# block 1

block_1/clocks.png
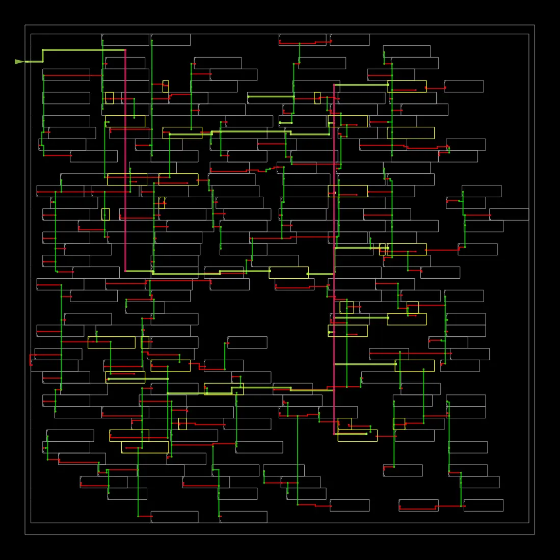

## config.mk

```make
export PLATFORM = sky130hd
export DESIGN_NAME = apb_master_ctrl
export DESIGN_NICKNAME = d
export VERILOG_FILES = /design/src/rtl/apb_master_ctrl.sv
export SDC_FILE = /design/constraint.sdc
export NUM_CORES = 1
export LEC_CHECK = 0
export ABC_AREA = 1
export CAP_MARGIN = 20
export CORE_UTILIZATION = 54
export DETAILED_ROUTE_END_ITERATION = 8
export PLACE_DENSITY_LB_ADDON = 0.2
export SLEW_MARGIN = 20
export SYNTH_ARGS = -nofsm -noshare
export SYNTH_HDL_FRONTEND = slang
export SYNTH_SLANG_ARGS = --single-unit
```

## constraint.sdc

```tcl
create_clock -name PCLK -period 3.5 [get_ports PCLK]
set_clock_uncertainty 0.05 [all_clocks]
set_input_delay 1.05 -clock PCLK [delete_from_list [all_inputs] [get_ports PCLK]]
set_output_delay 1.05 -clock PCLK [all_outputs]
set_load 0.05 [all_outputs]
```

## src/rtl/apb_master_ctrl.sv

```systemverilog
// APB master controller: queues read/write commands in a small FIFO and runs
// them one at a time as APB transfers, returning one response per command.
module apb_master_ctrl #(
   parameter int ADDR_W    = 8,
   parameter int DATA_W    = 21,
   parameter int CMD_DEPTH = 4,
   parameter int TIMEOUT   = 15
) (
   input  logic              PCLK,
   input  logic              PRESET,
   input  logic              req_valid,
   output logic              req_ready,
   input  logic              req_write,
   input  logic [ADDR_W-1:0] req_addr,
   input  logic [DATA_W-1:0] req_wdata,
   output logic              rsp_valid,
   input  logic              rsp_ready,
   output logic [DATA_W-1:0] rsp_rdata,
   output logic              rsp_err,
   output logic              PSEL,
   output logic              PENABLE,
   output logic              PWRITE,
   output logic [ADDR_W-1:0] PADDR,
   output logic [DATA_W-1:0] PWDATA,
   input  logic              PREADY,
   input  logic              PSLVERR,
   input  logic [DATA_W-1:0] PRDATA
);

   localparam int PTR_W = $clog2(CMD_DEPTH);
   localparam int CMD_W = 1 + ADDR_W + DATA_W;
   localparam int CNT_W = (TIMEOUT > 1) ? $clog2(TIMEOUT + 1) : 1;
   localparam logic [CNT_W-1:0] TO_LAST = CNT_W'((TIMEOUT > 0) ? (TIMEOUT - 1) : 0);

   typedef enum logic [1:0] {
      ST_IDLE   = 2'd0,
      ST_SETUP  = 2'd1,
      ST_ACCESS = 2'd2,
      ST_RESP   = 2'd3
   } state_t;

   state_t              state_q, state_d;
   logic [CMD_W-1:0]    fifo_mem_q [CMD_DEPTH];
   logic [PTR_W:0]      wr_ptr_q, wr_ptr_d;
   logic [PTR_W:0]      rd_ptr_q, rd_ptr_d;
   logic                empty_s, full_s, push_s, pop_s;
   logic                head_write_s;
   logic [ADDR_W-1:0]   head_addr_s;
   logic [DATA_W-1:0]   head_wdata_s;
   logic [CNT_W-1:0]    wait_cnt_q, wait_cnt_d;
   logic                psel_q, psel_d, penable_q, penable_d, pwrite_q, pwrite_d;
   logic [ADDR_W-1:0]   paddr_q, paddr_d;
   logic [DATA_W-1:0]   pwdata_q, pwdata_d;
   logic                rsp_valid_q, rsp_valid_d, rsp_err_q, rsp_err_d;
   logic [DATA_W-1:0]   rsp_rdata_q, rsp_rdata_d;

   // The extra pointer MSB tells a full FIFO apart from an empty one.
   assign empty_s   = (wr_ptr_q == rd_ptr_q);
   assign full_s    = (wr_ptr_q[PTR_W] != rd_ptr_q[PTR_W]) &&
                      (wr_ptr_q[PTR_W-1:0] == rd_ptr_q[PTR_W-1:0]);
   assign req_ready = !full_s;
   assign push_s    = req_valid && !full_s;
   assign {head_write_s, head_addr_s, head_wdata_s} = fifo_mem_q[rd_ptr_q[PTR_W-1:0]];

   // Command storage; contents are only meaningful between the pointers.
   always_ff @(posedge PCLK) begin
      if (push_s) begin
         fifo_mem_q[wr_ptr_q[PTR_W-1:0]] <= {req_write, req_addr, req_wdata};
      end
   end

   // FIFO pointer next-state.
   always_comb begin
      wr_ptr_d = wr_ptr_q;
      rd_ptr_d = rd_ptr_q;
      if (push_s) begin
         wr_ptr_d = wr_ptr_q + (PTR_W + 1)'(1);
      end else begin
         wr_ptr_d = wr_ptr_q;
      end
      if (pop_s) begin
         rd_ptr_d = rd_ptr_q + (PTR_W + 1)'(1);
      end else begin
         rd_ptr_d = rd_ptr_q;
      end
   end

   // Transfer FSM next-state and registered APB/response outputs.
   always_comb begin
      state_d     = state_q;
      wait_cnt_d  = wait_cnt_q;
      psel_d      = psel_q;
      penable_d   = penable_q;
      pwrite_d    = pwrite_q;
      paddr_d     = paddr_q;
      pwdata_d    = pwdata_q;
      rsp_valid_d = rsp_valid_q;
      rsp_rdata_d = rsp_rdata_q;
      rsp_err_d   = rsp_err_q;
      pop_s       = 1'b0;

      case (state_q)
         ST_IDLE: begin
            psel_d    = 1'b0;
            penable_d = 1'b0;
            if (!empty_s) begin
               pop_s = 1'b1;
            end else begin
               pop_s = 1'b0;
            end
         end
         ST_SETUP: begin
            penable_d  = 1'b1;
            wait_cnt_d = '0;
            state_d    = ST_ACCESS;
         end
         ST_ACCESS: begin
            if (PREADY) begin
               psel_d      = 1'b0;
               penable_d   = 1'b0;
               rsp_valid_d = 1'b1;
               rsp_rdata_d = pwrite_q ? '0 : PRDATA;
               rsp_err_d   = PSLVERR;
               state_d     = ST_RESP;
            end else if ((TIMEOUT != 0) && (wait_cnt_q == TO_LAST)) begin
               psel_d      = 1'b0;
               penable_d   = 1'b0;
               rsp_valid_d = 1'b1;
               rsp_rdata_d = '0;
               rsp_err_d   = 1'b1;
               state_d     = ST_RESP;
            end else begin
               wait_cnt_d  = wait_cnt_q + CNT_W'(1);
            end
         end
         ST_RESP: begin
            if (rsp_ready) begin
               rsp_valid_d = 1'b0;
               state_d     = ST_IDLE;
               pop_s       = !empty_s;
            end else begin
               rsp_valid_d = 1'b1;
            end
         end
         default: begin
            state_d   = ST_IDLE;
            psel_d    = 1'b0;
            penable_d = 1'b0;
         end
      endcase

      // Launching a command always overrides the idle/return path above.
      if (pop_s) begin
         paddr_d    = head_addr_s;
         pwrite_d   = head_write_s;
         pwdata_d   = head_wdata_s;
         psel_d     = 1'b1;
         penable_d  = 1'b0;
         wait_cnt_d = '0;
         state_d    = ST_SETUP;
      end else begin
         paddr_d    = paddr_d;
      end
   end

   // State and output registers with asynchronous reset.
   always_ff @(posedge PCLK or negedge PRESET) begin
      if (!PRESET) begin
         state_q     <= ST_IDLE;
         wr_ptr_q    <= '0;
         rd_ptr_q    <= '0;
         wait_cnt_q  <= '0;
         psel_q      <= 1'b0;
         penable_q   <= 1'b0;
         pwrite_q    <= 1'b0;
         paddr_q     <= '0;
         pwdata_q    <= '0;
         rsp_valid_q <= 1'b0;
         rsp_rdata_q <= '0;
         rsp_err_q   <= 1'b0;
      end else begin
         state_q     <= state_d;
         wr_ptr_q    <= wr_ptr_d;
         rd_ptr_q    <= rd_ptr_d;
         wait_cnt_q  <= wait_cnt_d;
         psel_q      <= psel_d;
         penable_q   <= penable_d;
         pwrite_q    <= pwrite_d;
         paddr_q     <= paddr_d;
         pwdata_q    <= pwdata_d;
         rsp_valid_q <= rsp_valid_d;
         rsp_rdata_q <= rsp_rdata_d;
         rsp_err_q   <= rsp_err_d;
      end
   end

   assign PSEL      = psel_q;
   assign PENABLE   = penable_q;
   assign PWRITE    = pwrite_q;
   assign PADDR     = paddr_q;
   assign PWDATA    = pwdata_q;
   assign rsp_valid = rsp_valid_q;
   assign rsp_rdata = rsp_rdata_q;
   assign rsp_err   = rsp_err_q;

endmodule

```

# block 2

===== src/rtl/kbd_pkg.sv =====
`default_nettype none
// ============================================================================
// kbd_pkg : shared keyboard matrix geometry, frame size and FSM state type
// Rev 1.0
// ============================================================================
package kbd_pkg;

  localparam int KBD_ROWS       = 8;
  localparam int KBD_COLS       = 5;
  localparam int KBD_FRAME_BITS = 48;

  // Bit positions within the extras byte; bits 3..7 are reserved.
  localparam int EXT_MAGIC      = 0;
  localparam int EXT_RESET_REQ  = 1;
  localparam int EXT_TURBO      = 2;

  typedef enum logic [0:0] {
    ST_IDLE  = 1'b0,
    ST_SHIFT = 1'b1
  } kbd_state_t;

endpackage
`default_nettype wire


===== src/rtl/spi_in_sync.sv =====
`default_nettype none
// ============================================================================
// spi_in_sync : synchronizers and registered edge pulses for the keyboard SPI pins
// Rev 1.0
// ============================================================================
module spi_in_sync #(
  parameter int SYNC_STAGES = 2
) (
  input  logic CLK_14MHZ,
  input  logic CPU_RESET,
  input  logic cs_pin,
  input  logic sclk_pin,
  input  logic di_pin,
  output logic cs_fall,
  output logic cs_rise,
  output logic sclk_rise,
  output logic di_bit
);

  logic [SYNC_STAGES-1:0] cs_sync;
  logic [SYNC_STAGES-1:0] sclk_sync;
  logic [SYNC_STAGES-1:0] di_sync;
  logic                   cs_prev;
  logic                   sclk_prev;

  // Edge pulses and the data tap are registered together so a sampled bit
  // always lines up with its clock pulse, SYNC_STAGES+1 clocks after the pins.
  always_ff @(posedge CLK_14MHZ or negedge CPU_RESET) begin
    if (!CPU_RESET) begin
      cs_sync   <= '1;
      sclk_sync <= '0;
      di_sync   <= '0;
      cs_prev   <= 1'b1;
      sclk_prev <= 1'b0;
      cs_fall   <= 1'b0;
      cs_rise   <= 1'b0;
      sclk_rise <= 1'b0;
      di_bit    <= 1'b0;
    end else begin
      cs_sync[0]   <= cs_pin;
      sclk_sync[0] <= sclk_pin;
      di_sync[0]   <= di_pin;
      for (int i = 1; i < SYNC_STAGES; i++) begin
        cs_sync[i]   <= cs_sync[i-1];
        sclk_sync[i] <= sclk_sync[i-1];
        di_sync[i]   <= di_sync[i-1];
      end
      cs_prev   <= cs_sync[SYNC_STAGES-1];
      sclk_prev <= sclk_sync[SYNC_STAGES-1];
      cs_fall   <= cs_prev & ~cs_sync[SYNC_STAGES-1];
      cs_rise   <= ~cs_prev & cs_sync[SYNC_STAGES-1];
      sclk_rise <= ~sclk_prev & sclk_sync[SYNC_STAGES-1];
      di_bit    <= di_sync[SYNC_STAGES-1];
    end
  end

endmodule
`default_nettype wire


===== src/rtl/kbd_spi_matrix_rx.sv =====
`default_nettype none
// ============================================================================
// kbd_spi_matrix_rx : SPI keyboard frame receiver, atomic matrix commit, port #FE column mux
// Rev 1.0
// ============================================================================
module kbd_spi_matrix_rx
  import kbd_pkg::*;
#(
  parameter int MATRIX_BITS = 40,
  parameter int EXTRA_BITS  = 8,
  parameter int SYNC_STAGES = 2
) (
  input  logic                  CLK_14MHZ,
  input  logic                  CPU_RESET,
  input  logic                  KBD_CS,
  input  logic                  KBD_CLK,
  input  logic                  KBD_DI,
  input  logic [KBD_ROWS-1:0]   A_HI,
  output logic [KBD_COLS-1:0]   KD,
  output logic [EXTRA_BITS-1:0] EXT_KEYS,
  output logic                  FRAME_OK,
  output logic                  FRAME_ERR
);

  localparam int FRAME_BITS = MATRIX_BITS + EXTRA_BITS;
  localparam int CNT_W      = $clog2(FRAME_BITS + 2);
  localparam logic [CNT_W-1:0] CNT_FULL = CNT_W'(FRAME_BITS);
  localparam logic [CNT_W-1:0] CNT_OVF  = CNT_W'(FRAME_BITS + 1);

  logic cs_fall;
  logic cs_rise;
  logic sclk_rise;
  logic di_bit;

  spi_in_sync #(
    .SYNC_STAGES (SYNC_STAGES)
  ) u_sync (
    .CLK_14MHZ (CLK_14MHZ),
    .CPU_RESET (CPU_RESET),
    .cs_pin    (KBD_CS),
    .sclk_pin  (KBD_CLK),
    .di_pin    (KBD_DI),
    .cs_fall   (cs_fall),
    .cs_rise   (cs_rise),
    .sclk_rise (sclk_rise),
    .di_bit    (di_bit)
  );

  kbd_state_t             state;
  kbd_state_t             state_nxt;
  logic [CNT_W-1:0]       bit_cnt;
  logic [FRAME_BITS-1:0]  shreg;
  logic [MATRIX_BITS-1:0] matrix;
  logic [MATRIX_BITS-1:0] frame_matrix;
  logic                   clr_cnt;
  logic                   shift_en;
  logic                   commit;
  logic                   discard;

  always_ff @(posedge CLK_14MHZ or negedge CPU_RESET) begin
    if (!CPU_RESET) state <= ST_IDLE;
    else            state <= state_nxt;
  end

  // A CS rise outranks a coincident SCLK rise; a CS fall inside a frame restarts it.
  always_comb begin
    state_nxt = state;
    clr_cnt   = 1'b0;
    shift_en  = 1'b0;
    commit    = 1'b0;
    discard   = 1'b0;
    case (state)
      ST_IDLE: begin
        if (cs_fall) begin
          state_nxt = ST_SHIFT;
          clr_cnt   = 1'b1;
        end
      end
      ST_SHIFT: begin
        if (cs_rise) begin
          state_nxt = ST_IDLE;
          if (bit_cnt == CNT_FULL) commit  = 1'b1;
          else                     discard = 1'b1;
        end else if (cs_fall) begin
          clr_cnt = 1'b1;
        end else if (sclk_rise) begin
          shift_en = 1'b1;
        end
      end
      default: state_nxt = ST_IDLE;
    endcase
  end

  // First wire bit ends up at the top of the shift register.
  for (genvar i = 0; i < MATRIX_BITS; i++) begin : g_unpack
    assign frame_matrix[i] = shreg[FRAME_BITS-1-i];
  end

  always_ff @(posedge CLK_14MHZ or negedge CPU_RESET) begin
    if (!CPU_RESET) begin
      bit_cnt   <= '0;
      shreg     <= '0;
      matrix    <= '1;
      EXT_KEYS  <= '0;
      FRAME_OK  <= 1'b0;
      FRAME_ERR <= 1'b0;
    end else begin
      FRAME_OK  <= commit;
      FRAME_ERR <= discard;
      if (clr_cnt) begin
        bit_cnt <= '0;
        shreg   <= '0;
      end else if (shift_en) begin
        shreg <= {shreg[FRAME_BITS-2:0], di_bit};
        if (bit_cnt != CNT_OVF) bit_cnt <= bit_cnt + CNT_W'(1);
      end
      if (commit) begin
        matrix   <= frame_matrix;
        EXT_KEYS <= shreg[EXTRA_BITS-1:0];
      end
    end
  end

  always_comb begin
    KD = '1;
    for (int r = 0; r < KBD_ROWS; r++) begin
      if (!A_HI[r]) KD = KD & matrix[r*KBD_COLS +: KBD_COLS];
    end
  end

endmodule
`default_nettype wire


===== config.mk =====
export PLATFORM = sky130hd
export DESIGN_NAME = kbd_spi_matrix_rx
export DESIGN_NICKNAME = d
export VERILOG_FILES = /design/src/rtl/kbd_pkg.sv /design/src/rtl/spi_in_sync.sv /design/src/rtl/kbd_spi_matrix_rx.sv
export SDC_FILE = /design/constraint.sdc
export NUM_CORES = 1
export LEC_CHECK = 0
export CORE_MARGIN = 2
export CORE_UTILIZATION = 54
export CTS_CLUSTER_DIAMETER = 150
export DETAILED_ROUTE_END_ITERATION = 10
export DONT_BUFFER_PORTS = 1
export HOLD_SLACK_MARGIN = 0.15
export PLACE_DENSITY = 0.79
export REMOVE_ABC_BUFFERS = 1
export SYNTH_ARGS = -nofsm -noshare
export SYNTH_HDL_FRONTEND = slang
export SYNTH_SLANG_ARGS = --single-unit

===== constraint.sdc =====
create_clock -name CLK_14MHZ -period 1.8 [get_ports CLK_14MHZ]
set_input_delay 0.27 -clock CLK_14MHZ [delete_from_list [all_inputs] [get_ports CLK_14MHZ]]
set_output_delay 0.27 -clock CLK_14MHZ [all_outputs]
set_load 0.005 [all_outputs]

# block 3

**src/rtl/uart_protocol_rx.sv**
```systemverilog
// Host-to-FPGA command frame parser: HEADER, PAYLOAD_LEN payload bytes, CRC8, TAIL.
// Validates each frame and publishes the payload of good frames on rev_data.
module uart_protocol_rx #(
    parameter logic [7:0]  HEADER         = 8'h80,
    parameter logic [7:0]  TAIL           = 8'h55,
    parameter int unsigned PAYLOAD_LEN    = 11,
    parameter logic [15:0] TIMEOUT_CYCLES = 16'd50000
) (
    input  logic                     clk_50M,
    input  logic                     rst,
    input  logic                     rx_byte_valid,
    input  logic [7:0]               rx_byte,
    output logic [8*PAYLOAD_LEN-1:0] rev_data,
    output logic                     recv_done,
    output logic                     crc_err,
    output logic                     frame_err,
    output logic                     busy,
    output logic [15:0]              good_cnt,
    output logic [15:0]              err_cnt
);

    typedef enum logic [1:0] {
        ST_IDLE,
        ST_PAYLOAD,
        ST_CHECK,
        ST_TAIL
    } state_t;

    localparam logic [3:0]  LAST_IDX = 4'(PAYLOAD_LEN - 1);
    localparam logic [15:0] TMO_LAST = TIMEOUT_CYCLES - 16'd1;

    state_t                     state;
    logic [3:0]                 idx;
    logic [7:0]                 crc;
    logic                       crc_ok;
    logic [15:0]                tmo_cnt;
    logic [8*PAYLOAD_LEN-1:0]   shadow;

    logic tail_byte;
    logic tmo_hit;
    logic good_ev;
    logic crc_ev;
    logic frm_ev;

    // CRC8, poly 0x07, MSB-first, no reflection.
    function automatic logic [7:0] crc8_next(input logic [7:0] c, input logic [7:0] d);
        logic [7:0] r;
        r = c ^ d;
        for (int unsigned i = 0; i < 8; i++) begin
            r = r[7] ? ((r << 1) ^ 8'h07) : (r << 1);
        end
        return r;
    endfunction

    // A byte arriving on the would-be timeout cycle takes precedence.
    always_comb begin
        tail_byte = 1'b0;
        tmo_hit   = 1'b0;
        good_ev   = 1'b0;
        crc_ev    = 1'b0;
        frm_ev    = 1'b0;
        tail_byte = (state == ST_TAIL) && rx_byte_valid;
        tmo_hit   = (state != ST_IDLE) && !rx_byte_valid && (tmo_cnt == TMO_LAST);
        good_ev   = tail_byte && (rx_byte == TAIL) && crc_ok;
        crc_ev    = tail_byte && (rx_byte == TAIL) && !crc_ok;
        frm_ev    = (tail_byte && (rx_byte != TAIL)) || tmo_hit;
    end

    always_ff @(posedge clk_50M) begin
        if (rst) begin
            state     <= ST_IDLE;
            idx       <= '0;
            crc       <= '0;
            crc_ok    <= 1'b0;
            tmo_cnt   <= '0;
            shadow    <= '0;
            rev_data  <= '0;
            recv_done <= 1'b0;
            crc_err   <= 1'b0;
            frame_err <= 1'b0;
            busy      <= 1'b0;
            good_cnt  <= '0;
            err_cnt   <= '0;
        end else begin
            recv_done <= good_ev;
            crc_err   <= crc_ev;
            frame_err <= frm_ev;

            if (good_ev) begin
                rev_data <= shadow;
                good_cnt <= good_cnt + 16'd1;
            end
            if ((crc_ev || frm_ev) && (err_cnt != 16'hFFFF)) begin
                err_cnt <= err_cnt + 16'd1;
            end

            if (state != ST_IDLE) begin
                tmo_cnt <= rx_byte_valid ? 16'd0 : tmo_cnt + 16'd1;
            end

            if (tmo_hit) begin
                state   <= ST_IDLE;
                busy    <= 1'b0;
                tmo_cnt <= '0;
            end else if (rx_byte_valid) begin
                case (state)
                    ST_IDLE: begin
                        if (rx_byte == HEADER) begin
                            state   <= ST_PAYLOAD;
                            busy    <= 1'b1;
                            idx     <= '0;
                            crc     <= '0;
                            tmo_cnt <= '0;
                        end
                    end
                    ST_PAYLOAD: begin
                        shadow[8*idx +: 8] <= rx_byte;
                        crc                <= crc8_next(crc, rx_byte);
                        if (idx == LAST_IDX) begin
                            state <= ST_CHECK;
                        end else begin
                            idx <= idx + 4'd1;
                        end
                    end
                    ST_CHECK: begin
                        crc_ok <= (rx_byte == crc);
                        state  <= ST_TAIL;
                    end
                    ST_TAIL: begin
                        state   <= ST_IDLE;
                        busy    <= 1'b0;
                        tmo_cnt <= '0;
                    end
                    default: begin
                        state <= ST_IDLE;
                        busy  <= 1'b0;
                    end
                endcase
            end
        end
    end

endmodule

```
**config.mk**
```make
export PLATFORM = sky130hd
export DESIGN_NAME = uart_protocol_rx
export DESIGN_NICKNAME = d
export VERILOG_FILES = /design/src/rtl/uart_protocol_rx.sv
export SDC_FILE = /design/constraint.sdc
export NUM_CORES = 1
export LEC_CHECK = 0
export CORE_MARGIN = 2
export CORE_UTILIZATION = 40
export DETAILED_ROUTE_END_ITERATION = 6
export PLACE_DENSITY = 0.66
export SLEW_MARGIN = 0
export SYNTH_ARGS = -nofsm -noshare
export SYNTH_HDL_FRONTEND = slang
export SYNTH_SLANG_ARGS = --single-unit
```
**constraint.sdc**
```tcl
create_clock -name clk_50M -period 5.39 [get_ports clk_50M]
set_clock_uncertainty 0.05 [all_clocks]
set_input_delay 1.078 -clock clk_50M [delete_from_list [all_inputs] [get_ports clk_50M]]
set_output_delay 1.078 -clock clk_50M [all_outputs]
set_load 0.005 [all_outputs]
```
block_3/clocks.png
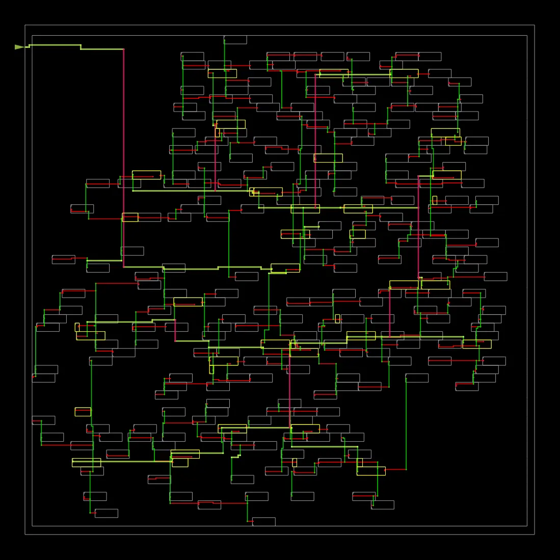
power dissipated in the clock network: 1.65 mW
number of sinks handled by clock tree synthesis: 243
later-pin clock latency in the skew report: 0.51 ns
Inserted Clock Buffers: 26

block_3/io_fan.png
The bar under the picture is 50 um long.
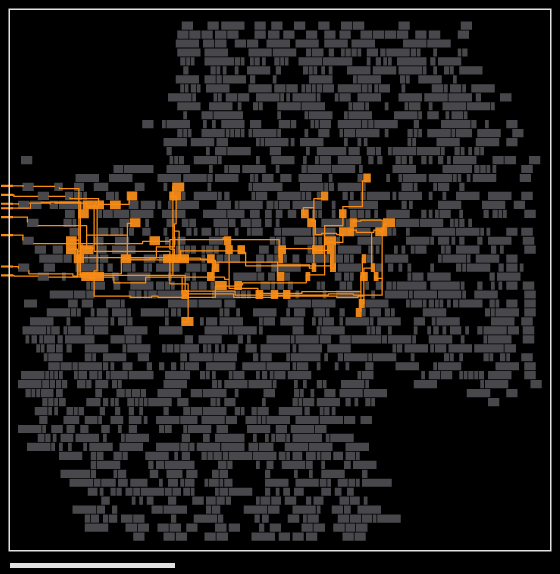
orange -> `rx_byte`  # direction input, end cells 57, buffers 11, wire 1260 um

==> highlights.md, block 3 <==
- 11.44% — fraction of area in non-clock buffers
- sky130_fd_sc_hd__dfxtp_1 — Most common reg cell
- 4935 um2 — Logic area
- 330 — Tapcell Cnt
- 47.59% — area share of the largest cell type after synthesis
- 243 — post-synthesis sequential element count
- 22.27% — Area Growth Syn to Fin
- 3.531 mW — overall power after layout
- 11720 um2 — cell area after placement
- 2.5% — part of the power in combinational logic
- sky130_fd_sc_hd__dfxtp_1 (48%), sky130_fd_sc_hd__nand2_1 (9.0%), sky130_fd_sc_hd__a21oi_1 (6.9%), sky130_fd_sc_hd__mux2i_1 (6.7%), sky130_fd_sc_hd__nor2_1 (4.7%) — cells taking the most area after synthesis
- 2428 — number of filler instances in the final layout
- finished, final reports clean — status
- 1201 — cell count in the Yosys report
- 0 — overflow left after global routing
- 0.0001817 V — peak supply drop
- 0 — number of routed nets with antenna violations
- 1.91 ns — r2r setup slk
- 11.68% — complex-gate fraction of the synthesized area
- 40 — tally of clock buffers in the finished layout
- 39.49% — share of cell area taken by multi-input logic gates
- 0.84 ns — Crit path largest cell delay
- 0 — count of final hold-check violations
- 1597 — Post-Place Cells
- 1.714% — post-synthesis share of cell area spent on full adders, half adders and majority gates
- sky130_fd_sc_hd__or3_2 — master of the slowest instance on the critical path
- 17.48 mm — estimated wirelength of the detail-placed design
- 1 — number of H-tree levels
==> block 3: state kept, by name (all words and copies together), names as in the netlist <==
| name | count |
|---|---|
| rev_data | 88 |
| tmo_cnt | 16 |
| crc_err | 1 |
| recv_done | 1 |
| shadow | 88 |
| frame_err | 1 |
| good_cnt | 16 |
| crc_ok | 1 |
| state | 2 |
| busy | 1 |
| err_cnt | 16 |
| crc | 8 |
| idx | 4 |
==> block 3: routing by layer <==
layer  part of all wire, %  GRT usage, %
met1                    46         25.94
met2                    47         30.73
met3                   5.4         2.702
met4                   1.7         4.585
met5                     0             0
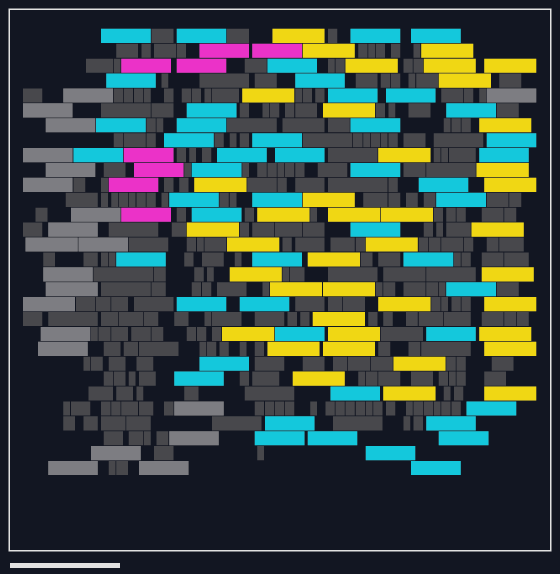
block_2/flops_by_reg.png
The bar under the picture is 20 um long.
cyan -> `shreg`  # flops 48
magenta -> `EXT_KEYS`  # flops 8, where upper left
yellow -> `matrix`  # flops 40
sequential share of cell area: 52.52%
sequential logic power: 2.83 mW
combined flip-flop and latch cell area: 2982 um2
post-layout util: 65.41%

block_2/io_fan.png
The bar under the picture is 20 um long.
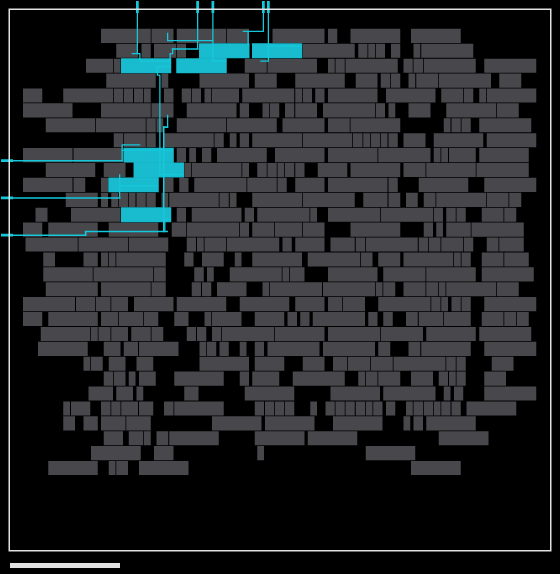
cyan -> `EXT_KEYS`  # direction output, end cells 8, buffers 0, wire 225 um
number of port buffers: 0
count of pins on the block boundary: 28

==> highlights.md, block 2 <==
- flip-flop to output pin — path type of the worst setup path
- 0.4093 ns — slew at the pin closest to its max-slew limit
- 10.36% — fraction of area in clock buffers and inverters
- 117 — count of final hold-check violations
- 38 — count of distinct cell types in the synthesized netlist
- met2 — routing layer with the top usage in global route
- 0 — initial antenna violation count
- 1.827 ns — time the worst path needs with I/O delays and setup
- clock — Top Consumer
- 3.26 mW — power dissipated in the clock network
- 38.34% — area share of the largest cell type after synthesis
- 22.54% — global router's overall resource usage
- 0 — EDFF count, synth
- 4830 um2 — total cell area reported by yosys after synthesis
- shreg[46]$_DFFE_PN0P_ — Reg-to-Reg End
- 19.32 um — average wire length per cell after detail routing
- yes — setup repair after global routing missed its margin
- 431 — nets@finish
- 50.1% — Clk pwr share
- 2 — number of cells on the critical path
- complete, but fails checks — status
- 500 — Post-Place Cells
- flip-flops — family with the most delay on the worst path
- 409 — cell count after synthesis
- output pin — kind of end point of the critical path
- hold timing, setup timing — violated checks
- 6.215 — post-DR vias/cell
- 34 — count of standard-cell rows
- sky130_fd_sc_hd__dfstp_2 — master of the slowest instance on the critical path
- 338 — 1st-iter DRT viols
- sky130_fd_sc_hd__dfrtp_1 (38%), sky130_fd_sc_hd__dfstp_2 (23%), sky130_fd_sc_hd__o21ai_0 (9.9%), sky130_fd_sc_hd__mux2_2 (9.1%), sky130_fd_sc_hd__nand2_1 (4.0%) — cells taking the most area after synthesis
- 61.74% — sequential area share after synthesis
- 0.1347 ns — Worst Setup Slack post-DPL
- 3226 — number of global-route vias before repair
- 0 — count of unresolved DRC violations after routing
- 0 — Yosys warnings
- 1.56 ns — data arrival time of the critical path
- 6.4% — part of the power in combinational logic
- 17.10 mm — first-pass GRT wire length
- 34.35% — fraction of layout instances using a drive strength above 1
- 2 — maximum root-to-sink buffer count
- -0.02750 ns — worst path setup slack after routing
- 101.5% — crit share post-route
- -0.5445 ns — worst hold slack
- 1148 nW/um2 — Power Dens Cells
- 1 — Finish-stage setup viols
- 0 — Buffers & Inverters on Critical Path
- sequential cells — Max-area cell class
## block 2: sequential cells by signal (all words and copies together), names as in the netlist, 2 cells and up
register / flops
EXT_KEYS: 8
bit_cnt: 6
matrix: 40
shreg: 48
u_sync.cs_sync: 2
u_sync.di_sync: 2
u_sync.sclk_sync: 2
## block 2: logic make-up after synthesis
group	Yosys count	share of synthesized area (%)
adders and majority gates	3	0.7773
AOI/OAI and AO/OA	126	14.25
DFF	117	61.74
and+or+nand+nor	79	7.695
buffers and inverters	33	3.031
muxes	51	12.51
block_1/io_fan.png
The bar under the picture is 20 um long.
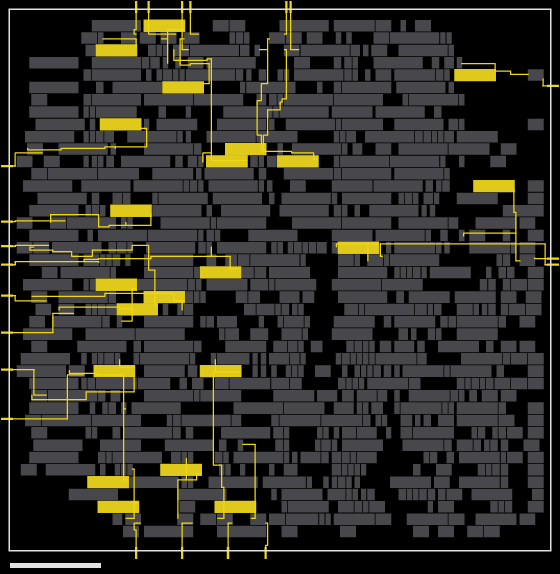
yellow -> `PWDATA`  # direction output, end cells 21, buffers 21, wire 847 um

About block_1/clocks.png:
registers: 187
tally of clock buffers in the finished layout: 20

==> highlights.md, block 1 <==
- 20.56% — share of cell area taken by multi-input logic gates
- 0 — count of unresolved DRC violations after routing
- 128 — non-clock buffer total of the final layout
- 7401 um2 — total cell area reported by yosys after synthesis
- 0 — Finish-stage setup viols
- 13300 um2 — total core area
- 5.891% — met3 track demand over resource
- 81.99% — crit share post-route
- 5 — number of detailed-routing iterations run before antenna repair
- 70.37% — post-layout util
- flip-flop to output pin — path type of the worst setup path
- 120 — Largest register FFs
- 0 ns — Total Neg Setup Slack
- sky130_fd_sc_hd__nand2_1 — cell repeated most along the worst path
- 0.6303 ns — worst path setup slack after routing
- 9.376 mm — estimated wirelength of the detail-placed design
- 0.9093 ns — slew at the pin closest to its max-slew limit
- 48.69% — area share of the largest cell type after synthesis
- 0.42 ns — later-pin clock latency in the skew report
- finished, final reports clean — status
- 26 — critical path fanouts, max
- 1.07 ns — r2r setup slk
- 71.34% — sequential area share after synthesis
- 34 — tool warning count
- built — clock tree from TritonCTS
- flip-flop — kind of launch point of the worst setup path
- met2 — routing layer with the top usage in global route
- 0 — number of pins exceeding their max-slew limit in the final report
- 9.495 mW — overall power after layout
- 27 — count of distinct cell types in the synthesized netlist
- 7401 um2 — combined area of all synthesized cells
- 15.97 mm — wirelength, routed
- flip-flops — family with the most delay on the worst path
- 113 — count of pins on the block boundary
- 5281 um2 — combined flip-flop and latch cell area
- 1015 nW/um2 — Power Dens Cells
- 112 — number of port buffers
- sky130_fd_sc_hd__edfxtp_1 — cell type with the largest total area after synthesis
- 0.8436 — routability-driven placement congestion ratio
- 898 — number of filler instances in the final layout
- 0 — initial antenna violation count
- 2.40 ns — critical path data required time
-- block 1: cells in the final DEF (no fill, tap or decap), drive strengths merged --
master         count
nand4              4
clkbuf            20
bufinv             3
a31oi             30
inv               20
clkinv             6
nand3             31
clkinvlp           2
xor2               4
nor3               1
or2                1
dfrtp             67
a21oi              3
o21bai             1
o21ai             84
nand2             63
edfxtp           120
nor2             167
clkdlybuf4s50    110
nand3b             1
ha                12
buf               18
-- block 1: power by group --
part	switching [mW]	internal, mW	total [mW]
registers	0.342	3.07	3.41
clock network	0.779	1.12	1.90
logic	2.86	1.32	4.19

# block 4

block_4/wires.png
Only two layers are drawn.
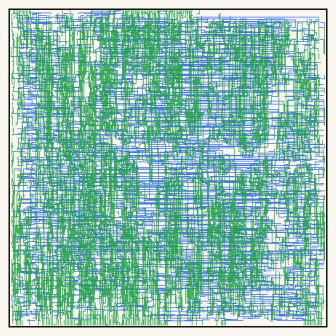

$ cat src/rtl/wait_event_pkg.sv
// rtl/wait_event_pkg.sv - shared types and constants for the wait-event controller
package wait_event_pkg;

  typedef enum logic [2:0] {
    MODE_EQ     = 3'd0,
    MODE_NE     = 3'd1,
    MODE_RISE   = 3'd2,
    MODE_FALL   = 3'd3,
    MODE_CHANGE = 3'd4
  } t_wait_mode;

  typedef enum logic [1:0] {
    STAT_OK      = 2'b00,
    STAT_TIMEOUT = 2'b01,
    STAT_ABORT   = 2'b10,
    STAT_BAD_REQ = 2'b11
  } t_wait_status;

  typedef enum logic [1:0] {
    S_IDLE  = 2'd0,
    S_ARMED = 2'd1,
    S_RESP  = 2'd2
  } t_wait_state;

  localparam logic [2:0] C_WAIT_MODE_MAX = 3'd4;

endpackage

$ cat src/rtl/wait_event_cond_eval.sv
// rtl/wait_event_cond_eval.sv - channel mux, masking and wait-mode compare
module wait_event_cond_eval
  import wait_event_pkg::*;
#(
  parameter int G_NB_CHANNELS = 8,
  parameter int G_WIDTH       = 32,
  parameter int G_SEL_WIDTH   = (G_NB_CHANNELS > 1) ? $clog2(G_NB_CHANNELS) : 1
) (
  input  logic [G_NB_CHANNELS*G_WIDTH-1:0] i_signals,
  input  logic [G_SEL_WIDTH-1:0]           i_chan,
  input  logic [2:0]                       i_mode,
  input  logic [G_WIDTH-1:0]               i_value,
  input  logic [G_WIDTH-1:0]               i_mask,
  input  logic [G_WIDTH-1:0]               i_prev,
  output logic [G_WIDTH-1:0]               o_masked,
  output logic                             o_hit
);

  logic [G_WIDTH-1:0] chan_bus;

  // Out-of-range selects read as zero; the controller never arms on them.
  always_comb begin
    chan_bus = '0;
    for (int n = 0; n < G_NB_CHANNELS; n++) begin
      if (32'(i_chan) == n) chan_bus = i_signals[n*G_WIDTH +: G_WIDTH];
    end
  end

  assign o_masked = chan_bus & i_mask;

  always_comb begin
    o_hit = 1'b0;
    case (i_mode)
      MODE_EQ:     o_hit = (o_masked == (i_value & i_mask));
      MODE_NE:     o_hit = (o_masked != (i_value & i_mask));
      MODE_RISE:   o_hit = !i_prev[0] && chan_bus[0];
      MODE_FALL:   o_hit = i_prev[0] && !chan_bus[0];
      MODE_CHANGE: o_hit = (o_masked != i_prev);
      default:     o_hit = 1'b0;
    endcase
  end

endmodule

$ cat src/rtl/wait_event_ctrl.sv
// rtl/wait_event_ctrl.sv - single-request multi-channel wait engine with timeout, abort and result handshake
module wait_event_ctrl
  import wait_event_pkg::*;
#(
  parameter int G_NB_CHANNELS   = 8,
  parameter int G_WIDTH         = 32,
  parameter int G_TIMEOUT_WIDTH = 32,
  parameter int G_SEL_WIDTH     = (G_NB_CHANNELS > 1) ? $clog2(G_NB_CHANNELS) : 1
) (
  input  logic                             clk,
  input  logic                             rst,
  input  logic [G_NB_CHANNELS*G_WIDTH-1:0] i_signals,
  input  logic                             i_req_valid,
  output logic                             o_req_ready,
  input  logic [G_SEL_WIDTH-1:0]           i_req_chan,
  input  logic [2:0]                       i_req_mode,
  input  logic [G_WIDTH-1:0]               i_req_value,
  input  logic [G_WIDTH-1:0]               i_req_mask,
  input  logic [G_TIMEOUT_WIDTH-1:0]       i_req_timeout,
  input  logic                             i_abort,
  output logic                             o_rsp_valid,
  input  logic                             i_rsp_ready,
  output logic [1:0]                       o_rsp_status,
  output logic [G_TIMEOUT_WIDTH-1:0]       o_rsp_cycles,
  output logic                             o_busy
);

  t_wait_state                      state_q, state_d;
  logic [G_NB_CHANNELS*G_WIDTH-1:0] r_sig_q, r_sig_d;
  logic [G_WIDTH-1:0]               r_prev_q, r_prev_d;
  logic [G_SEL_WIDTH-1:0]           chan_q, chan_d;
  logic [2:0]                       mode_q, mode_d;
  logic [G_WIDTH-1:0]               value_q, value_d;
  logic [G_WIDTH-1:0]               mask_q, mask_d;
  logic [G_TIMEOUT_WIDTH-1:0]       timeout_q, timeout_d;
  logic [G_TIMEOUT_WIDTH-1:0]       cnt_q, cnt_d;
  t_wait_status                     status_q, status_d;
  logic [G_TIMEOUT_WIDTH-1:0]       cycles_q, cycles_d;

  logic                             is_idle;
  logic [G_SEL_WIDTH-1:0]           eval_chan;
  logic [G_WIDTH-1:0]               eval_mask;
  logic [G_WIDTH-1:0]               eval_masked;
  logic                             eval_hit;
  logic [G_TIMEOUT_WIDTH-1:0]       cnt_next;
  logic                             bad_req;

  assign is_idle = (state_q == S_IDLE);

  // In IDLE the evaluator looks at the incoming request so r_prev can be seeded on accept.
  assign eval_chan = is_idle ? i_req_chan : chan_q;
  assign eval_mask = is_idle ? i_req_mask : mask_q;

  wait_event_cond_eval #(
    .G_NB_CHANNELS (G_NB_CHANNELS),
    .G_WIDTH       (G_WIDTH),
    .G_SEL_WIDTH   (G_SEL_WIDTH)
  ) u_cond_eval (
    .i_signals (r_sig_q),
    .i_chan    (eval_chan),
    .i_mode    (mode_q),
    .i_value   (value_q),
    .i_mask    (eval_mask),
    .i_prev    (r_prev_q),
    .o_masked  (eval_masked),
    .o_hit     (eval_hit)
  );

  assign cnt_next = (cnt_q == '1) ? cnt_q : cnt_q + 1'b1;
  assign bad_req  = (32'(i_req_chan) >= G_NB_CHANNELS) || (i_req_mode > C_WAIT_MODE_MAX);

  always_comb begin
    state_d   = state_q;
    r_sig_d   = i_signals;
    r_prev_d  = r_prev_q;
    chan_d    = chan_q;
    mode_d    = mode_q;
    value_d   = value_q;
    mask_d    = mask_q;
    timeout_d = timeout_q;
    cnt_d     = cnt_q;
    status_d  = status_q;
    cycles_d  = cycles_q;
    case (state_q)
      S_IDLE: begin
        if (i_req_valid) begin
          if (bad_req) begin
            state_d  = S_RESP;
            status_d = STAT_BAD_REQ;
            cycles_d = '0;
          end else begin
            state_d   = S_ARMED;
            chan_d    = i_req_chan;
            mode_d    = i_req_mode;
            value_d   = i_req_value;
            mask_d    = i_req_mask;
            timeout_d = i_req_timeout;
            r_prev_d  = eval_masked;
            cnt_d     = '0;
          end
        end
      end
      S_ARMED: begin
        cnt_d    = cnt_next;
        r_prev_d = eval_masked;
        // Abort beats a hit, and a hit beats a timeout expiring on the same cycle.
        if (i_abort) begin
          state_d  = S_RESP;
          status_d = STAT_ABORT;
          cycles_d = cnt_next;
        end else if (eval_hit) begin
          state_d  = S_RESP;
          status_d = STAT_OK;
          cycles_d = cnt_next;
        end else if ((timeout_q != '0) && (cnt_next == timeout_q)) begin
          state_d  = S_RESP;
          status_d = STAT_TIMEOUT;
          cycles_d = cnt_next;
        end
      end
      S_RESP: begin
        if (i_rsp_ready) state_d = S_IDLE;
      end
      default: state_d = S_IDLE;
    endcase
  end

  always_ff @(posedge clk) begin
    if (rst) begin
      state_q   <= S_IDLE;
      r_sig_q   <= '0;
      r_prev_q  <= '0;
      chan_q    <= '0;
      mode_q    <= '0;
      value_q   <= '0;
      mask_q    <= '0;
      timeout_q <= '0;
      cnt_q     <= '0;
      status_q  <= STAT_OK;
      cycles_q  <= '0;
    end else begin
      state_q   <= state_d;
      r_sig_q   <= r_sig_d;
      r_prev_q  <= r_prev_d;
      chan_q    <= chan_d;
      mode_q    <= mode_d;
      value_q   <= value_d;
      mask_q    <= mask_d;
      timeout_q <= timeout_d;
      cnt_q     <= cnt_d;
      status_q  <= status_d;
      cycles_q  <= cycles_d;
    end
  end

  assign o_req_ready  = is_idle && !rst;
  assign o_rsp_valid  = (state_q == S_RESP);
  assign o_busy       = (state_q == S_ARMED) || (state_q == S_RESP);
  assign o_rsp_status = status_q;
  assign o_rsp_cycles = cycles_q;

endmodule

$ cat config.mk
export PLATFORM = sky130hd
export DESIGN_NAME = wait_event_ctrl
export DESIGN_NICKNAME = d
export VERILOG_FILES = /design/src/rtl/wait_event_pkg.sv /design/src/rtl/wait_event_cond_eval.sv /design/src/rtl/wait_event_ctrl.sv
export SDC_FILE = /design/constraint.sdc
export NUM_CORES = 1
export LEC_CHECK = 0
export CAP_MARGIN = 15
export CORE_UTILIZATION = 55
export CTS_BUF_LIST = sky130_fd_sc_hd__clkbuf_16
export DETAILED_ROUTE_END_ITERATION = 10
export PLACE_DENSITY = 0.83
export SETUP_SLACK_MARGIN = 0.2
export SYNTH_ARGS = -nofsm -noshare
export SYNTH_HDL_FRONTEND = slang
export SYNTH_HIERARCHICAL = 1
export SYNTH_SLANG_ARGS = --single-unit
$ cat constraint.sdc
create_clock -name clk -period 11.8 [get_ports clk]
set_clock_uncertainty 0.2 [all_clocks]
set_input_delay 1.77 -clock clk [delete_from_list [all_inputs] [get_ports clk]]
set_output_delay 1.77 -clock clk [all_outputs]
set_load 0.005 [all_outputs]
# block 5

**src/rtl/vga_pkg.sv**
```systemverilog
// Shared constants and FSM encoding for the framebuffer arbiter.
// Screen geometry sets the per-line burst length.
package vga_pkg;

    localparam int SCREEN_WIDTH  = 800;
    localparam int SCREEN_HEIGHT = 600;
    localparam int PIX_PER_WORD  = 8;
    localparam int LINE_WORDS    = SCREEN_WIDTH / PIX_PER_WORD;
    localparam int ADDR_W        = 16;
    localparam int DATA_W        = 8;
    localparam int LB_AW         = 7;

    typedef enum logic [1:0] {
        IDLE,
        FETCH,
        DRAIN
    } fb_state_t;

endpackage

```
**src/rtl/vga_fb_addr_gen.sv**
```systemverilog
// Line base and word counter for scanline bursts.
// Produces the RAM fetch address and a last-word flag.
module vga_fb_addr_gen #(
    parameter int LINE_WORDS = vga_pkg::LINE_WORDS,
    parameter int ADDR_W     = vga_pkg::ADDR_W,
    parameter int LB_AW      = vga_pkg::LB_AW
) (
    input  logic              clk,
    input  logic              rst_n,
    input  logic              start,
    input  logic [10:0]       line_num,
    input  logic              advance,
    output logic [ADDR_W-1:0] addr,
    output logic [LB_AW-1:0]  wcnt,
    output logic              last
);

    logic [ADDR_W-1:0] base;
    logic [ADDR_W-1:0] base_nxt;

    assign base_nxt = ADDR_W'(32'(line_num) * 32'(LINE_WORDS));

    always_ff @(posedge clk or negedge rst_n) begin
        if (!rst_n) begin
            base <= '0;
            wcnt <= '0;
        end else if (start) begin
            base <= base_nxt;
            wcnt <= '0;
        end else if (advance) begin
            wcnt <= wcnt + 1'b1;
        end
    end

    assign addr = base + ADDR_W'(wcnt);
    assign last = (wcnt == LB_AW'(LINE_WORDS - 1));

endmodule

```
**src/rtl/vga_fb_arbiter.sv**
```systemverilog
// Single-port framebuffer arbiter: scanline refill bursts
// take strict priority over single-word draw writes.
module vga_fb_arbiter #(
    parameter int LINE_WORDS   = vga_pkg::LINE_WORDS,
    parameter int SCREEN_LINES = vga_pkg::SCREEN_HEIGHT,
    parameter int ADDR_W       = vga_pkg::ADDR_W,
    parameter int DATA_W       = vga_pkg::DATA_W,
    parameter int LB_AW        = vga_pkg::LB_AW
) (
    input  logic              clk,
    input  logic              w_rst_n,
    input  logic              line_req,
    input  logic [10:0]       line_num,
    output logic              line_busy,
    output logic              line_err,
    output logic              ln_we,
    output logic [LB_AW-1:0]  ln_addr,
    output logic [DATA_W-1:0] ln_data,
    input  logic              drw_req,
    input  logic [ADDR_W-1:0] drw_addr,
    input  logic [DATA_W-1:0] drw_data,
    output logic              drw_ack,
    output logic              mem_en,
    output logic              mem_we,
    output logic [ADDR_W-1:0] mem_addr,
    output logic [DATA_W-1:0] mem_wdata,
    input  logic [DATA_W-1:0] mem_rdata
);
    import vga_pkg::*;

    fb_state_t         state;
    fb_state_t         state_nxt;
    logic              start;
    logic              advance;
    logic              last;
    logic              line_ok;
    logic [ADDR_W-1:0] fetch_addr;
    logic [LB_AW-1:0]  wcnt;

    assign line_ok = (32'(line_num) < 32'(SCREEN_LINES));

    vga_fb_addr_gen #(
        .LINE_WORDS (LINE_WORDS),
        .ADDR_W     (ADDR_W),
        .LB_AW      (LB_AW)
    ) u_addr_gen (
        .clk      (clk),
        .rst_n    (w_rst_n),
        .start    (start),
        .line_num (line_num),
        .advance  (advance),
        .addr     (fetch_addr),
        .wcnt     (wcnt),
        .last     (last)
    );

    always_comb begin
        state_nxt = state;
        start     = 1'b0;
        advance   = 1'b0;
        drw_ack   = 1'b0;
        mem_en    = 1'b0;
        mem_we    = 1'b0;
        mem_addr  = '0;
        mem_wdata = '0;
        unique case (state)
            IDLE: begin
                if (line_req) begin
                    if (line_ok) begin
                        start     = 1'b1;
                        state_nxt = FETCH;
                    end
                end else if (drw_req) begin
                    drw_ack   = 1'b1;
                    mem_en    = 1'b1;
                    mem_we    = 1'b1;
                    mem_addr  = drw_addr;
                    mem_wdata = drw_data;
                end
            end
            FETCH: begin
                mem_en   = 1'b1;
                mem_addr = fetch_addr;
                advance  = 1'b1;
                if (last) state_nxt = DRAIN;
            end
            DRAIN:   state_nxt = IDLE;
            default: state_nxt = IDLE;
        endcase
    end

    // busy stays up one cycle past DRAIN so the last line-buffer write is covered
    always_ff @(posedge clk or negedge w_rst_n) begin
        if (!w_rst_n) begin
            state     <= IDLE;
            line_busy <= 1'b0;
            line_err  <= 1'b0;
            ln_we     <= 1'b0;
            ln_addr   <= '0;
        end else begin
            state     <= state_nxt;
            line_busy <= (state_nxt != IDLE) || (state == DRAIN);
            line_err  <= line_req && ((state != IDLE) || !line_ok);
            ln_we     <= (state == FETCH);
            if (state == FETCH) ln_addr <= wcnt;
        end
    end

    // read data arrives in the cycle ln_we is high; forward it directly
    assign ln_data = ln_we ? mem_rdata : '0;

endmodule

```
**config.mk**
```make
export PLATFORM = sky130hd
export DESIGN_NAME = vga_fb_arbiter
export DESIGN_NICKNAME = d
export VERILOG_FILES = /design/src/rtl/vga_pkg.sv /design/src/rtl/vga_fb_addr_gen.sv /design/src/rtl/vga_fb_arbiter.sv
export SDC_FILE = /design/constraint.sdc
export NUM_CORES = 1
export LEC_CHECK = 0
export CAP_MARGIN = 20
export CORE_ASPECT_RATIO = 0.9
export CORE_MARGIN = 5
export CORE_UTILIZATION = 52
export CTS_BUF_LIST = sky130_fd_sc_hd__clkbuf_8
export DETAILED_ROUTE_END_ITERATION = 7
export PLACE_DENSITY = 0.89
export SYNTH_ARGS = -nofsm -noshare
export SYNTH_HDL_FRONTEND = slang
export SYNTH_SLANG_ARGS = --single-unit
```
**constraint.sdc**
```tcl
create_clock -name clk -period 3.47 [get_ports clk]
set_input_delay 0.8675 -clock clk [delete_from_list [all_inputs] [get_ports clk]]
set_output_delay 0.8675 -clock clk [all_outputs]
set_load 0.02 [all_outputs]
```
# block 6

$ cat config.mk
export PLATFORM = sky130hd
export DESIGN_NAME = led_chaser_ctrl
export DESIGN_NICKNAME = d
export VERILOG_FILES = /design/src/rtl/led_ctrl_pkg.sv /design/src/rtl/led_prescaler.sv /design/src/rtl/led_chaser_ctrl.sv
export SDC_FILE = /design/constraint.sdc
export NUM_CORES = 1
export LEC_CHECK = 0
export ABC_AREA = 1
export CORE_MARGIN = 1.5
export CORE_UTILIZATION = 30
export CTS_CLUSTER_DIAMETER = 200
export DETAILED_ROUTE_END_ITERATION = 10
export SYNTH_ARGS = -nofsm -noshare
export SYNTH_HDL_FRONTEND = slang
export SYNTH_SLANG_ARGS = --single-unit
export TNS_END_PERCENT = 10
$ cat constraint.sdc
create_clock -name clk -period 4 [get_ports clk]
set_input_delay 1 -clock clk [delete_from_list [all_inputs] [get_ports clk]]
set_output_delay 1 -clock clk [all_outputs]
set_load 0.005 [all_outputs]
$ cat src/rtl/led_ctrl_pkg.sv
// rtl/led_ctrl_pkg.sv - mode/state encodings and the LED step function for the chaser.
package led_ctrl_pkg;

    localparam int LED_MAX = 32;

    typedef enum logic [1:0] {
        MODE_SHIFT  = 2'b00,
        MODE_BOUNCE = 2'b01,
        MODE_FILL   = 2'b10
    } mode_e;

    typedef enum logic [1:0] {
        ST_STOP = 2'b00,
        ST_RUN  = 2'b01,
        ST_HOLD = 2'b10
    } state_e;

    localparam logic BDIR_LEFT  = 1'b0;
    localparam logic BDIR_RIGHT = 1'b1;

    // The reserved encoding 2'b11 behaves as SHIFT.
    function automatic mode_e decode_mode(input logic [1:0] m);
        case (m)
            2'b01:   return MODE_BOUNCE;
            2'b10:   return MODE_FILL;
            default: return MODE_SHIFT;
        endcase
    endfunction

    // Computes on LED_MAX bits; only the low n bits are meaningful.
    function automatic logic [LED_MAX-1:0] next_pattern(
        input logic [LED_MAX-1:0] led,
        input int                 n,
        input mode_e              mode,
        input logic               dir,
        input logic               bdir
    );
        logic [LED_MAX-1:0] mask;
        logic [LED_MAX-1:0] msb;
        logic [LED_MAX-1:0] res;
        mask = '0;
        for (int i = 0; i < LED_MAX; i++) begin
            if (i < n) mask[i] = 1'b1;
        end
        msb = LED_MAX'(1) << (n - 1);
        case (mode)
            MODE_BOUNCE: res = (bdir == BDIR_LEFT) ? (led << 1) : (led >> 1);
            MODE_FILL: begin
                if (led == mask)  res = '0;
                else if (!dir)    res = (led << 1) | LED_MAX'(1);
                else              res = (led >> 1) | msb;
            end
            default: res = dir ? ((led >> 1) | (led << (n - 1)))
                               : ((led << 1) | (led >> (n - 1)));
        endcase
        return res & mask;
    endfunction

endpackage

$ cat src/rtl/led_prescaler.sv
// rtl/led_prescaler.sv - step prescaler: counts 0..terminal-1 while enabled, pulses tick on wrap.
module led_prescaler #(
    parameter int CNT_W = 3
) (
    input  logic             clk,
    input  logic             rst,
    input  logic             clr,
    input  logic             en,
    input  logic [CNT_W-1:0] terminal,
    output logic             tick
);

    logic [CNT_W-1:0] cnt_q, cnt_d;

    // >= rather than == so a terminal that shrinks below the count still wraps.
    assign tick = en && (cnt_q >= (terminal - CNT_W'(1)));

    always_comb begin
        cnt_d = cnt_q;
        if (clr)     cnt_d = '0;
        else if (en) cnt_d = tick ? '0 : cnt_q + CNT_W'(1);
    end

    always_ff @(posedge clk) begin
        if (rst) cnt_q <= '0;
        else     cnt_q <= cnt_d;
    end

endmodule

$ cat src/rtl/led_chaser_ctrl.sv
// rtl/led_chaser_ctrl.sv - LED chaser sequencer: STOP/RUN/HOLD FSM, pattern register, prescaler.
// Optional LED_SPEED_EN adds a speed input that divides the step terminal count.
module led_chaser_ctrl
    import led_ctrl_pkg::*;
#(
    parameter int N_LEDS  = 4,
    parameter int DIV_MAX = 50_000_000
) (
    input  logic              clk,
    input  logic              rst,
    input  logic              start,
    input  logic              stop,
    input  logic              hold,
    input  logic              dir,
    input  logic [1:0]        mode,
`ifdef LED_SPEED_EN
    input  logic [1:0]        speed,
`endif
    output logic [N_LEDS-1:0] led,
    output logic              tick,
    output logic              busy
);

    localparam int CNT_W = $clog2(DIV_MAX + 1);

    state_e              state_q, state_d;
    logic [N_LEDS-1:0]   led_q, led_d;
    mode_e               mode_q, mode_d;
    logic                bdir_q, bdir_d;
    logic                clr;
    logic                en;
    logic [CNT_W-1:0]    terminal;

`ifdef LED_SPEED_EN
    function automatic logic [CNT_W-1:0] speed_term(input logic [1:0] s);
        logic [CNT_W-1:0] t;
        t = CNT_W'(DIV_MAX) >> s;
        return (t == '0) ? CNT_W'(1) : t;
    endfunction

    logic [CNT_W-1:0] term_q;

    // Speed is picked up on every wrap; start and reset also load it so the first period is right.
    always_ff @(posedge clk) begin
        if (rst || start || tick) term_q <= speed_term(speed);
    end

    assign terminal = term_q;
`else
    assign terminal = CNT_W'(DIV_MAX);
`endif

    assign clr = start | stop;
    assign en  = (state_q == ST_RUN) & ~hold & ~clr;

    led_prescaler #(
        .CNT_W (CNT_W)
    ) u_prescaler (
        .clk      (clk),
        .rst      (rst),
        .clr      (clr),
        .en       (en),
        .terminal (terminal),
        .tick     (tick)
    );

    always_comb begin
        state_d = state_q;
        led_d   = led_q;
        mode_d  = mode_q;
        bdir_d  = bdir_q;
        if (stop) begin
            state_d = ST_STOP;
            led_d   = '0;
        end else if (start) begin
            state_d = ST_RUN;
            led_d   = N_LEDS'(1);
            mode_d  = decode_mode(mode);
            bdir_d  = BDIR_LEFT;
        end else begin
            case (state_q)
                ST_RUN: begin
                    if (hold) begin
                        state_d = ST_HOLD;
                    end else if (tick) begin
                        // A mode change spends its tick on a reload instead of a step.
                        if (decode_mode(mode) != mode_q) begin
                            mode_d = decode_mode(mode);
                            led_d  = N_LEDS'(1);
                            bdir_d = BDIR_LEFT;
                        end else begin
                            led_d = N_LEDS'(next_pattern(LED_MAX'(led_q), N_LEDS, mode_q, dir, bdir_q));
                            if (mode_q == MODE_BOUNCE) begin
                                if (led_d[N_LEDS-1]) bdir_d = BDIR_RIGHT;
                                else if (led_d[0])   bdir_d = BDIR_LEFT;
                            end
                        end
                    end
                end
                ST_HOLD: begin
                    if (!hold) state_d = ST_RUN;
                end
                default: state_d = ST_STOP;
            endcase
        end
    end

    always_ff @(posedge clk) begin
        if (rst) begin
            state_q <= ST_STOP;
            led_q   <= '0;
            mode_q  <= MODE_SHIFT;
            bdir_q  <= BDIR_LEFT;
        end else begin
            state_q <= state_d;
            led_q   <= led_d;
            mode_q  <= mode_d;
            bdir_q  <= bdir_d;
        end
    end

    assign led  = led_q;
    assign busy = (state_q != ST_STOP);

endmodule

==> screenshots <==
Zoomed window.
shot_01.png
Region (2, 40) to (42, 80) um. Cells in gray, sequential cells in the stronger gray; small squares are vias.
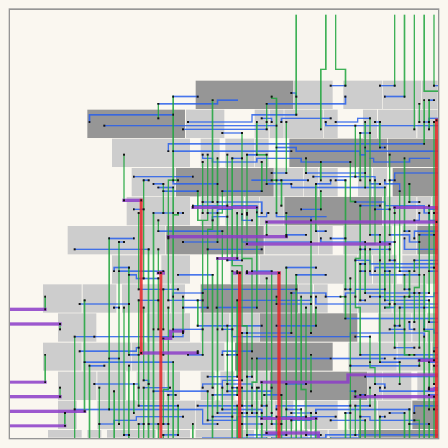
shot_02.png
Region (2, 45) to (42, 85) um. Cells in gray, sequential cells in the stronger gray; small squares are vias.
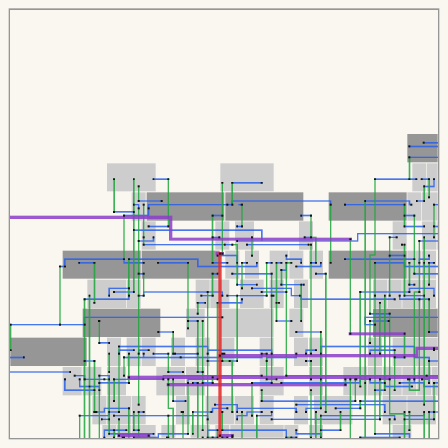
shot_03.png
Region (30, 130) to (70, 170) um. Cells in gray, sequential cells in the stronger gray; small squares are vias.
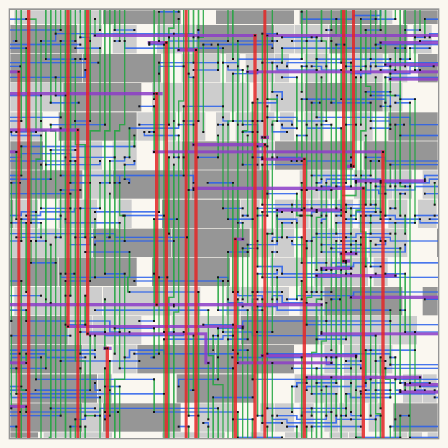
- block 5 = shot_01.png
- block 4 = shot_03.png
- block 6 = shot_02.png

Key to shot_03.png:
red -> metal 4
purple -> metal 3
blue -> metal 1
green -> metal 2
sequential cells in the window = 32
most frequent = dfxtp_1 (32), nand2_1 (14), a21oi_1 (14)
netlist names of flops here include = `r_sig_q` (21), `o_rsp_cycles` (6), `cnt_q` (5)
cells with their middle in the window = 126

block_5/io_fan.png
The bar under the picture is 20 um long.
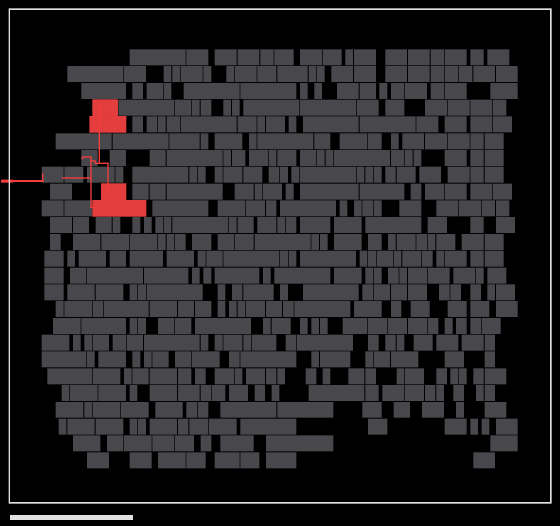
red -> `line_req`  # direction input, end cells 4, buffers 2, wire 39.8 um

==> highlights.md, block 5 <==
- 0.05887 ns — worst path setup slack after routing
- sky130_fd_sc_hd__clkdlybuf4s50_1 — master of the slowest instance on the critical path
- sky130_fd_sc_hd__nand2_1 — most common cell after layout, fill and taps aside
- 59.97% — tightest slew margin relative to the limit
- 28 — number of non-clock inverters
- flip-flop — kind of end point of the critical path
- 2 — number of H-tree levels
- 258 — layout multi-input combinational cell count
- input port — kind of launch point of the worst setup path
- 87.49 um — Horiz. Die Dim
- 2.036 nW — leakage component of the power
- 296.6 nW/um2 — Power Dens Cells
- 2810 um2 — total cell area reported by yosys after synthesis
- 3.411 ns — time the worst path needs with I/O delays and setup
- sky130_fd_sc_hd__ha_1 — cell repeated most along the worst path
- finished, final reports clean — status
- 4 — number of detailed-routing iterations run before antenna repair
- 0 — number of routed nets with antenna violations
- 91 — number of port buffers
- 30.37% — switch share
- -0.5658 ns — Worst Setup Slack post-DPL
- 0.373 mW — power dissipated in the clock network
- 2794 — number of global-route vias before repair
- 513 — Layout Cells excl Fill
- 11.53% — complex-gate fraction of the synthesized area
- 0 — overflow left after global routing
- 2 — Worst Hold Path Cells
- 6.433 mm — estimated wirelength of the detail-placed design
- 2 — maximum root-to-sink buffer count
- 1 — buffer count from post-CTS setup fixing
- 3.67 ns — critical path data required time
- 92 — count of pins on the block boundary
- 2740 — vias after detailed routing
- 29.39% — area share of the largest cell type after synthesis
- 827.0 um2 — combined flip-flop and latch cell area
- 0.07 ns — register clock-pin slew on the reported worst setup and hold paths
- 67 — Tapcell Cnt
- 0.8871 — routability-driven placement congestion ratio
- 0 — diode count
- sky130_fd_sc_hd__nand2_1 — count leader, synth
- 79.74 um — overall die height
- 6 — tally of clock buffers in the finished layout
- 1.244 mW — overall power after layout
[block 5: worst register-to-register path, delay by kind of cell, from the launching register on]
family	cells	cell delay, ns
AOI/OAI and AO/OA	1	0.13
buffers and inverters	1	0.31
DFF	1	0.47
and+or+nand+nor	3	0.84
[block 5: metal layers]
layer	part of all wire (%)	global-route usage, %
met1	39	27.14
met2	50	43.30
met3	8.1	4.128
met4	2.8	11.50
met5	0	0
[block 5: sequential cells by signal, indices dropped and copies added (netlist names)]
register         cells
u_addr_gen.base     14
ln_addr              7
u_addr_gen.wcnt      7
state                2
line_busy            1
line_err             1
ln_we                1
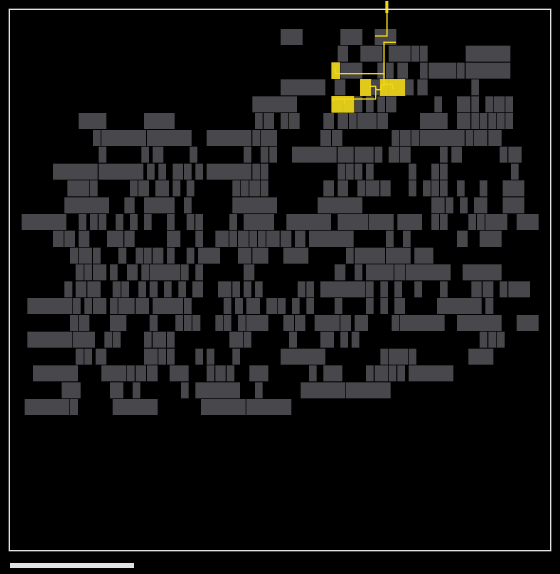
block_6/io_fan.png
The bar under the picture is 20 um long.
yellow -> `dir`  # direction input, end cells 6, buffers 1, wire 38.2 um
count of pins on the block boundary: 14
number of port buffers: 13

==> highlights.md, block 6 <==
- finished, final reports clean — status
- 0% — async set or reset register ratio after synthesis
- 1204 um2 — Logic area
- 0.6934 mW — overall power after layout
- 15.54% — Area Growth Syn to Fin
- 21 — maximum number of pins on one net before global-route repair
- 12 — worst r2r path cells
- sky130_fd_sc_hd__clkbuf_8 — cell at the root of the clock tree
- u_prescaler.cnt_q[20]$_SDFFE_PP0P_ — HP Start
- 48.83% — share of cell area taken by multi-input logic gates
- 27 — tool warning count
- 2 — number of H-tree levels
- 0.5313 mW — internal power of the cells
- 32.84% — area share of the largest cell type after synthesis
- output pin — kind of end point of the critical path
- u_prescaler.cnt_q[18]$_SDFFE_PP0P_ — Reg-to-Reg End
- 281.3 nW/um2 — Power Dens Cells
- 0.06 ns — register clock-pin slew on the reported worst setup and hold paths
- 0.0594 mW — Logic power comb
- 0.2755 ns — worst path setup slack after routing
- flip-flop to flip-flop — worst min-delay path category
- 35 — registers
- 0 — number of max-cap violations
- 0.28 ns — later-pin clock latency in the skew report
- built — clock tree from TritonCTS
- 4 — Buffers & Inverters on Critical Path
- 0.355 mW — sequential logic power
- 765 — number of filler instances in the final layout
- buffers and inverters — family with the most delay on the worst path
- 51.2% — sequential share of power
- 4.558 — post-DR vias/cell
- 3.725 ns — time the worst path needs with I/O delays and setup
- 2133 um2 — total cell area reported by yosys after synthesis
- 23.38% — switch share
- sky130_fd_sc_hd__dfxtp_1 (33%), sky130_fd_sc_hd__nand2_1 (11%), sky130_fd_sc_hd__nor2_1 (9.9%), sky130_fd_sc_hd__inv_1 (9.5%), sky130_fd_sc_hd__nand3_1 (5.4%) — cells taking the most area after synthesis
- 87.33 um — Horiz. Die Dim
- 56 — number of non-clock inverters
- 0.008553 ns — clock skew
- 0 — overflow left after global routing
- u_prescaler.cnt_q[20]$_SDFFE_PP0P_ — Hold Crit Endpoint
- 4.660 mm — wirelength, routed
- 87.33 um — overall die height
- 2010 — vias after detailed routing
- 10 — critical path fanouts, max
- 31.23% — Initial Util
- 6.544 um2 — Mean Syn Cell Area
- 0.8370 — routability-driven placement congestion ratio
-- block 6: logic make-up (layout without fill, tap and decap cells) --
group	count (synthesis)	count (layout)	synth area share, %
simple gates	186	186	42.05
xor+xnor	6	6	2.463
fa+ha+maj	3	3	1.760
flops	35	35	32.84
buf+inv	58	77	10.73
compound gates	38	38	10.15
-- block 6: per-layer routing --
metal  part of all wire, %  global-route usage, %
met1                    51                  17.30
met2                    44                  21.05
met4                  0.36                  2.886
met3                   4.6                  2.844
met5                     0                      0
block_4/io_fan.png
The bar under the picture is 50 um long.
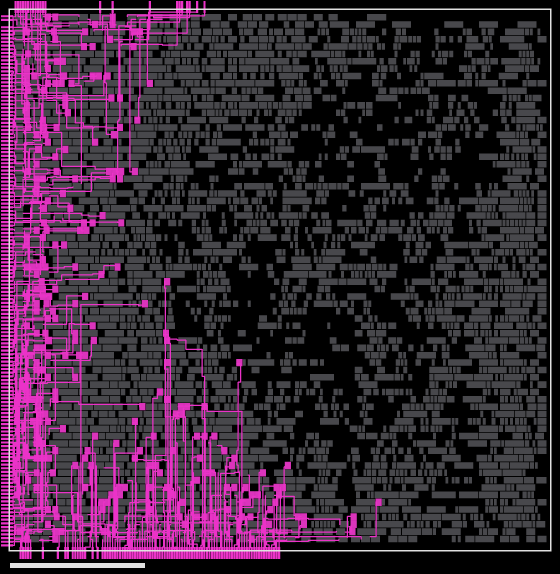
magenta -> `i_signals`  # direction input, end cells 256, buffers 256, wire 7810 um

## Picture notes: block_4/wires.png
blue -> metal 1  # wire length 34.4 mm
green -> metal 2  # wire length 36.4 mm

==> highlights.md, block 4 <==
- 9.674 nW — leakage component of the power
- 22.01% — tightest slew margin relative to the limit
- 38650 um2 — total core area
- 46 — Inserted Clock Buffers
- 62.81 mm — estimated wirelength of the detail-placed design
- 0 — number of max-cap violations
- 41.85% — share of cell area taken by multi-input logic gates
- sky130_fd_sc_hd__dfxtp_1 — most common cell after layout, fill and taps aside
- flip-flop to flip-flop — worst min-delay path category
- 100 — count of distinct cell types in the synthesized netlist
- finished, final reports clean — status
- 0 — EDFF count, synth
- 25.57% — Area Growth Syn to Fin
- 36.39 mm — DR WL met2
- 458 — registers
- 256 — Largest register FFs
- 7.628 ns — time the worst path needs with I/O delays and setup
- 42.59% — area share of the largest cell type after synthesis
- 20 — worst r2r path cells
## block 4: stage by stage
step	setup WS (ns)	hold slack, ns	total power [mW]	instance area [um2]	utilization (%)
after floorplan	6.120	0.2287	2.737	21530	-
after global placement	3.842	0.2353	3.251	25460	65.88
after detailed placement	3.828	0.2481	3.272	25460	65.88
after CTS	4.413	0.2562	4.798	27030	69.94
after global routing	3.972	0.2669	5.006	27030	69.95
final	4.172	0.2562	4.867	27030	69.95

# block 7

block_7/clocks.png
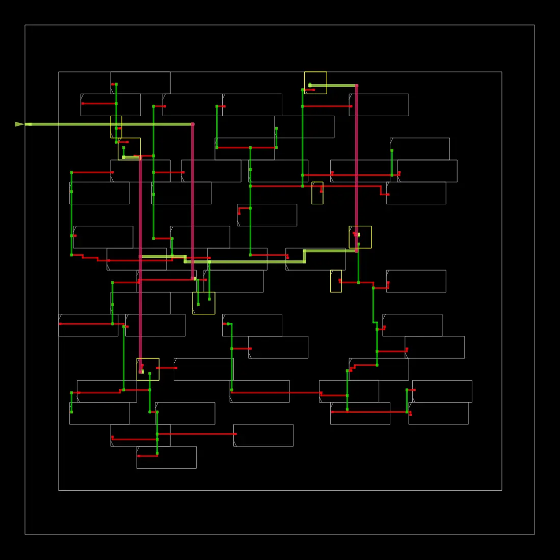

--- src/rtl/irq_ctrl_pkg.sv ---
//------------------------------------------------------------------------------
// Module   : irq_ctrl_pkg
// Brief    : Shared types and constants for the CP0 interrupt request path.
// Revision : 1.0 - initial release
//------------------------------------------------------------------------------
`default_nettype none

package irq_ctrl_pkg;

    typedef enum logic [1:0] {
        IRQ_IDLE    = 2'd0,
        IRQ_REQ     = 2'd1,
        IRQ_SERVICE = 2'd2
    } irq_state_t;

    localparam int         c_NSRC_DEFAULT    = 8;
    localparam int         c_CAUSE_W         = 3;
    localparam logic [4:0] c_CP0_PENDING_IDX = 5'd13;
    localparam logic [4:0] c_CP0_MASK_IDX    = 5'd12;

    // Lowest set bit index; the scan runs downward so the last hit is the lowest.
    function automatic logic [2:0] irq_lowest(input logic [7:0] v);
        logic [2:0] idx;
        idx = 3'd0;
        for (int i = 7; i >= 0; i--) begin
            if (v[i]) idx = 3'(i);
        end
        return idx;
    endfunction

endpackage

`default_nettype wire

--- src/rtl/irq_timer.sv ---
//------------------------------------------------------------------------------
// Module   : irq_timer
// Brief    : Periodic down counter; pulses tick once per period, period 0 = off.
// Revision : 1.0 - initial release
//------------------------------------------------------------------------------
`default_nettype none

module irq_timer #(
    parameter int TIMER_W = 32
) (
    input  logic               clk,
    input  logic               rst,
    input  logic               timer_we,
    input  logic [TIMER_W-1:0] timer_wdata,
    output logic               tick
);

    logic [TIMER_W-1:0] r_period;
    logic [TIMER_W-1:0] r_count;
    logic               w_enabled;

    assign w_enabled = (r_period != '0);
    assign tick      = w_enabled && (r_count == TIMER_W'(1));

    always_ff @(posedge clk) begin
        if (rst) begin
            r_period <= '0;
            r_count  <= '0;
        end else if (timer_we) begin
            r_period <= timer_wdata;
            r_count  <= timer_wdata;
        end else if (w_enabled) begin
            if (r_count == TIMER_W'(1)) begin
                r_count <= r_period;
            end else if (r_count != '0) begin
                r_count <= r_count - TIMER_W'(1);
            end
        end
    end

endmodule

`default_nettype wire

--- src/rtl/irq_ctrl.sv ---
//------------------------------------------------------------------------------
// Module   : irq_ctrl
// Brief    : Sync/edge-detect/mask/prioritise device lines into one CP0 request.
//            Optional IRQ_TIMER_EN replaces source 0 with an internal timer.
// Revision : 1.0 - initial release
//------------------------------------------------------------------------------
`default_nettype none

module irq_ctrl
    import irq_ctrl_pkg::*;
#(
    parameter int NSRC    = c_NSRC_DEFAULT,
    parameter int TIMER_W = 32
) (
    input  logic               clk,
    input  logic               rst,
    input  logic [NSRC-1:0]    src,
    input  logic               mask_we,
    input  logic [NSRC-1:0]    mask_wdata,
    input  logic               ir_ack,
    input  logic               eret,
    output logic               ir_out,
    output logic [2:0]         ir_cause,
    output logic [NSRC-1:0]    pending,
`ifdef IRQ_TIMER_EN
    input  logic               timer_we,
    input  logic [TIMER_W-1:0] timer_wdata,
`endif
    output logic               in_service
);

    logic [NSRC-1:0] r_s1;
    logic [NSRC-1:0] r_s2;
    logic [NSRC-1:0] r_prev;
    logic [NSRC-1:0] r_pending;
    logic [NSRC-1:0] r_mask;
    logic [NSRC-1:0] w_edge;
    logic [7:0]      w_req8;
    logic            w_ack_take;
    irq_state_t      r_state;
    irq_state_t      w_state_nxt;
    logic [2:0]      r_cause;
    logic [2:0]      w_cause_nxt;

    always_ff @(posedge clk) begin
        if (rst) begin
            r_s1   <= '0;
            r_s2   <= '0;
            r_prev <= '0;
        end else begin
            r_s1   <= src;
            r_s2   <= r_s1;
            r_prev <= r_s2;
        end
    end

`ifdef IRQ_TIMER_EN
    logic w_tick;

    irq_timer #(
        .TIMER_W     (TIMER_W)
    ) u_timer (
        .clk         (clk),
        .rst         (rst),
        .timer_we    (timer_we),
        .timer_wdata (timer_wdata),
        .tick        (w_tick)
    );

    // Bit 0 comes straight from the timer; the synchronised src[0] is discarded.
    assign w_edge = ((r_s2 & ~r_prev) & ~NSRC'(1)) | NSRC'(w_tick);
`else
    assign w_edge = r_s2 & ~r_prev;
`endif

    always_ff @(posedge clk) begin
        if (rst) begin
            r_mask <= '1;
        end else if (mask_we) begin
            r_mask <= mask_wdata;
        end
    end

    assign w_ack_take = (r_state == IRQ_REQ) && ir_ack;

    // A fresh edge outranks the acknowledge clear so no event is lost.
    for (genvar i = 0; i < NSRC; i++) begin : g_pending
        always_ff @(posedge clk) begin
            if (rst) begin
                r_pending[i] <= 1'b0;
            end else if (w_edge[i]) begin
                r_pending[i] <= 1'b1;
            end else if (w_ack_take && (r_cause == 3'(i))) begin
                r_pending[i] <= 1'b0;
            end
        end
    end

    always_comb begin
        w_req8            = '0;
        w_req8[NSRC-1:0]  = r_pending & r_mask;
    end

    always_comb begin
        w_state_nxt = r_state;
        w_cause_nxt = r_cause;
        case (r_state)
            IRQ_IDLE: begin
                if (w_req8 != 8'd0) begin
                    w_cause_nxt = irq_lowest(w_req8);
                    w_state_nxt = IRQ_REQ;
                end
            end
            IRQ_REQ: begin
                if (ir_ack) w_state_nxt = IRQ_SERVICE;
            end
            IRQ_SERVICE: begin
                if (eret) w_state_nxt = IRQ_IDLE;
            end
            default: w_state_nxt = IRQ_IDLE;
        endcase
    end

    always_ff @(posedge clk) begin
        if (rst) begin
            r_state <= IRQ_IDLE;
            r_cause <= 3'd0;
        end else begin
            r_state <= w_state_nxt;
            r_cause <= w_cause_nxt;
        end
    end

    assign ir_out     = (r_state == IRQ_REQ);
    assign in_service = (r_state == IRQ_SERVICE);
    assign ir_cause   = r_cause;
    assign pending    = r_pending;

endmodule

`default_nettype wire
--- config.mk ---
export PLATFORM = sky130hd
export DESIGN_NAME = irq_ctrl
export DESIGN_NICKNAME = d
export VERILOG_FILES = /design/src/rtl/irq_ctrl_pkg.sv /design/src/rtl/irq_timer.sv /design/src/rtl/irq_ctrl.sv
export SDC_FILE = /design/constraint.sdc
export NUM_CORES = 1
export LEC_CHECK = 0
export CORE_MARGIN = 4
export CORE_UTILIZATION = 52
export DETAILED_ROUTE_END_ITERATION = 8
export PLACE_DENSITY = 0.87
export REMOVE_ABC_BUFFERS = 1
export SLEW_MARGIN = 20
export SYNTH_ARGS = -nofsm -noshare
export SYNTH_HDL_FRONTEND = slang
export SYNTH_SLANG_ARGS = --single-unit
export TNS_END_PERCENT = 20
--- constraint.sdc ---
create_clock -name clk -period 3.3 [get_ports clk]
set_clock_uncertainty 0.1 [all_clocks]
set_input_delay 0.66 -clock clk [delete_from_list [all_inputs] [get_ports clk]]
set_output_delay 0.66 -clock clk [all_outputs]
set_load 0.01 [all_outputs]
# block 8

$ cat src/rtl/mux_select_arbiter.sv
// Round-robin owner arbiter for a shared N:1 mux select, with optional hold-limit
// preemption and a mandatory one-cycle gnt=0 turnaround between owners.
module mux_select_arbiter #(
    parameter int NUM_REQ  = 2,
    parameter int SEL_W    = 1,
    parameter int MAX_HOLD = 16
) (
    input  logic               clk,
    input  logic               rst,
    input  logic [NUM_REQ-1:0] req,
    output logic [NUM_REQ-1:0] gnt,
    output logic [SEL_W-1:0]   sel,
    output logic               busy,
    output logic               preempt
);

    localparam int HC_W = $clog2(MAX_HOLD + 2);
    localparam logic [HC_W-1:0] HOLD_MAX  = HC_W'(MAX_HOLD);
    localparam logic [HC_W-1:0] HOLD_LAST = (MAX_HOLD > 0) ? HC_W'(MAX_HOLD - 1) : '0;

    typedef enum logic [1:0] {IDLE, GRANT, GAP} state_t;

    state_t             state, state_n;
    logic [NUM_REQ-1:0] gnt_n;
    logic [SEL_W-1:0]   sel_n, last, last_n, pick;
    logic               busy_n, preempt_n, others;
    logic [HC_W-1:0]    hold_cnt, hold_n;

    // First requester after 'base', wrapping modulo NUM_REQ; base itself is scanned last.
    function automatic logic [SEL_W-1:0] rr_pick(input logic [NUM_REQ-1:0] r,
                                                 input logic [SEL_W-1:0]   base);
        logic [SEL_W-1:0] p;
        logic             found;
        int               idx;
        p     = '0;
        found = 1'b0;
        for (int k = 1; k <= NUM_REQ; k++) begin
            idx = int'(base) + k;
            if (idx >= NUM_REQ) idx = idx - NUM_REQ;
            if (!found && r[idx]) begin
                p     = idx[SEL_W-1:0];
                found = 1'b1;
            end
        end
        return p;
    endfunction

    assign pick   = rr_pick(req, last);
    assign others = |(req & ~gnt);

    always_comb begin
        state_n   = state;
        gnt_n     = gnt;
        sel_n     = sel;
        busy_n    = busy;
        preempt_n = 1'b0;
        hold_n    = hold_cnt;
        last_n    = last;
        case (state)
            GRANT: begin
                if (!req[sel]) begin
                    state_n = IDLE;
                    gnt_n   = '0;
                    busy_n  = 1'b0;
                end else if (MAX_HOLD > 0 && hold_cnt >= HOLD_LAST && others) begin
                    // >= rather than == so a requester arriving after saturation still gets in
                    state_n   = GAP;
                    gnt_n     = '0;
                    busy_n    = 1'b0;
                    preempt_n = 1'b1;
                end else if (hold_cnt != HOLD_MAX) begin
                    hold_n = hold_cnt + 1'b1;
                end
            end
            default: begin
                if (|req) begin
                    state_n = GRANT;
                    gnt_n   = NUM_REQ'(1) << pick;
                    sel_n   = pick;
                    busy_n  = 1'b1;
                    last_n  = pick;
                    hold_n  = '0;
                end else begin
                    state_n = IDLE;
                    gnt_n   = '0;
                    busy_n  = 1'b0;
                end
            end
        endcase
    end

    always_ff @(posedge clk) begin
        if (rst) begin
            state    <= IDLE;
            gnt      <= '0;
            sel      <= '0;
            busy     <= 1'b0;
            preempt  <= 1'b0;
            hold_cnt <= '0;
            last     <= SEL_W'(NUM_REQ - 1);
        end else begin
            state    <= state_n;
            gnt      <= gnt_n;
            sel      <= sel_n;
            busy     <= busy_n;
            preempt  <= preempt_n;
            hold_cnt <= hold_n;
            last     <= last_n;
        end
    end

endmodule

$ cat config.mk
export PLATFORM = sky130hd
export DESIGN_NAME = mux_select_arbiter
export DESIGN_NICKNAME = d
export VERILOG_FILES = /design/src/rtl/mux_select_arbiter.sv
export SDC_FILE = /design/constraint.sdc
export NUM_CORES = 1
export LEC_CHECK = 0
export CORE_MARGIN = 3
export CORE_UTILIZATION = 40
export CTS_BUF_LIST = sky130_fd_sc_hd__clkbuf_16
export DETAILED_ROUTE_END_ITERATION = 16
export GPL_TIMING_DRIVEN = 0
export HOLD_SLACK_MARGIN = 0.02
export PLACE_DENSITY = 0.73
export SETUP_SLACK_MARGIN = 0.2
export SLEW_MARGIN = 5
export SYNTH_ARGS = -nofsm -noshare
export SYNTH_HDL_FRONTEND = slang
export SYNTH_SLANG_ARGS = --single-unit
$ cat constraint.sdc
create_clock -name clk -period 2.7 [get_ports clk]
set_input_delay 0.54 -clock clk [delete_from_list [all_inputs] [get_ports clk]]
set_output_delay 0.54 -clock clk [all_outputs]
set_load 0.03 [all_outputs]
# block 9

$ cat src/rtl/uart_pkg.sv
`default_nettype none
// ============================================================================
// Module   : uart_pkg
// Purpose  : Shared UART state encoding, prescale constants and helpers.
// Revision : 1.0 - initial release
// ============================================================================
package uart_pkg;

    typedef enum logic [2:0] {
        ST_IDLE   = 3'd0,
        ST_START  = 3'd1,
        ST_DATA   = 3'd2,
        ST_PARITY = 3'd3,
        ST_STOP   = 3'd4
    } uart_state_t;

    localparam int c_PRESCALE_W = 5;
    localparam int c_BIT_CNT_W  = 4;

    // A 5-bit field cannot hold 32, so 32 is carried as 0; the edge counter's
    // terminal value (prescale - 1) then wraps naturally to 31.
    localparam logic [c_PRESCALE_W-1:0] c_PRESCALE_8  = 5'd8;
    localparam logic [c_PRESCALE_W-1:0] c_PRESCALE_16 = 5'd16;
    localparam logic [c_PRESCALE_W-1:0] c_PRESCALE_32 = 5'd0;

    function automatic logic prescale_legal(input logic [c_PRESCALE_W-1:0] p);
        return (p == c_PRESCALE_8) || (p == c_PRESCALE_16) || (p == c_PRESCALE_32);
    endfunction

endpackage
`default_nettype wire

$ cat src/rtl/tx_baud_counter.sv
`default_nettype none
// ============================================================================
// Module   : tx_baud_counter
// Purpose  : Per-bit edge counter and in-frame bit counter for the UART TX.
// Revision : 1.0 - initial release
// ============================================================================
module tx_baud_counter
    import uart_pkg::*;
#(
    parameter int DATA_WIDTH = 8
) (
    input  logic                    clk,
    input  logic                    rst,
    input  logic                    i_enable,
    input  logic [c_PRESCALE_W-1:0] i_prescale,
    output logic                    o_bit_done,
    output logic                    o_last_data
);

    logic [c_PRESCALE_W-1:0] r_edge_cnt;
    logic [c_BIT_CNT_W-1:0]  r_bit_cnt;
    logic [c_PRESCALE_W-1:0] w_terminal;
    logic                    w_bit_done;

    assign w_terminal  = i_prescale - 5'd1;
    assign w_bit_done  = i_enable && (r_edge_cnt == w_terminal);
    assign o_bit_done  = w_bit_done;
    // Bit 0 of the frame is the start bit, so the last data bit sits at DATA_WIDTH.
    assign o_last_data = (r_bit_cnt == c_BIT_CNT_W'(DATA_WIDTH));

    always_ff @(posedge clk or posedge rst) begin
        if (rst) begin
            r_edge_cnt <= '0;
            r_bit_cnt  <= '0;
        end else if (!i_enable) begin
            r_edge_cnt <= '0;
            r_bit_cnt  <= '0;
        end else if (w_bit_done) begin
            r_edge_cnt <= '0;
            r_bit_cnt  <= r_bit_cnt + 4'd1;
        end else begin
            r_edge_cnt <= r_edge_cnt + 5'd1;
        end
    end

endmodule
`default_nettype wire

$ cat src/rtl/uart_tx.sv
`default_nettype none
// ============================================================================
// Module   : uart_tx
// Purpose  : UART transmitter: start, LSB-first data, optional parity, stop.
// Revision : 1.0 - initial release
// ============================================================================
module uart_tx
    import uart_pkg::*;
#(
    parameter int DATA_WIDTH = 8
) (
    input  logic                    clk,
    input  logic                    rst,
    input  logic [DATA_WIDTH-1:0]   P_DATA,
    input  logic                    Data_Valid,
    input  logic                    PAR_EN,
    input  logic                    PAR_TYP,
    input  logic [c_PRESCALE_W-1:0] Prescale,
    output logic                    TX_OUT,
    output logic                    Busy
);

    uart_state_t             r_state, w_state_next;
    logic [DATA_WIDTH-1:0]   r_data;
    logic [DATA_WIDTH-1:0]   r_shift;
    logic                    r_par_en;
    logic                    r_par_typ;
    logic [c_PRESCALE_W-1:0] r_prescale;
    logic                    r_tx, r_busy;

    logic w_tx_next, w_busy_next, w_load, w_shift_en;
    logic w_bit_done, w_last_data, w_parity;

    tx_baud_counter #(
        .DATA_WIDTH (DATA_WIDTH)
    ) u_baud (
        .clk         (clk),
        .rst         (rst),
        .i_enable    (r_state != ST_IDLE),
        .i_prescale  (r_prescale),
        .o_bit_done  (w_bit_done),
        .o_last_data (w_last_data)
    );

    assign w_parity = (^r_data) ^ r_par_typ;
    assign TX_OUT   = r_tx;
    assign Busy     = r_busy;

    always_ff @(posedge clk or posedge rst) begin
        if (rst) begin
            r_state <= ST_IDLE;
            r_tx    <= 1'b1;
            r_busy  <= 1'b0;
        end else begin
            r_state <= w_state_next;
            r_tx    <= w_tx_next;
            r_busy  <= w_busy_next;
        end
    end

    // Outputs are decided one cycle ahead so TX_OUT/Busy change with the state.
    always_comb begin
        w_state_next = r_state;
        w_tx_next    = r_tx;
        w_busy_next  = r_busy;
        w_load       = 1'b0;
        w_shift_en   = 1'b0;
        case (r_state)
            ST_IDLE: begin
                w_tx_next   = 1'b1;
                w_busy_next = 1'b0;
                if (Data_Valid && prescale_legal(Prescale)) begin
                    w_state_next = ST_START;
                    w_load       = 1'b1;
                    w_tx_next    = 1'b0;
                    w_busy_next  = 1'b1;
                end
            end
            ST_START: begin
                if (w_bit_done) begin
                    w_state_next = ST_DATA;
                    w_tx_next    = r_shift[0];
                    w_shift_en   = 1'b1;
                end
            end
            ST_DATA: begin
                if (w_bit_done) begin
                    if (w_last_data) begin
                        w_state_next = r_par_en ? ST_PARITY : ST_STOP;
                        w_tx_next    = r_par_en ? w_parity : 1'b1;
                    end else begin
                        w_tx_next  = r_shift[0];
                        w_shift_en = 1'b1;
                    end
                end
            end
            ST_PARITY: begin
                if (w_bit_done) begin
                    w_state_next = ST_STOP;
                    w_tx_next    = 1'b1;
                end
            end
            ST_STOP: begin
                if (w_bit_done) begin
                    w_state_next = ST_IDLE;
                    w_tx_next    = 1'b1;
                    w_busy_next  = 1'b0;
                end
            end
            default: begin
                w_state_next = ST_IDLE;
                w_tx_next    = 1'b1;
                w_busy_next  = 1'b0;
            end
        endcase
    end

    always_ff @(posedge clk or posedge rst) begin
        if (rst) begin
            r_data     <= '0;
            r_shift    <= '0;
            r_par_en   <= 1'b0;
            r_par_typ  <= 1'b0;
            r_prescale <= '0;
        end else if (w_load) begin
            r_data     <= P_DATA;
            r_shift    <= P_DATA;
            r_par_en   <= PAR_EN;
            r_par_typ  <= PAR_TYP;
            r_prescale <= Prescale;
        end else if (w_shift_en) begin
            r_shift <= r_shift >> 1;
        end
    end

endmodule
`default_nettype wire

$ cat config.mk
export PLATFORM = sky130hd
export DESIGN_NAME = uart_tx
export DESIGN_NICKNAME = d
export VERILOG_FILES = /design/src/rtl/uart_pkg.sv /design/src/rtl/tx_baud_counter.sv /design/src/rtl/uart_tx.sv
export SDC_FILE = /design/constraint.sdc
export NUM_CORES = 1
export LEC_CHECK = 0
export CORE_MARGIN = 3
export CORE_UTILIZATION = 56
export DETAILED_ROUTE_END_ITERATION = 10
export PLACE_DENSITY = 0.86
export SLEW_MARGIN = 40
export SYNTH_ARGS = -nofsm -noshare
export SYNTH_HDL_FRONTEND = slang
export SYNTH_SLANG_ARGS = --single-unit
$ cat constraint.sdc
create_clock -name clk -period 2.35 [get_ports clk]
set_input_delay 0.705 -clock clk [delete_from_list [all_inputs] [get_ports clk]]
set_output_delay 0.705 -clock clk [all_outputs]
set_load 0.02 [all_outputs]
block_9/io_fan.png
The bar under the picture is 20 um long.
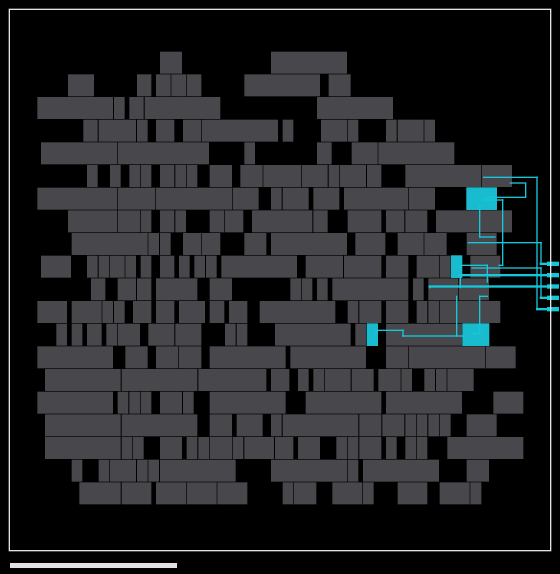
cyan -> `Prescale`  # direction input, end cells 4, buffers 5, wire 127 um
count of pins on the block boundary: 20
number of port buffers: 19

==> highlights.md, block 9 <==
- 0 — EDFF count, synth
- 0 — Finish-stage setup viols
- 64.79 um — Horiz. Die Dim
- 1936 um2 — total cell area reported by yosys after synthesis
- 2266 um2 — final instance area
- 2 — number of H-tree levels
- sky130_fd_sc_hd__nand2_1 (47), sky130_fd_sc_hd__dfrtp_1 (36), sky130_fd_sc_hd__inv_1 (15), sky130_fd_sc_hd__o211ai_1 (15), sky130_fd_sc_hd__nor2_1 (13) — top cells by count, synth
- flip-flop — kind of end point of the critical path
- 0.12 ns — register clock-pin slew on the reported worst setup and hold paths
- u_baud.r_bit_cnt[3]$_DFFE_PP0P_ — CP endpoint
- 5.568 — post-DR vias/cell
- AND-OR/OR-AND gates — family with the most delay on the worst path
- 2.604 mW — overall power after layout
- 93.89% — crit share post-route
- 1509 — vias after detailed routing
- 0 — initial antenna violation count
- 0.35 ns — later-pin clock latency in the skew report
- 69.29% — tightest slew margin relative to the limit
- finished, final reports clean — status
- 202 um — met3 wirelength from detailed routing
- 60.91% — Initial Util
- 2 — Worst Hold Path Cells
- 34.10% — global routing met2 resource utilization
- 205 — cell count after synthesis
- 1936 um2 — combined area of all synthesized cells
- 47.90% — sequential area share after synthesis
- r_data: 8 flops, r_shift: 8 flops — top flop regs
- 2 — maximum root-to-sink buffer count
- 2.206 ns — time the worst path needs with I/O delays and setup
- 39.3% — sequential share of power
- 0.41 ns — Crit path largest cell delay
- 17.07% — Area Growth Syn to Fin
- 453.2 MHz — maximum clock frequency
- 21.49% — global router's overall resource usage
- 1.626 mW — internal power of the cells
- 0 — number of max-cap violations
- 37 — number of sinks handled by clock tree synthesis
==> block 9: final cells by class <==
type | count | area, um2 | share of cell area [%]
Sequential cell | 37 | 927.1 | 40.92
Timing Repair Buffer | 24 | 252.7 | 11.15
Inverter | 15 | 56.30 | 2.485
Clock inverter | 1 | 30.03 | 1.325
Multi-Input combinational cell | 143 | 889.6 | 39.26
Tap cell | 44 | 55.05 | 2.430
Clock buffer | 7 | 55.05 | 2.430
==> block 9: timing repair <==
action                     in CTS  in global routing
setup endpoints to repair       0                  7
setup buffers                   0                  0
resized                         0                  3
hold endpoints to repair        0                  0
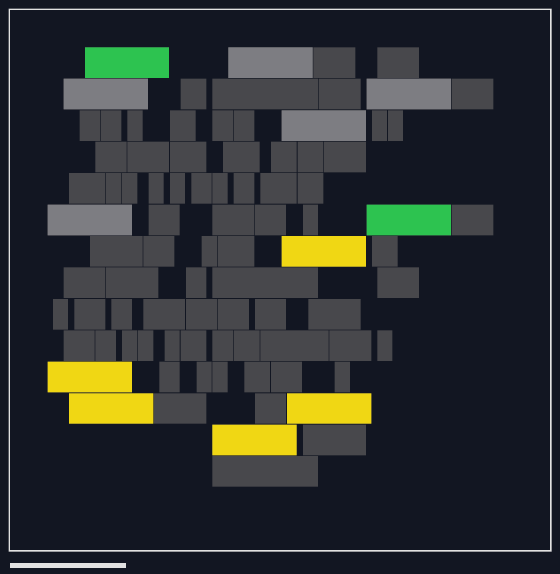
block_8/flops_by_reg.png
The bar under the picture is 10 um long.
green -> `gnt`  # flops 2
yellow -> `hold_cnt`  # flops 5
not colored = 5
combined flip-flop and latch cell area: 240.2 um2
sequential logic power: 0.191 mW

==> highlights.md, block 8 <==
- 0 — buffer count from post-CTS setup fixing
- AND-OR/OR-AND gates — dominant non-sequential cell family after synthesis
- sky130_fd_sc_hd__dfxtp_1 (12), sky130_fd_sc_hd__clkdlybuf4s50_1 (8), sky130_fd_sc_hd__nor2_1 (7), sky130_fd_sc_hd__inv_1 (6) — commonest cells after routing, fill and taps aside
- 51.7% — Clk pwr share
- 0.4055 mW — internal power of the cells
- 1.013 mm — estimated wirelength of the detail-placed design
- 82 — synthesized netlist net count
- 0 ns — Total Neg Setup Slack
- 0% — xor-xnor portion of the synthesized cell area
- 0.04 ns — register clock-pin slew on the reported worst setup and hold paths
- 2.22 ns — data arrival time of the critical path
- flip-flop to flip-flop — worst min-delay path category
- 46.72 um — overall die height
- 2 — Worst Hold Path Cells
- hold_cnt[0]$_SDFFE_PP0P_ — timing startpoint of the critical path
- 36.23% — sequential area share after synthesis
- 2.123 ns — time the worst path needs with I/O delays and setup
- 2182 um2 — chip area
- 8.046% — fraction of layout instances using a drive strength above 1
- 8 — number of port buffers
- 14.49 um — average wire length per cell after detail routing
- hold_cnt — register containing the most flip-flops in the final layout
- 625.1 nW/um2 — Power Dens Cells
- 16 — Tapcell Cnt
- 4 — number of detailed-routing iterations run before antenna repair
- 657 um — Post-Route M1 WL
- 15.78% — global router's overall resource usage
- 78.62% — crit share post-route
- met2 — routing layer with the top usage in global route
- 11 — maximum number of pins on one net before global-route repair
- AND-OR/OR-AND gates — family with the most delay on the worst path
- finished, final reports clean — status
- 0 — overflow left after global routing
- 75 — cell count after synthesis
- ha_1 -> and3_1 -> ha_1 -> nor2_1 -> a221oi_2 -> o31ai_1 -> o32ai_2 — CP Cell Sequence
- 0 — number of max-cap violations
- 26.98% — Area Growth Syn to Fin
block 8: final timing paths:
path / endpoint / slack (ns)
worst max register to register: hold_cnt[4]$_SDFFE_PP0P_ / 0.58
worst min-delay path: gnt[0]$_SDFFE_PP0P_ / 0.51
worst min register to register: gnt[0]$_SDFFE_PP0P_ / 0.51
worst max-delay path: hold_cnt[4]$_SDFFE_PP0P_ / 0.58
block 8: logic make-up (layout without fill, tap and decap cells):
family / Yosys count / after routing
adders and majority gates: 3 / 3
buffers and inverters: 7 / 19
muxes: 1 / 1
and+or+nand+nor: 29 / 29
DFF: 12 / 12
AOI/OAI and AO/OA: 23 / 23
block_7/detail.png
Region (0, 23) to (40, 63) um. Cells in gray, sequential cells in the stronger gray; small squares are vias.
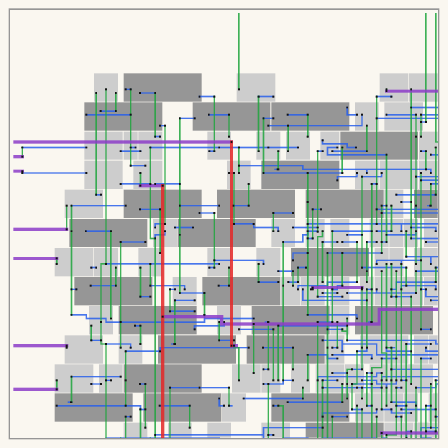
blue -> metal 1
red -> metal 4
green -> metal 2
purple -> metal 3
most frequent = dfxtp_1 (24), nor2b_1 (19), clkdlybuf4s50_1 (10)
netlist names of flops here include = `r_s1` (6), `r_s2` (6), `pending` (5)
cells with their middle in the window = 96
sequential cells in the window = 24

block_7/flops_by_reg.png
The bar under the picture is 20 um long.
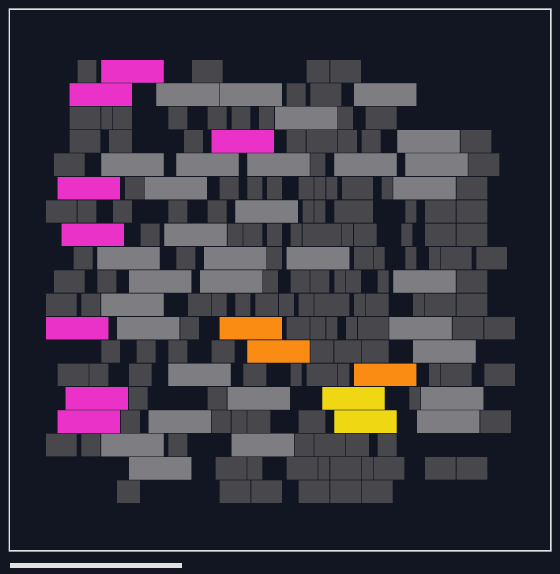
yellow -> `r_state`  # flops 2
orange -> `ir_cause`  # flops 3
magenta -> `r_s1`  # flops 8
not colored = 32
combined flip-flop and latch cell area: 900.9 um2
sequential share of cell area: 45.51%
post-layout util: 69.97%
sequential logic power: 0.602 mW

Notes on block_7/clocks.png above:
power dissipated in the clock network: 0.241 mW
Inserted Clock Buffers: 5

==> highlights.md, block 7 <==
- 0 ns — Total Neg Setup Slack
- 0% — async set or reset register ratio after synthesis
- flip-flop to flip-flop — worst min-delay path category
- sequential cells — Max-area cell class
- sky130_fd_sc_hd__clkbuf_4 — cell at the root of the clock tree
- 0.11 ns — register clock-pin slew on the reported worst setup and hold paths
- 1222 — vias after detailed routing
- 19 — count of standard-cell rows
- no — setup repair after global routing missed its margin
- finished, final reports clean — status
- sky130_fd_sc_hd__dfxtp_1 — count leader, synth
- flip-flop — kind of launch point of the worst setup path
- 13.33% — complex-gate fraction of the synthesized area
- 0 — number of max-cap violations
- 57.46% — area share of the largest cell type after synthesis
- 8 — tally of clock buffers in the finished layout
- 61.0% — sequential share of power
- sky130_fd_sc_hd__dfxtp_1 (57%), sky130_fd_sc_hd__nor2b_1 (10%), sky130_fd_sc_hd__mux2i_1 (5.1%), sky130_fd_sc_hd__nand2b_1 (4.4%), sky130_fd_sc_hd__nand2_1 (4.3%) — cells taking the most area after synthesis
- 1.465 mm — DR WL met2
- 55.42% — Initial Util
- 16.35% — global router's overall resource usage
- 45 — registers
- 1.95 ns — r2r setup slk
- 1.53 ns — data arrival time of the critical path
- and2b_1 -> clkdlybuf4s50_1 — CP Cell Sequence
- sky130_fd_sc_hd__dfxtp_1 (45), sky130_fd_sc_hd__clkdlybuf4s50_1 (33), sky130_fd_sc_hd__nor2b_1 (25), sky130_fd_sc_hd__nand2_1 (18) — commonest cells after routing, fill and taps aside
- 0 — post-cts hold buffer count
- 45 — number of sinks handled by clock tree synthesis
- 2.54 ns — critical path data required time
- 0% — xor-xnor portion of the synthesized cell area
- 0.0003664 V — peak supply drop
- sky130_fd_sc_hd__dfxtp_1 (45), sky130_fd_sc_hd__nor2b_1 (25), sky130_fd_sc_hd__nand2_1 (18), sky130_fd_sc_hd__a21oi_1 (11), sky130_fd_sc_hd__nand2b_1 (11) — top cells by count, synth
- 0 — overflow left after global routing
- 214 — Post-Place Cells
- 35 — non-clock buffer total of the final layout
[block 7: worst max path at each step]
stage,end,cells past startpoint,startpoint
after floorplan,pending[0]$_SDFFE_PP0P_,4,ir_ack
after global placement,ir_cause[0]$_SDFFE_PP0P_,4,rst
final,in_service,2,r_state[1]$_SDFFE_PP0P_
after CTS,in_service,2,r_state[0]$_SDFFE_PP0P_
after global routing,in_service,2,r_state[1]$_SDFFE_PP0P_
after detailed placement,ir_cause[0]$_SDFFE_PP0P_,4,rst
[block 7: state kept, by name (all words and copies together) (netlist names)]
register  count
pending       8
r_mask        8
ir_cause      3
r_state       2
r_prev        8
r_s1          8
r_s2          8

==> layout pictures side by side <==
Signal wires by layer.
Only two layers are drawn.
picture 1
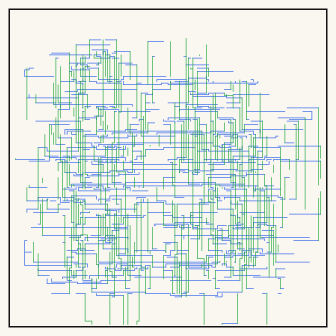
picture 2
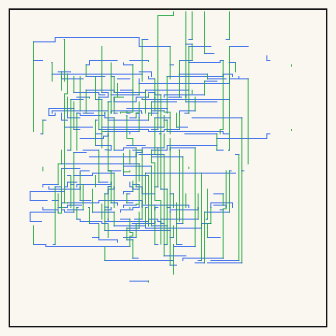
picture 3
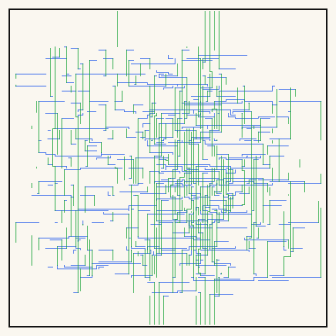
Block 8 is picture 2.
Block 9 is picture 1.
Block 7 is picture 3.
The one with the least wire is picture 2.


# block 10

$ cat src/rtl/spine_trap_ctrl.sv
// spine_trap_ctrl: arms on Mario's x, fires the spine launch pulse, then judges hit or escape once per frame.
module spine_trap_ctrl #(
    parameter int TRIG_X     = 200,
    parameter int END_X      = 460,
    parameter int SPINE_Y    = 440,
    parameter int SPINE_W    = 20,
    parameter int SPINE_H    = 20,
    parameter int MARIO_W    = 20,
    parameter int MARIO_H    = 20,
    parameter int HIT_FRAMES = 2
) (
    input  logic       Clk,
    input  logic       Reset,
    input  logic       frame_clk,
    input  logic       restart,
    input  logic [9:0] mario_x,
    input  logic [9:0] mario_y,
    input  logic [9:0] spine_x,
    output logic       trigger,
    output logic       mario_dead,
    output logic       trap_active
);
    typedef enum logic [2:0] {ARMED, FIRE, TRACK, DEAD, PASSED} state_t;
    state_t     state_q, state_d;
    logic [3:0] hit_cnt_q, hit_cnt_d;
    logic       frame_q, frame_d;
    logic       frame_rise, overlap, hit_last;
    logic [10:0] mx, my, sx;
    always_ff @(posedge Clk or posedge Reset) begin
        if (Reset) begin
            state_q   <= ARMED;
            hit_cnt_q <= 4'd0;
            frame_q   <= 1'b0;
        end else begin
            state_q   <= state_d;
            hit_cnt_q <= hit_cnt_d;
            frame_q   <= frame_d;
        end
    end
    // Sums are widened to 11 bits so edges near 1023 never wrap.
    always_comb begin
        mx         = {1'b0, mario_x};
        my         = {1'b0, mario_y};
        sx         = {1'b0, spine_x};
        frame_d    = frame_clk;
        frame_rise = frame_clk & ~frame_q;
        overlap    = (sx != 11'd0) && (mx < sx + 11'(SPINE_W)) && (sx < mx + 11'(MARIO_W)) &&
                     (my < 11'(SPINE_Y + SPINE_H)) && (11'(SPINE_Y) < my + 11'(MARIO_H));
        hit_last   = ({1'b0, hit_cnt_q} + 5'd1) == 5'(HIT_FRAMES);
    end
    always_comb begin
        state_d   = state_q;
        hit_cnt_d = hit_cnt_q;
        if (restart) begin
            state_d   = ARMED;
            hit_cnt_d = 4'd0;
        end else begin
            case (state_q)
                ARMED: if (frame_rise && mx >= 11'(TRIG_X)) begin
                    state_d   = FIRE;
                    hit_cnt_d = 4'd0;
                end
                FIRE: state_d = TRACK;
                TRACK: if (frame_rise) begin
                    if (overlap && hit_last) state_d = DEAD;
                    else if (overlap) hit_cnt_d = hit_cnt_q + 4'd1;
                    else begin
                        hit_cnt_d = 4'd0;
                        state_d   = (sx >= 11'(END_X)) ? PASSED : TRACK;
                    end
                end
                default: state_d = state_q;
            endcase
        end
    end
    always_comb begin
        trigger     = state_q == FIRE;
        trap_active = state_q == TRACK;
        mario_dead  = state_q == DEAD;
    end
endmodule

$ cat config.mk
export PLATFORM = sky130hd
export DESIGN_NAME = spine_trap_ctrl
export DESIGN_NICKNAME = d
export VERILOG_FILES = /design/src/rtl/spine_trap_ctrl.sv
export SDC_FILE = /design/constraint.sdc
export NUM_CORES = 1
export LEC_CHECK = 0
export ABC_AREA = 1
export CORE_MARGIN = 2
export CORE_UTILIZATION = 42
export DETAILED_ROUTE_END_ITERATION = 7
export PLACE_DENSITY = 0.72
export RECOVER_POWER = 50
export SYNTH_ARGS = -nofsm -noshare
export SYNTH_HDL_FRONTEND = slang
export SYNTH_SLANG_ARGS = --single-unit
export TNS_END_PERCENT = 20
$ cat constraint.sdc
create_clock -name Clk -period 4.3 [get_ports Clk]
set_input_delay 0.86 -clock Clk [delete_from_list [all_inputs] [get_ports Clk]]
set_output_delay 0.86 -clock Clk [all_outputs]
set_load 0.05 [all_outputs]
# block 11

==> src/rtl/imem_loader_pkg.sv <==
// imem_loader_pkg: loader state encoding and the restart PC shared with the fetch stage
package imem_loader_pkg;
    typedef enum logic [2:0] {IDLE, HDR0, HDR1, DATA, CHECK, DONE, ERR} ld_state_t;
    localparam logic [18:0] PC_RESET = 19'h0;
endpackage

==> src/rtl/imem_loader_if.sv <==
// imem_loader_if: byte-stream handshake plus instruction-memory write port
interface imem_loader_if #(parameter int AWID = 10);
    logic            byte_valid_i;
    logic [7:0]      byte_i;
    logic            byte_ready_o;
    logic            mem_wr_o;
    logic [AWID-1:0] mem_addr_o;
    logic [31:0]     mem_wdata_o;
    modport master (input byte_valid_i, byte_i, output byte_ready_o, mem_wr_o, mem_addr_o, mem_wdata_o);
    modport slave (output byte_valid_i, byte_i, input byte_ready_o, mem_wr_o, mem_addr_o, mem_wdata_o);
endinterface

==> src/rtl/imem_loader_assembler.sv <==
// imem_loader_assembler: byte index, little-endian word assembly and XOR checksum
module imem_loader_assembler (
    input  logic        clk,
    input  logic        resetn,
    input  logic        clr,
    input  logic        en,
    input  logic [7:0]  byte_in,
    output logic        last,
    output logic [31:0] word,
    output logic [7:0]  csum
);
    logic [1:0]  idx;
    logic [23:0] acc;
    assign last = idx == 2'd3;
    assign word = {byte_in, acc};
    // bytes enter at the top and shift down, so byte 0 lands in bits [7:0]
    always_ff @(posedge clk or negedge resetn)
        if (!resetn) begin
            idx  <= '0;
            acc  <= '0;
            csum <= '0;
        end else if (clr) begin
            idx  <= '0;
            acc  <= '0;
            csum <= '0;
        end else if (en) begin
            idx  <= idx + 2'd1;
            acc  <= {byte_in, acc[23:8]};
            csum <= csum ^ byte_in;
        end
endmodule

==> src/rtl/imem_loader.sv <==
// imem_loader: boot loader streaming a counted, checksummed image into instruction memory
module imem_loader
    import imem_loader_pkg::*;
#(
    parameter int AWID = 10,
    parameter int TOW  = 16
) (
    input  logic                 clk,
    input  logic                 resetn,
    input  logic                 start_i,
    imem_loader_if.master        bus,
    output logic                 cpu_hold_o,
    output logic                 wr_pc_o,
    output logic [18:0]          pc_o,
    output logic                 done_o,
    output logic                 err_o
);
    ld_state_t       state;
    logic [15:0]     n;
    logic [AWID-1:0] addr;
    logic [TOW-1:0]  to;
    logic            active, xfer, last, oversize;
    logic [15:0]     n_full;
    logic [31:0]     word;
    logic [7:0]      csum;
    assign active = state inside {HDR0, HDR1, DATA, CHECK};
    assign xfer = bus.byte_valid_i & bus.byte_ready_o;
    assign n_full = {bus.byte_i, n[7:0]};
    assign oversize = {1'b0, n_full} > (17'd1 << AWID);
    assign bus.byte_ready_o = active;
    assign cpu_hold_o = state != DONE;
    assign done_o = state == DONE;
    assign err_o = state == ERR;
    assign pc_o = PC_RESET;
    imem_loader_assembler u_asm (
        .clk     (clk),
        .resetn  (resetn),
        .clr     (!active && start_i),
        .en      (xfer && state == DATA),
        .byte_in (bus.byte_i),
        .last    (last),
        .word    (word),
        .csum    (csum)
    );
    // load sequencer: header, data words, checksum, with an inter-byte watchdog
    always_ff @(posedge clk or negedge resetn)
        if (!resetn) begin
            state           <= IDLE;
            n               <= '0;
            addr            <= '0;
            to              <= '0;
            bus.mem_wr_o    <= 1'b0;
            bus.mem_addr_o  <= '0;
            bus.mem_wdata_o <= '0;
            wr_pc_o         <= 1'b0;
        end else begin
            bus.mem_wr_o <= 1'b0;
            wr_pc_o      <= 1'b0;
            if (!active) begin
                to <= '0;
                if (start_i) begin
                    state <= HDR0;
                    addr  <= '0;
                end
            end else if (!xfer) begin
                if (to == ~TOW'(1)) state <= ERR;
                else to <= to + 1'b1;
            end else begin
                to <= '0;
                case (state)
                    HDR0: begin
                        n[7:0] <= bus.byte_i;
                        state  <= HDR1;
                    end
                    HDR1: begin
                        n[15:8] <= bus.byte_i;
                        state   <= n_full == 16'd0 ? CHECK : oversize ? ERR : DATA;
                    end
                    DATA: if (last) begin
                        bus.mem_wr_o    <= 1'b1;
                        bus.mem_addr_o  <= addr;
                        bus.mem_wdata_o <= word;
                        addr            <= addr + 1'b1;
                        n               <= n - 16'd1;
                        if (n == 16'd1) state <= CHECK;
                    end
                    CHECK: begin
                        state   <= bus.byte_i == csum ? DONE : ERR;
                        wr_pc_o <= bus.byte_i == csum;
                    end
                    default: ;
                endcase
            end
        end
endmodule

==> src/flat_wrapper.sv <==
// flat-port wrapper written by rule: the top's interface ports become plain ports
module imem_loader_flat import imem_loader_pkg::*;
#(
    parameter int AWID = 10,
    parameter int TOW  = 16
)
  (clk, resetn, start_i, cpu_hold_o, wr_pc_o, pc_o, done_o, err_o, bus_byte_valid_i, bus_byte_i, bus_byte_ready_o, bus_mem_wr_o, bus_mem_addr_o, bus_mem_wdata_o);
  imem_loader_if #(.AWID(AWID)) bus_i ();
  input  logic clk;
  input  logic resetn;
  input  logic start_i;
  output logic cpu_hold_o;
  output logic wr_pc_o;
  output logic [18:0] pc_o;
  output logic done_o;
  output logic err_o;
  input wire logic [$bits(bus_i.byte_valid_i)-1:0] bus_byte_valid_i;
  input wire logic [$bits(bus_i.byte_i)-1:0] bus_byte_i;
  output wire logic [$bits(bus_i.byte_ready_o)-1:0] bus_byte_ready_o;
  output wire logic [$bits(bus_i.mem_wr_o)-1:0] bus_mem_wr_o;
  output wire logic [$bits(bus_i.mem_addr_o)-1:0] bus_mem_addr_o;
  output wire logic [$bits(bus_i.mem_wdata_o)-1:0] bus_mem_wdata_o;
  assign bus_i.byte_valid_i = bus_byte_valid_i;
  assign bus_i.byte_i = bus_byte_i;
  assign bus_byte_ready_o = bus_i.byte_ready_o;
  assign bus_mem_wr_o = bus_i.mem_wr_o;
  assign bus_mem_addr_o = bus_i.mem_addr_o;
  assign bus_mem_wdata_o = bus_i.mem_wdata_o;
  imem_loader #(.AWID(AWID), .TOW(TOW)) u_core (.clk(clk), .resetn(resetn), .start_i(start_i), .bus(bus_i), .cpu_hold_o(cpu_hold_o), .wr_pc_o(wr_pc_o), .pc_o(pc_o), .done_o(done_o), .err_o(err_o));
endmodule
==> config.mk <==
export PLATFORM = sky130hd
export DESIGN_NAME = imem_loader_flat
export DESIGN_NICKNAME = d
export VERILOG_FILES = /design/src/rtl/imem_loader_pkg.sv /design/src/rtl/imem_loader_if.sv /design/src/rtl/imem_loader_assembler.sv /design/src/rtl/imem_loader.sv /design/src/flat_wrapper.sv
export SDC_FILE = /design/constraint.sdc
export NUM_CORES = 1
export LEC_CHECK = 0
export ABC_AREA = 1
export CORE_ASPECT_RATIO = 1.2
export CORE_UTILIZATION = 42
export CTS_BUF_LIST = sky130_fd_sc_hd__clkbuf_8
export DETAILED_ROUTE_END_ITERATION = 16
export SYNTH_ARGS = -nofsm -noshare
export SYNTH_HDL_FRONTEND = slang
export SYNTH_SLANG_ARGS = --single-unit
==> constraint.sdc <==
create_clock -name clk -period 2.6 [get_ports clk]
set_input_delay 0.52 -clock clk [delete_from_list [all_inputs] [get_ports clk]]
set_output_delay 0.52 -clock clk [all_outputs]
set_load 0.005 [all_outputs]
block_11/detail.png
Region (8, 81) to (48, 121) um. Cells in gray, sequential cells in the stronger gray; small squares are vias.
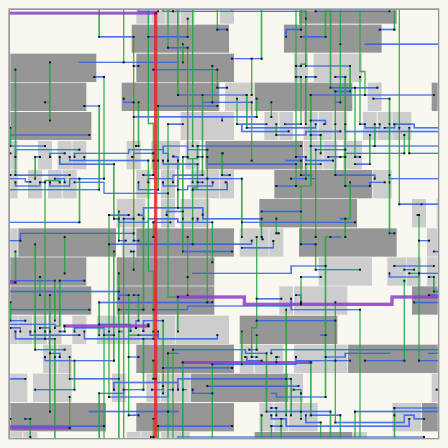
blue -> metal 1
red -> metal 4
green -> metal 2
purple -> metal 3
sequential cells in the window = 24
cells with their middle in the window = 94
netlist names of flops here include = `u_core.u_asm.acc` (10), `u_core.bus.mem_wdata_o` (8), `u_core.addr` (4)
most frequent = nand2_1 (30), dfrtp_1 (24), inv_1 (14)

block_11/io_fan.png
The bar under the picture is 20 um long.
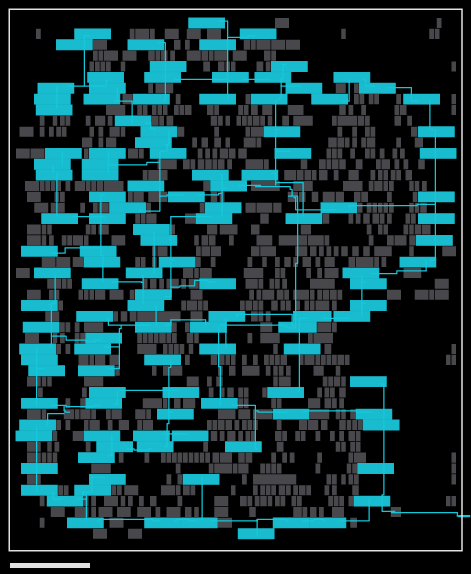
cyan -> `resetn`  # direction input, end cells 123, buffers 4, wire 1050 um

==> highlights.md, block 11 <==
- 32 — Largest register FFs
- 113.0 um — Horiz. Die Dim
- 2 — maximum root-to-sink buffer count
- simple AND/OR/NAND/NOR gates — dominant non-sequential cell family after synthesis
- 0% — Post-synth mux share
- 525 um — met3 wirelength from detailed routing
- 9.097% — fraction of area in non-clock buffers
- buffers and inverters — family with the most delay on the worst path
- 2.289 ns — time the worst path needs with I/O delays and setup
- 2540 um2 — Logic area
- 0 — post-cts hold buffer count
- 8.011 um2 — Mean Syn Cell Area
- 17 — Inserted Clock Buffers
- finished, final reports clean — status
- sky130_fd_sc_hd__dfrtp_1 — Most common reg cell
- 14410 um2 — total core area
- 0 — number of routed nets with antenna violations
- 49.58% — area share of the largest cell type after synthesis
- 2.08 ns — critical path data required time
- flip-flop — kind of launch point of the worst setup path
- 59.95% — tightest slew margin relative to the limit
- input port to asynchronous set/reset pin — worst min-delay path category
- 1.77 ns — data arrival time of the critical path
- 6208 um2 — combined area of all synthesized cells
- 436.9 MHz — maximum clock frequency
## block 11: power by group through the flow
| stage | logic (mW) | clock network [mW] | registers, mW |
|---|---|---|---|
| global route | 2.16 | 1.79 | 2.49 |
| global placement | 1.83 | 0 | 2.47 |
| CTS | 1.90 | 1.70 | 2.45 |
| finish | 1.91 | 1.66 | 2.45 |
| floorplan | 1.51 | 0 | 2.41 |
| detailed placement | 1.88 | 0 | 2.47 |
block_10/detail.png
Region (0, 25) to (40, 65) um. Cells in gray, sequential cells in the stronger gray; small squares are vias.
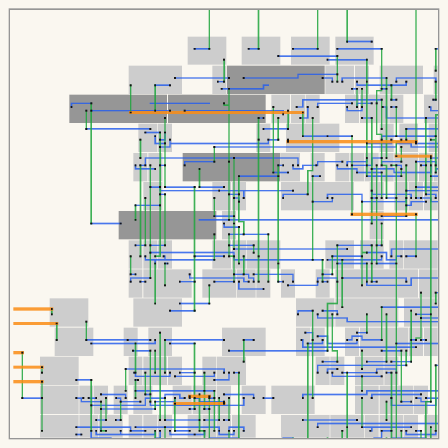
green -> metal 2
orange -> metal 3
blue -> metal 1
sequential cells in the window = 5
cells with their middle in the window = 118
netlist names of flops here include = `hit_cnt_q` (4), `frame_q` (1)
most frequent = nand2_1 (33), nor2_1 (12), inv_1 (10)

block_10/flops_by_reg.png
The bar under the picture is 20 um long.
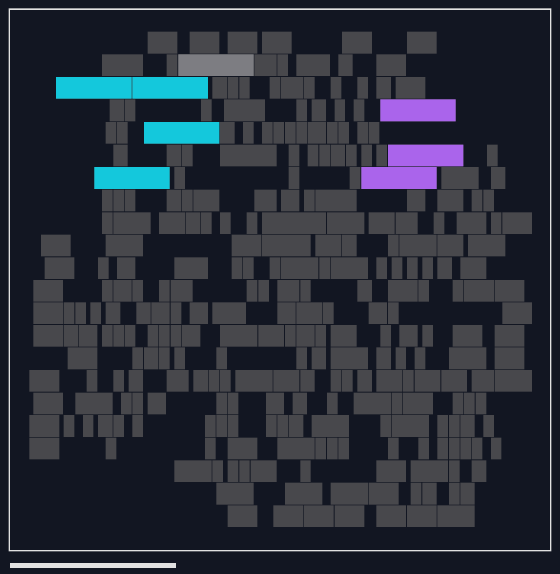
cyan -> `hit_cnt_q`  # flops 4, where upper left
purple -> `state_q`  # flops 3
not colored = 1
sequential share of cell area: 9.852%
sequential logic power: 0.0973 mW
combined flip-flop and latch cell area: 200.2 um2

==> highlights.md, block 10 <==
- finished, final reports clean — status
- sky130_fd_sc_hd__nand2_1 (76), sky130_fd_sc_hd__inv_1 (30), sky130_fd_sc_hd__ha_1 (24), sky130_fd_sc_hd__nor2_1 (24), sky130_fd_sc_hd__nand3_1 (13) — top cells by count, synth
- 1991 um2 — cell area after placement
- 0 — number of pins exceeding their max-slew limit in the final report
- 0.307 mW — Logic power comb
- sky130_fd_sc_hd__ha_1 — cell type with the largest total area after synthesis
- 8 — worst r2r path cells
- sky130_fd_sc_hd__nand2_1 (76), sky130_fd_sc_hd__clkdlybuf4s50_1 (34), sky130_fd_sc_hd__inv_1 (30), sky130_fd_sc_hd__nor2_1 (24), sky130_fd_sc_hd__ha_1 (24) — commonest cells after routing, fill and taps aside
- simple AND/OR/NAND/NOR gates — dominant non-sequential cell family after synthesis
- 9 — maximum number of pins on one net before global-route repair
- combinational logic — Top Consumer
- 12.75% — sequential area share after synthesis
- 0 — EDFF count, synth
- 2 — maximum root-to-sink buffer count
- 3 — Inserted Clock Buffers
- 1436 — number of global-route vias before repair
- 0 — initial antenna violation count
- 18.6% — Clk pwr share
- clkdlybuf4s50_1 -> ha_1 -> nor2_1 -> nor2_2 -> xnor2_1 -> ha_1 -> nand2_1 -> inv_1 -> a21oi_1 -> nand2_1 -> nand2_1 -> nand2_1 -> a21oi_4 -> nand4_4 -> o21bai_4 -> nand2_1 -> o21ai_1 — CP Cell Sequence
- 2.56 ns — r2r setup slk
- simple AND/OR/NAND/NOR gates — family with the most delay on the worst path
- 0 — Yosys warnings
- 0 — post-cts hold buffer count
- 247 — cell count in the Yosys report
- 4.722 — post-DR vias/cell
- 8 — critical path fanouts, max
- 19.6% — sequential share of power
- 29.40% — Area Growth Syn to Fin
- 0.53 ns — Crit path largest cell delay
==> block 10: per-layer routing <==
layer  vias up  GRT usage (%)  routed length, um
met1       679          25.37               1803
met5         -              0                  0
met2        31          27.71               1405
li1        867              -                  -
met4         0          2.344                  0
met3         0          3.596                129
==> block 10: sequential cells by signal (all words and copies together), names as in the netlist <==
register / cells
frame_q: 1
hit_cnt_q: 4
state_q: 3
==> block 10: final cells by class <==
type | count | area [um2]
inverter | 37 | 138.9
tap | 48 | 60.06
fill | 372 | 1602
sequential | 8 | 200.2
multi-input combinational | 202 | 1231
clock buffer | 3 | 41.29
timing repair buffer | 36 | 360.3


==> notes/layouts.md <==
Pictures saved along the way, in no particular order.

Sequential cells grouped by signal name.
Plate I
The bar under the picture is 20 um long.
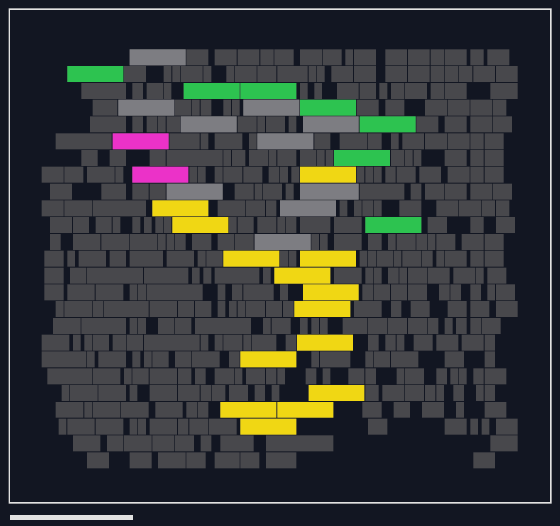
Plate II
The bar under the picture is 20 um long.
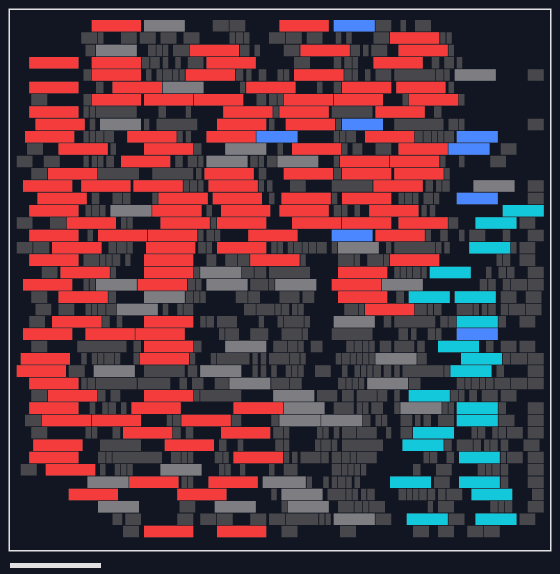
Plate III
The bar under the picture is 20 um long.
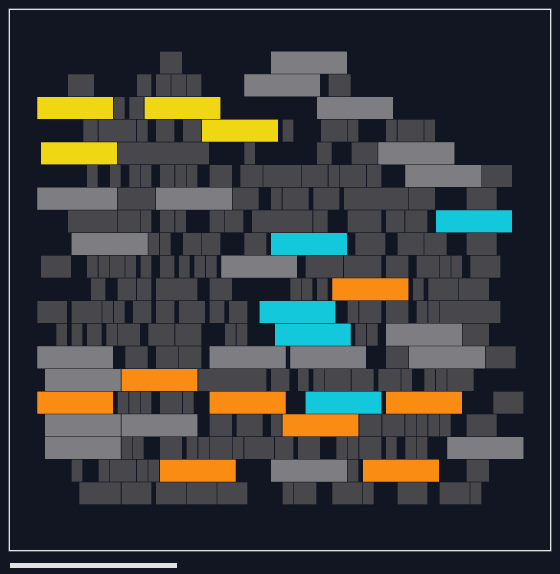
Plate IV
The bar under the picture is 50 um long.
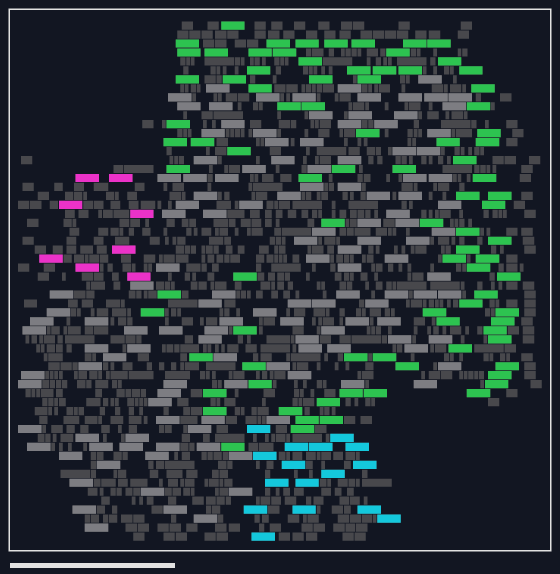
Plate V
The bar under the picture is 50 um long.
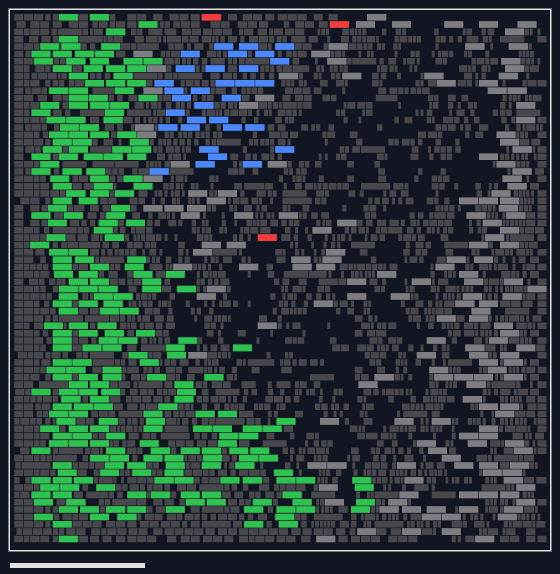
Plate VI
The bar under the picture is 20 um long.
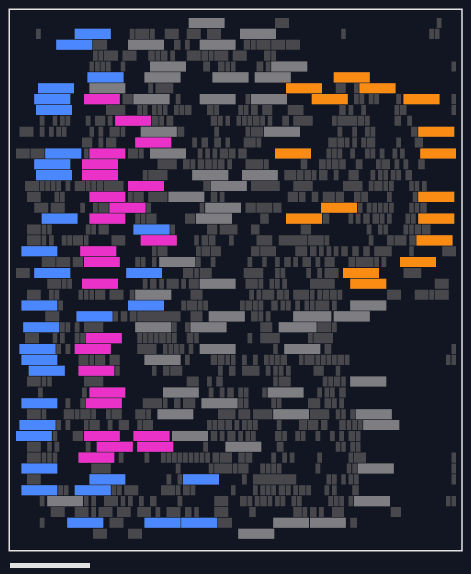
The one with the most cells is Plate V.
- Plate III = block 9
- Plate I = block 5
- Plate II = block 1
- Plate VI = block 11
- Plate V = block 4
- Plate IV = block 3


## Gallery

Zoomed window.
image #1
Region (21, 103) to (61, 143) um. Cells in gray, sequential cells in the stronger gray; small squares are vias.
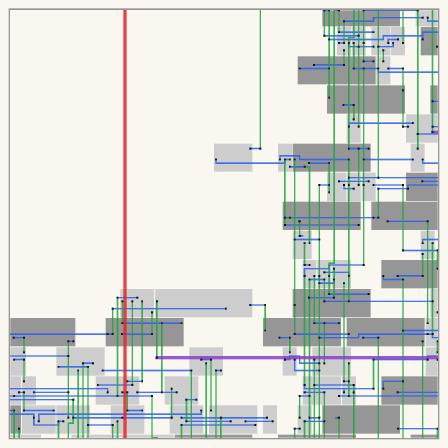
image #2
Region (0, 25) to (40, 65) um. Cells in gray, sequential cells in the stronger gray; small squares are vias.
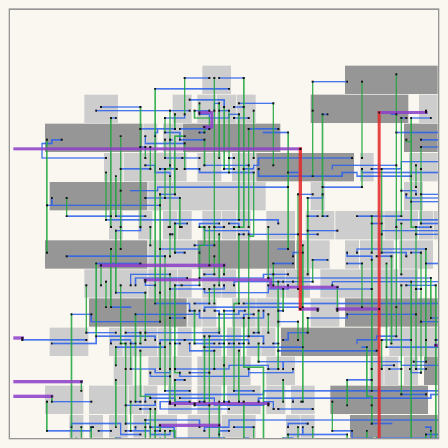
image #3
Region (10, 69) to (50, 109) um. Cells in gray, sequential cells in the stronger gray; small squares are vias.
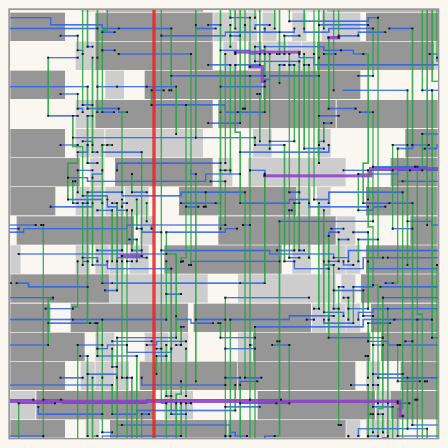
image #4
Region (5, 54) to (45, 94) um. Cells in gray, sequential cells in the stronger gray; small squares are vias.
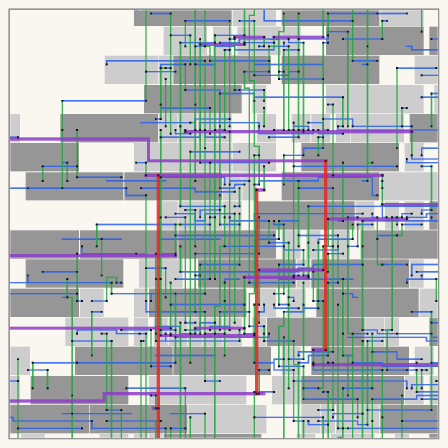
Block 9 is image #2.
Block 1 is image #3.
Block 3 is image #1.
Block 2 is image #4.

Key to image #1:
green -> metal 2
red -> metal 4
blue -> metal 1
purple -> metal 3
sequential cells in the window = 14
cells with their middle in the window = 55
most frequent = dfxtp_1 (14), nand2_1 (12), nor2_1 (7)
netlist names of flops here include = `rev_data` (5), `shadow` (5), `crc` (2)

Power is estimated from default activity; no workload was simulated.
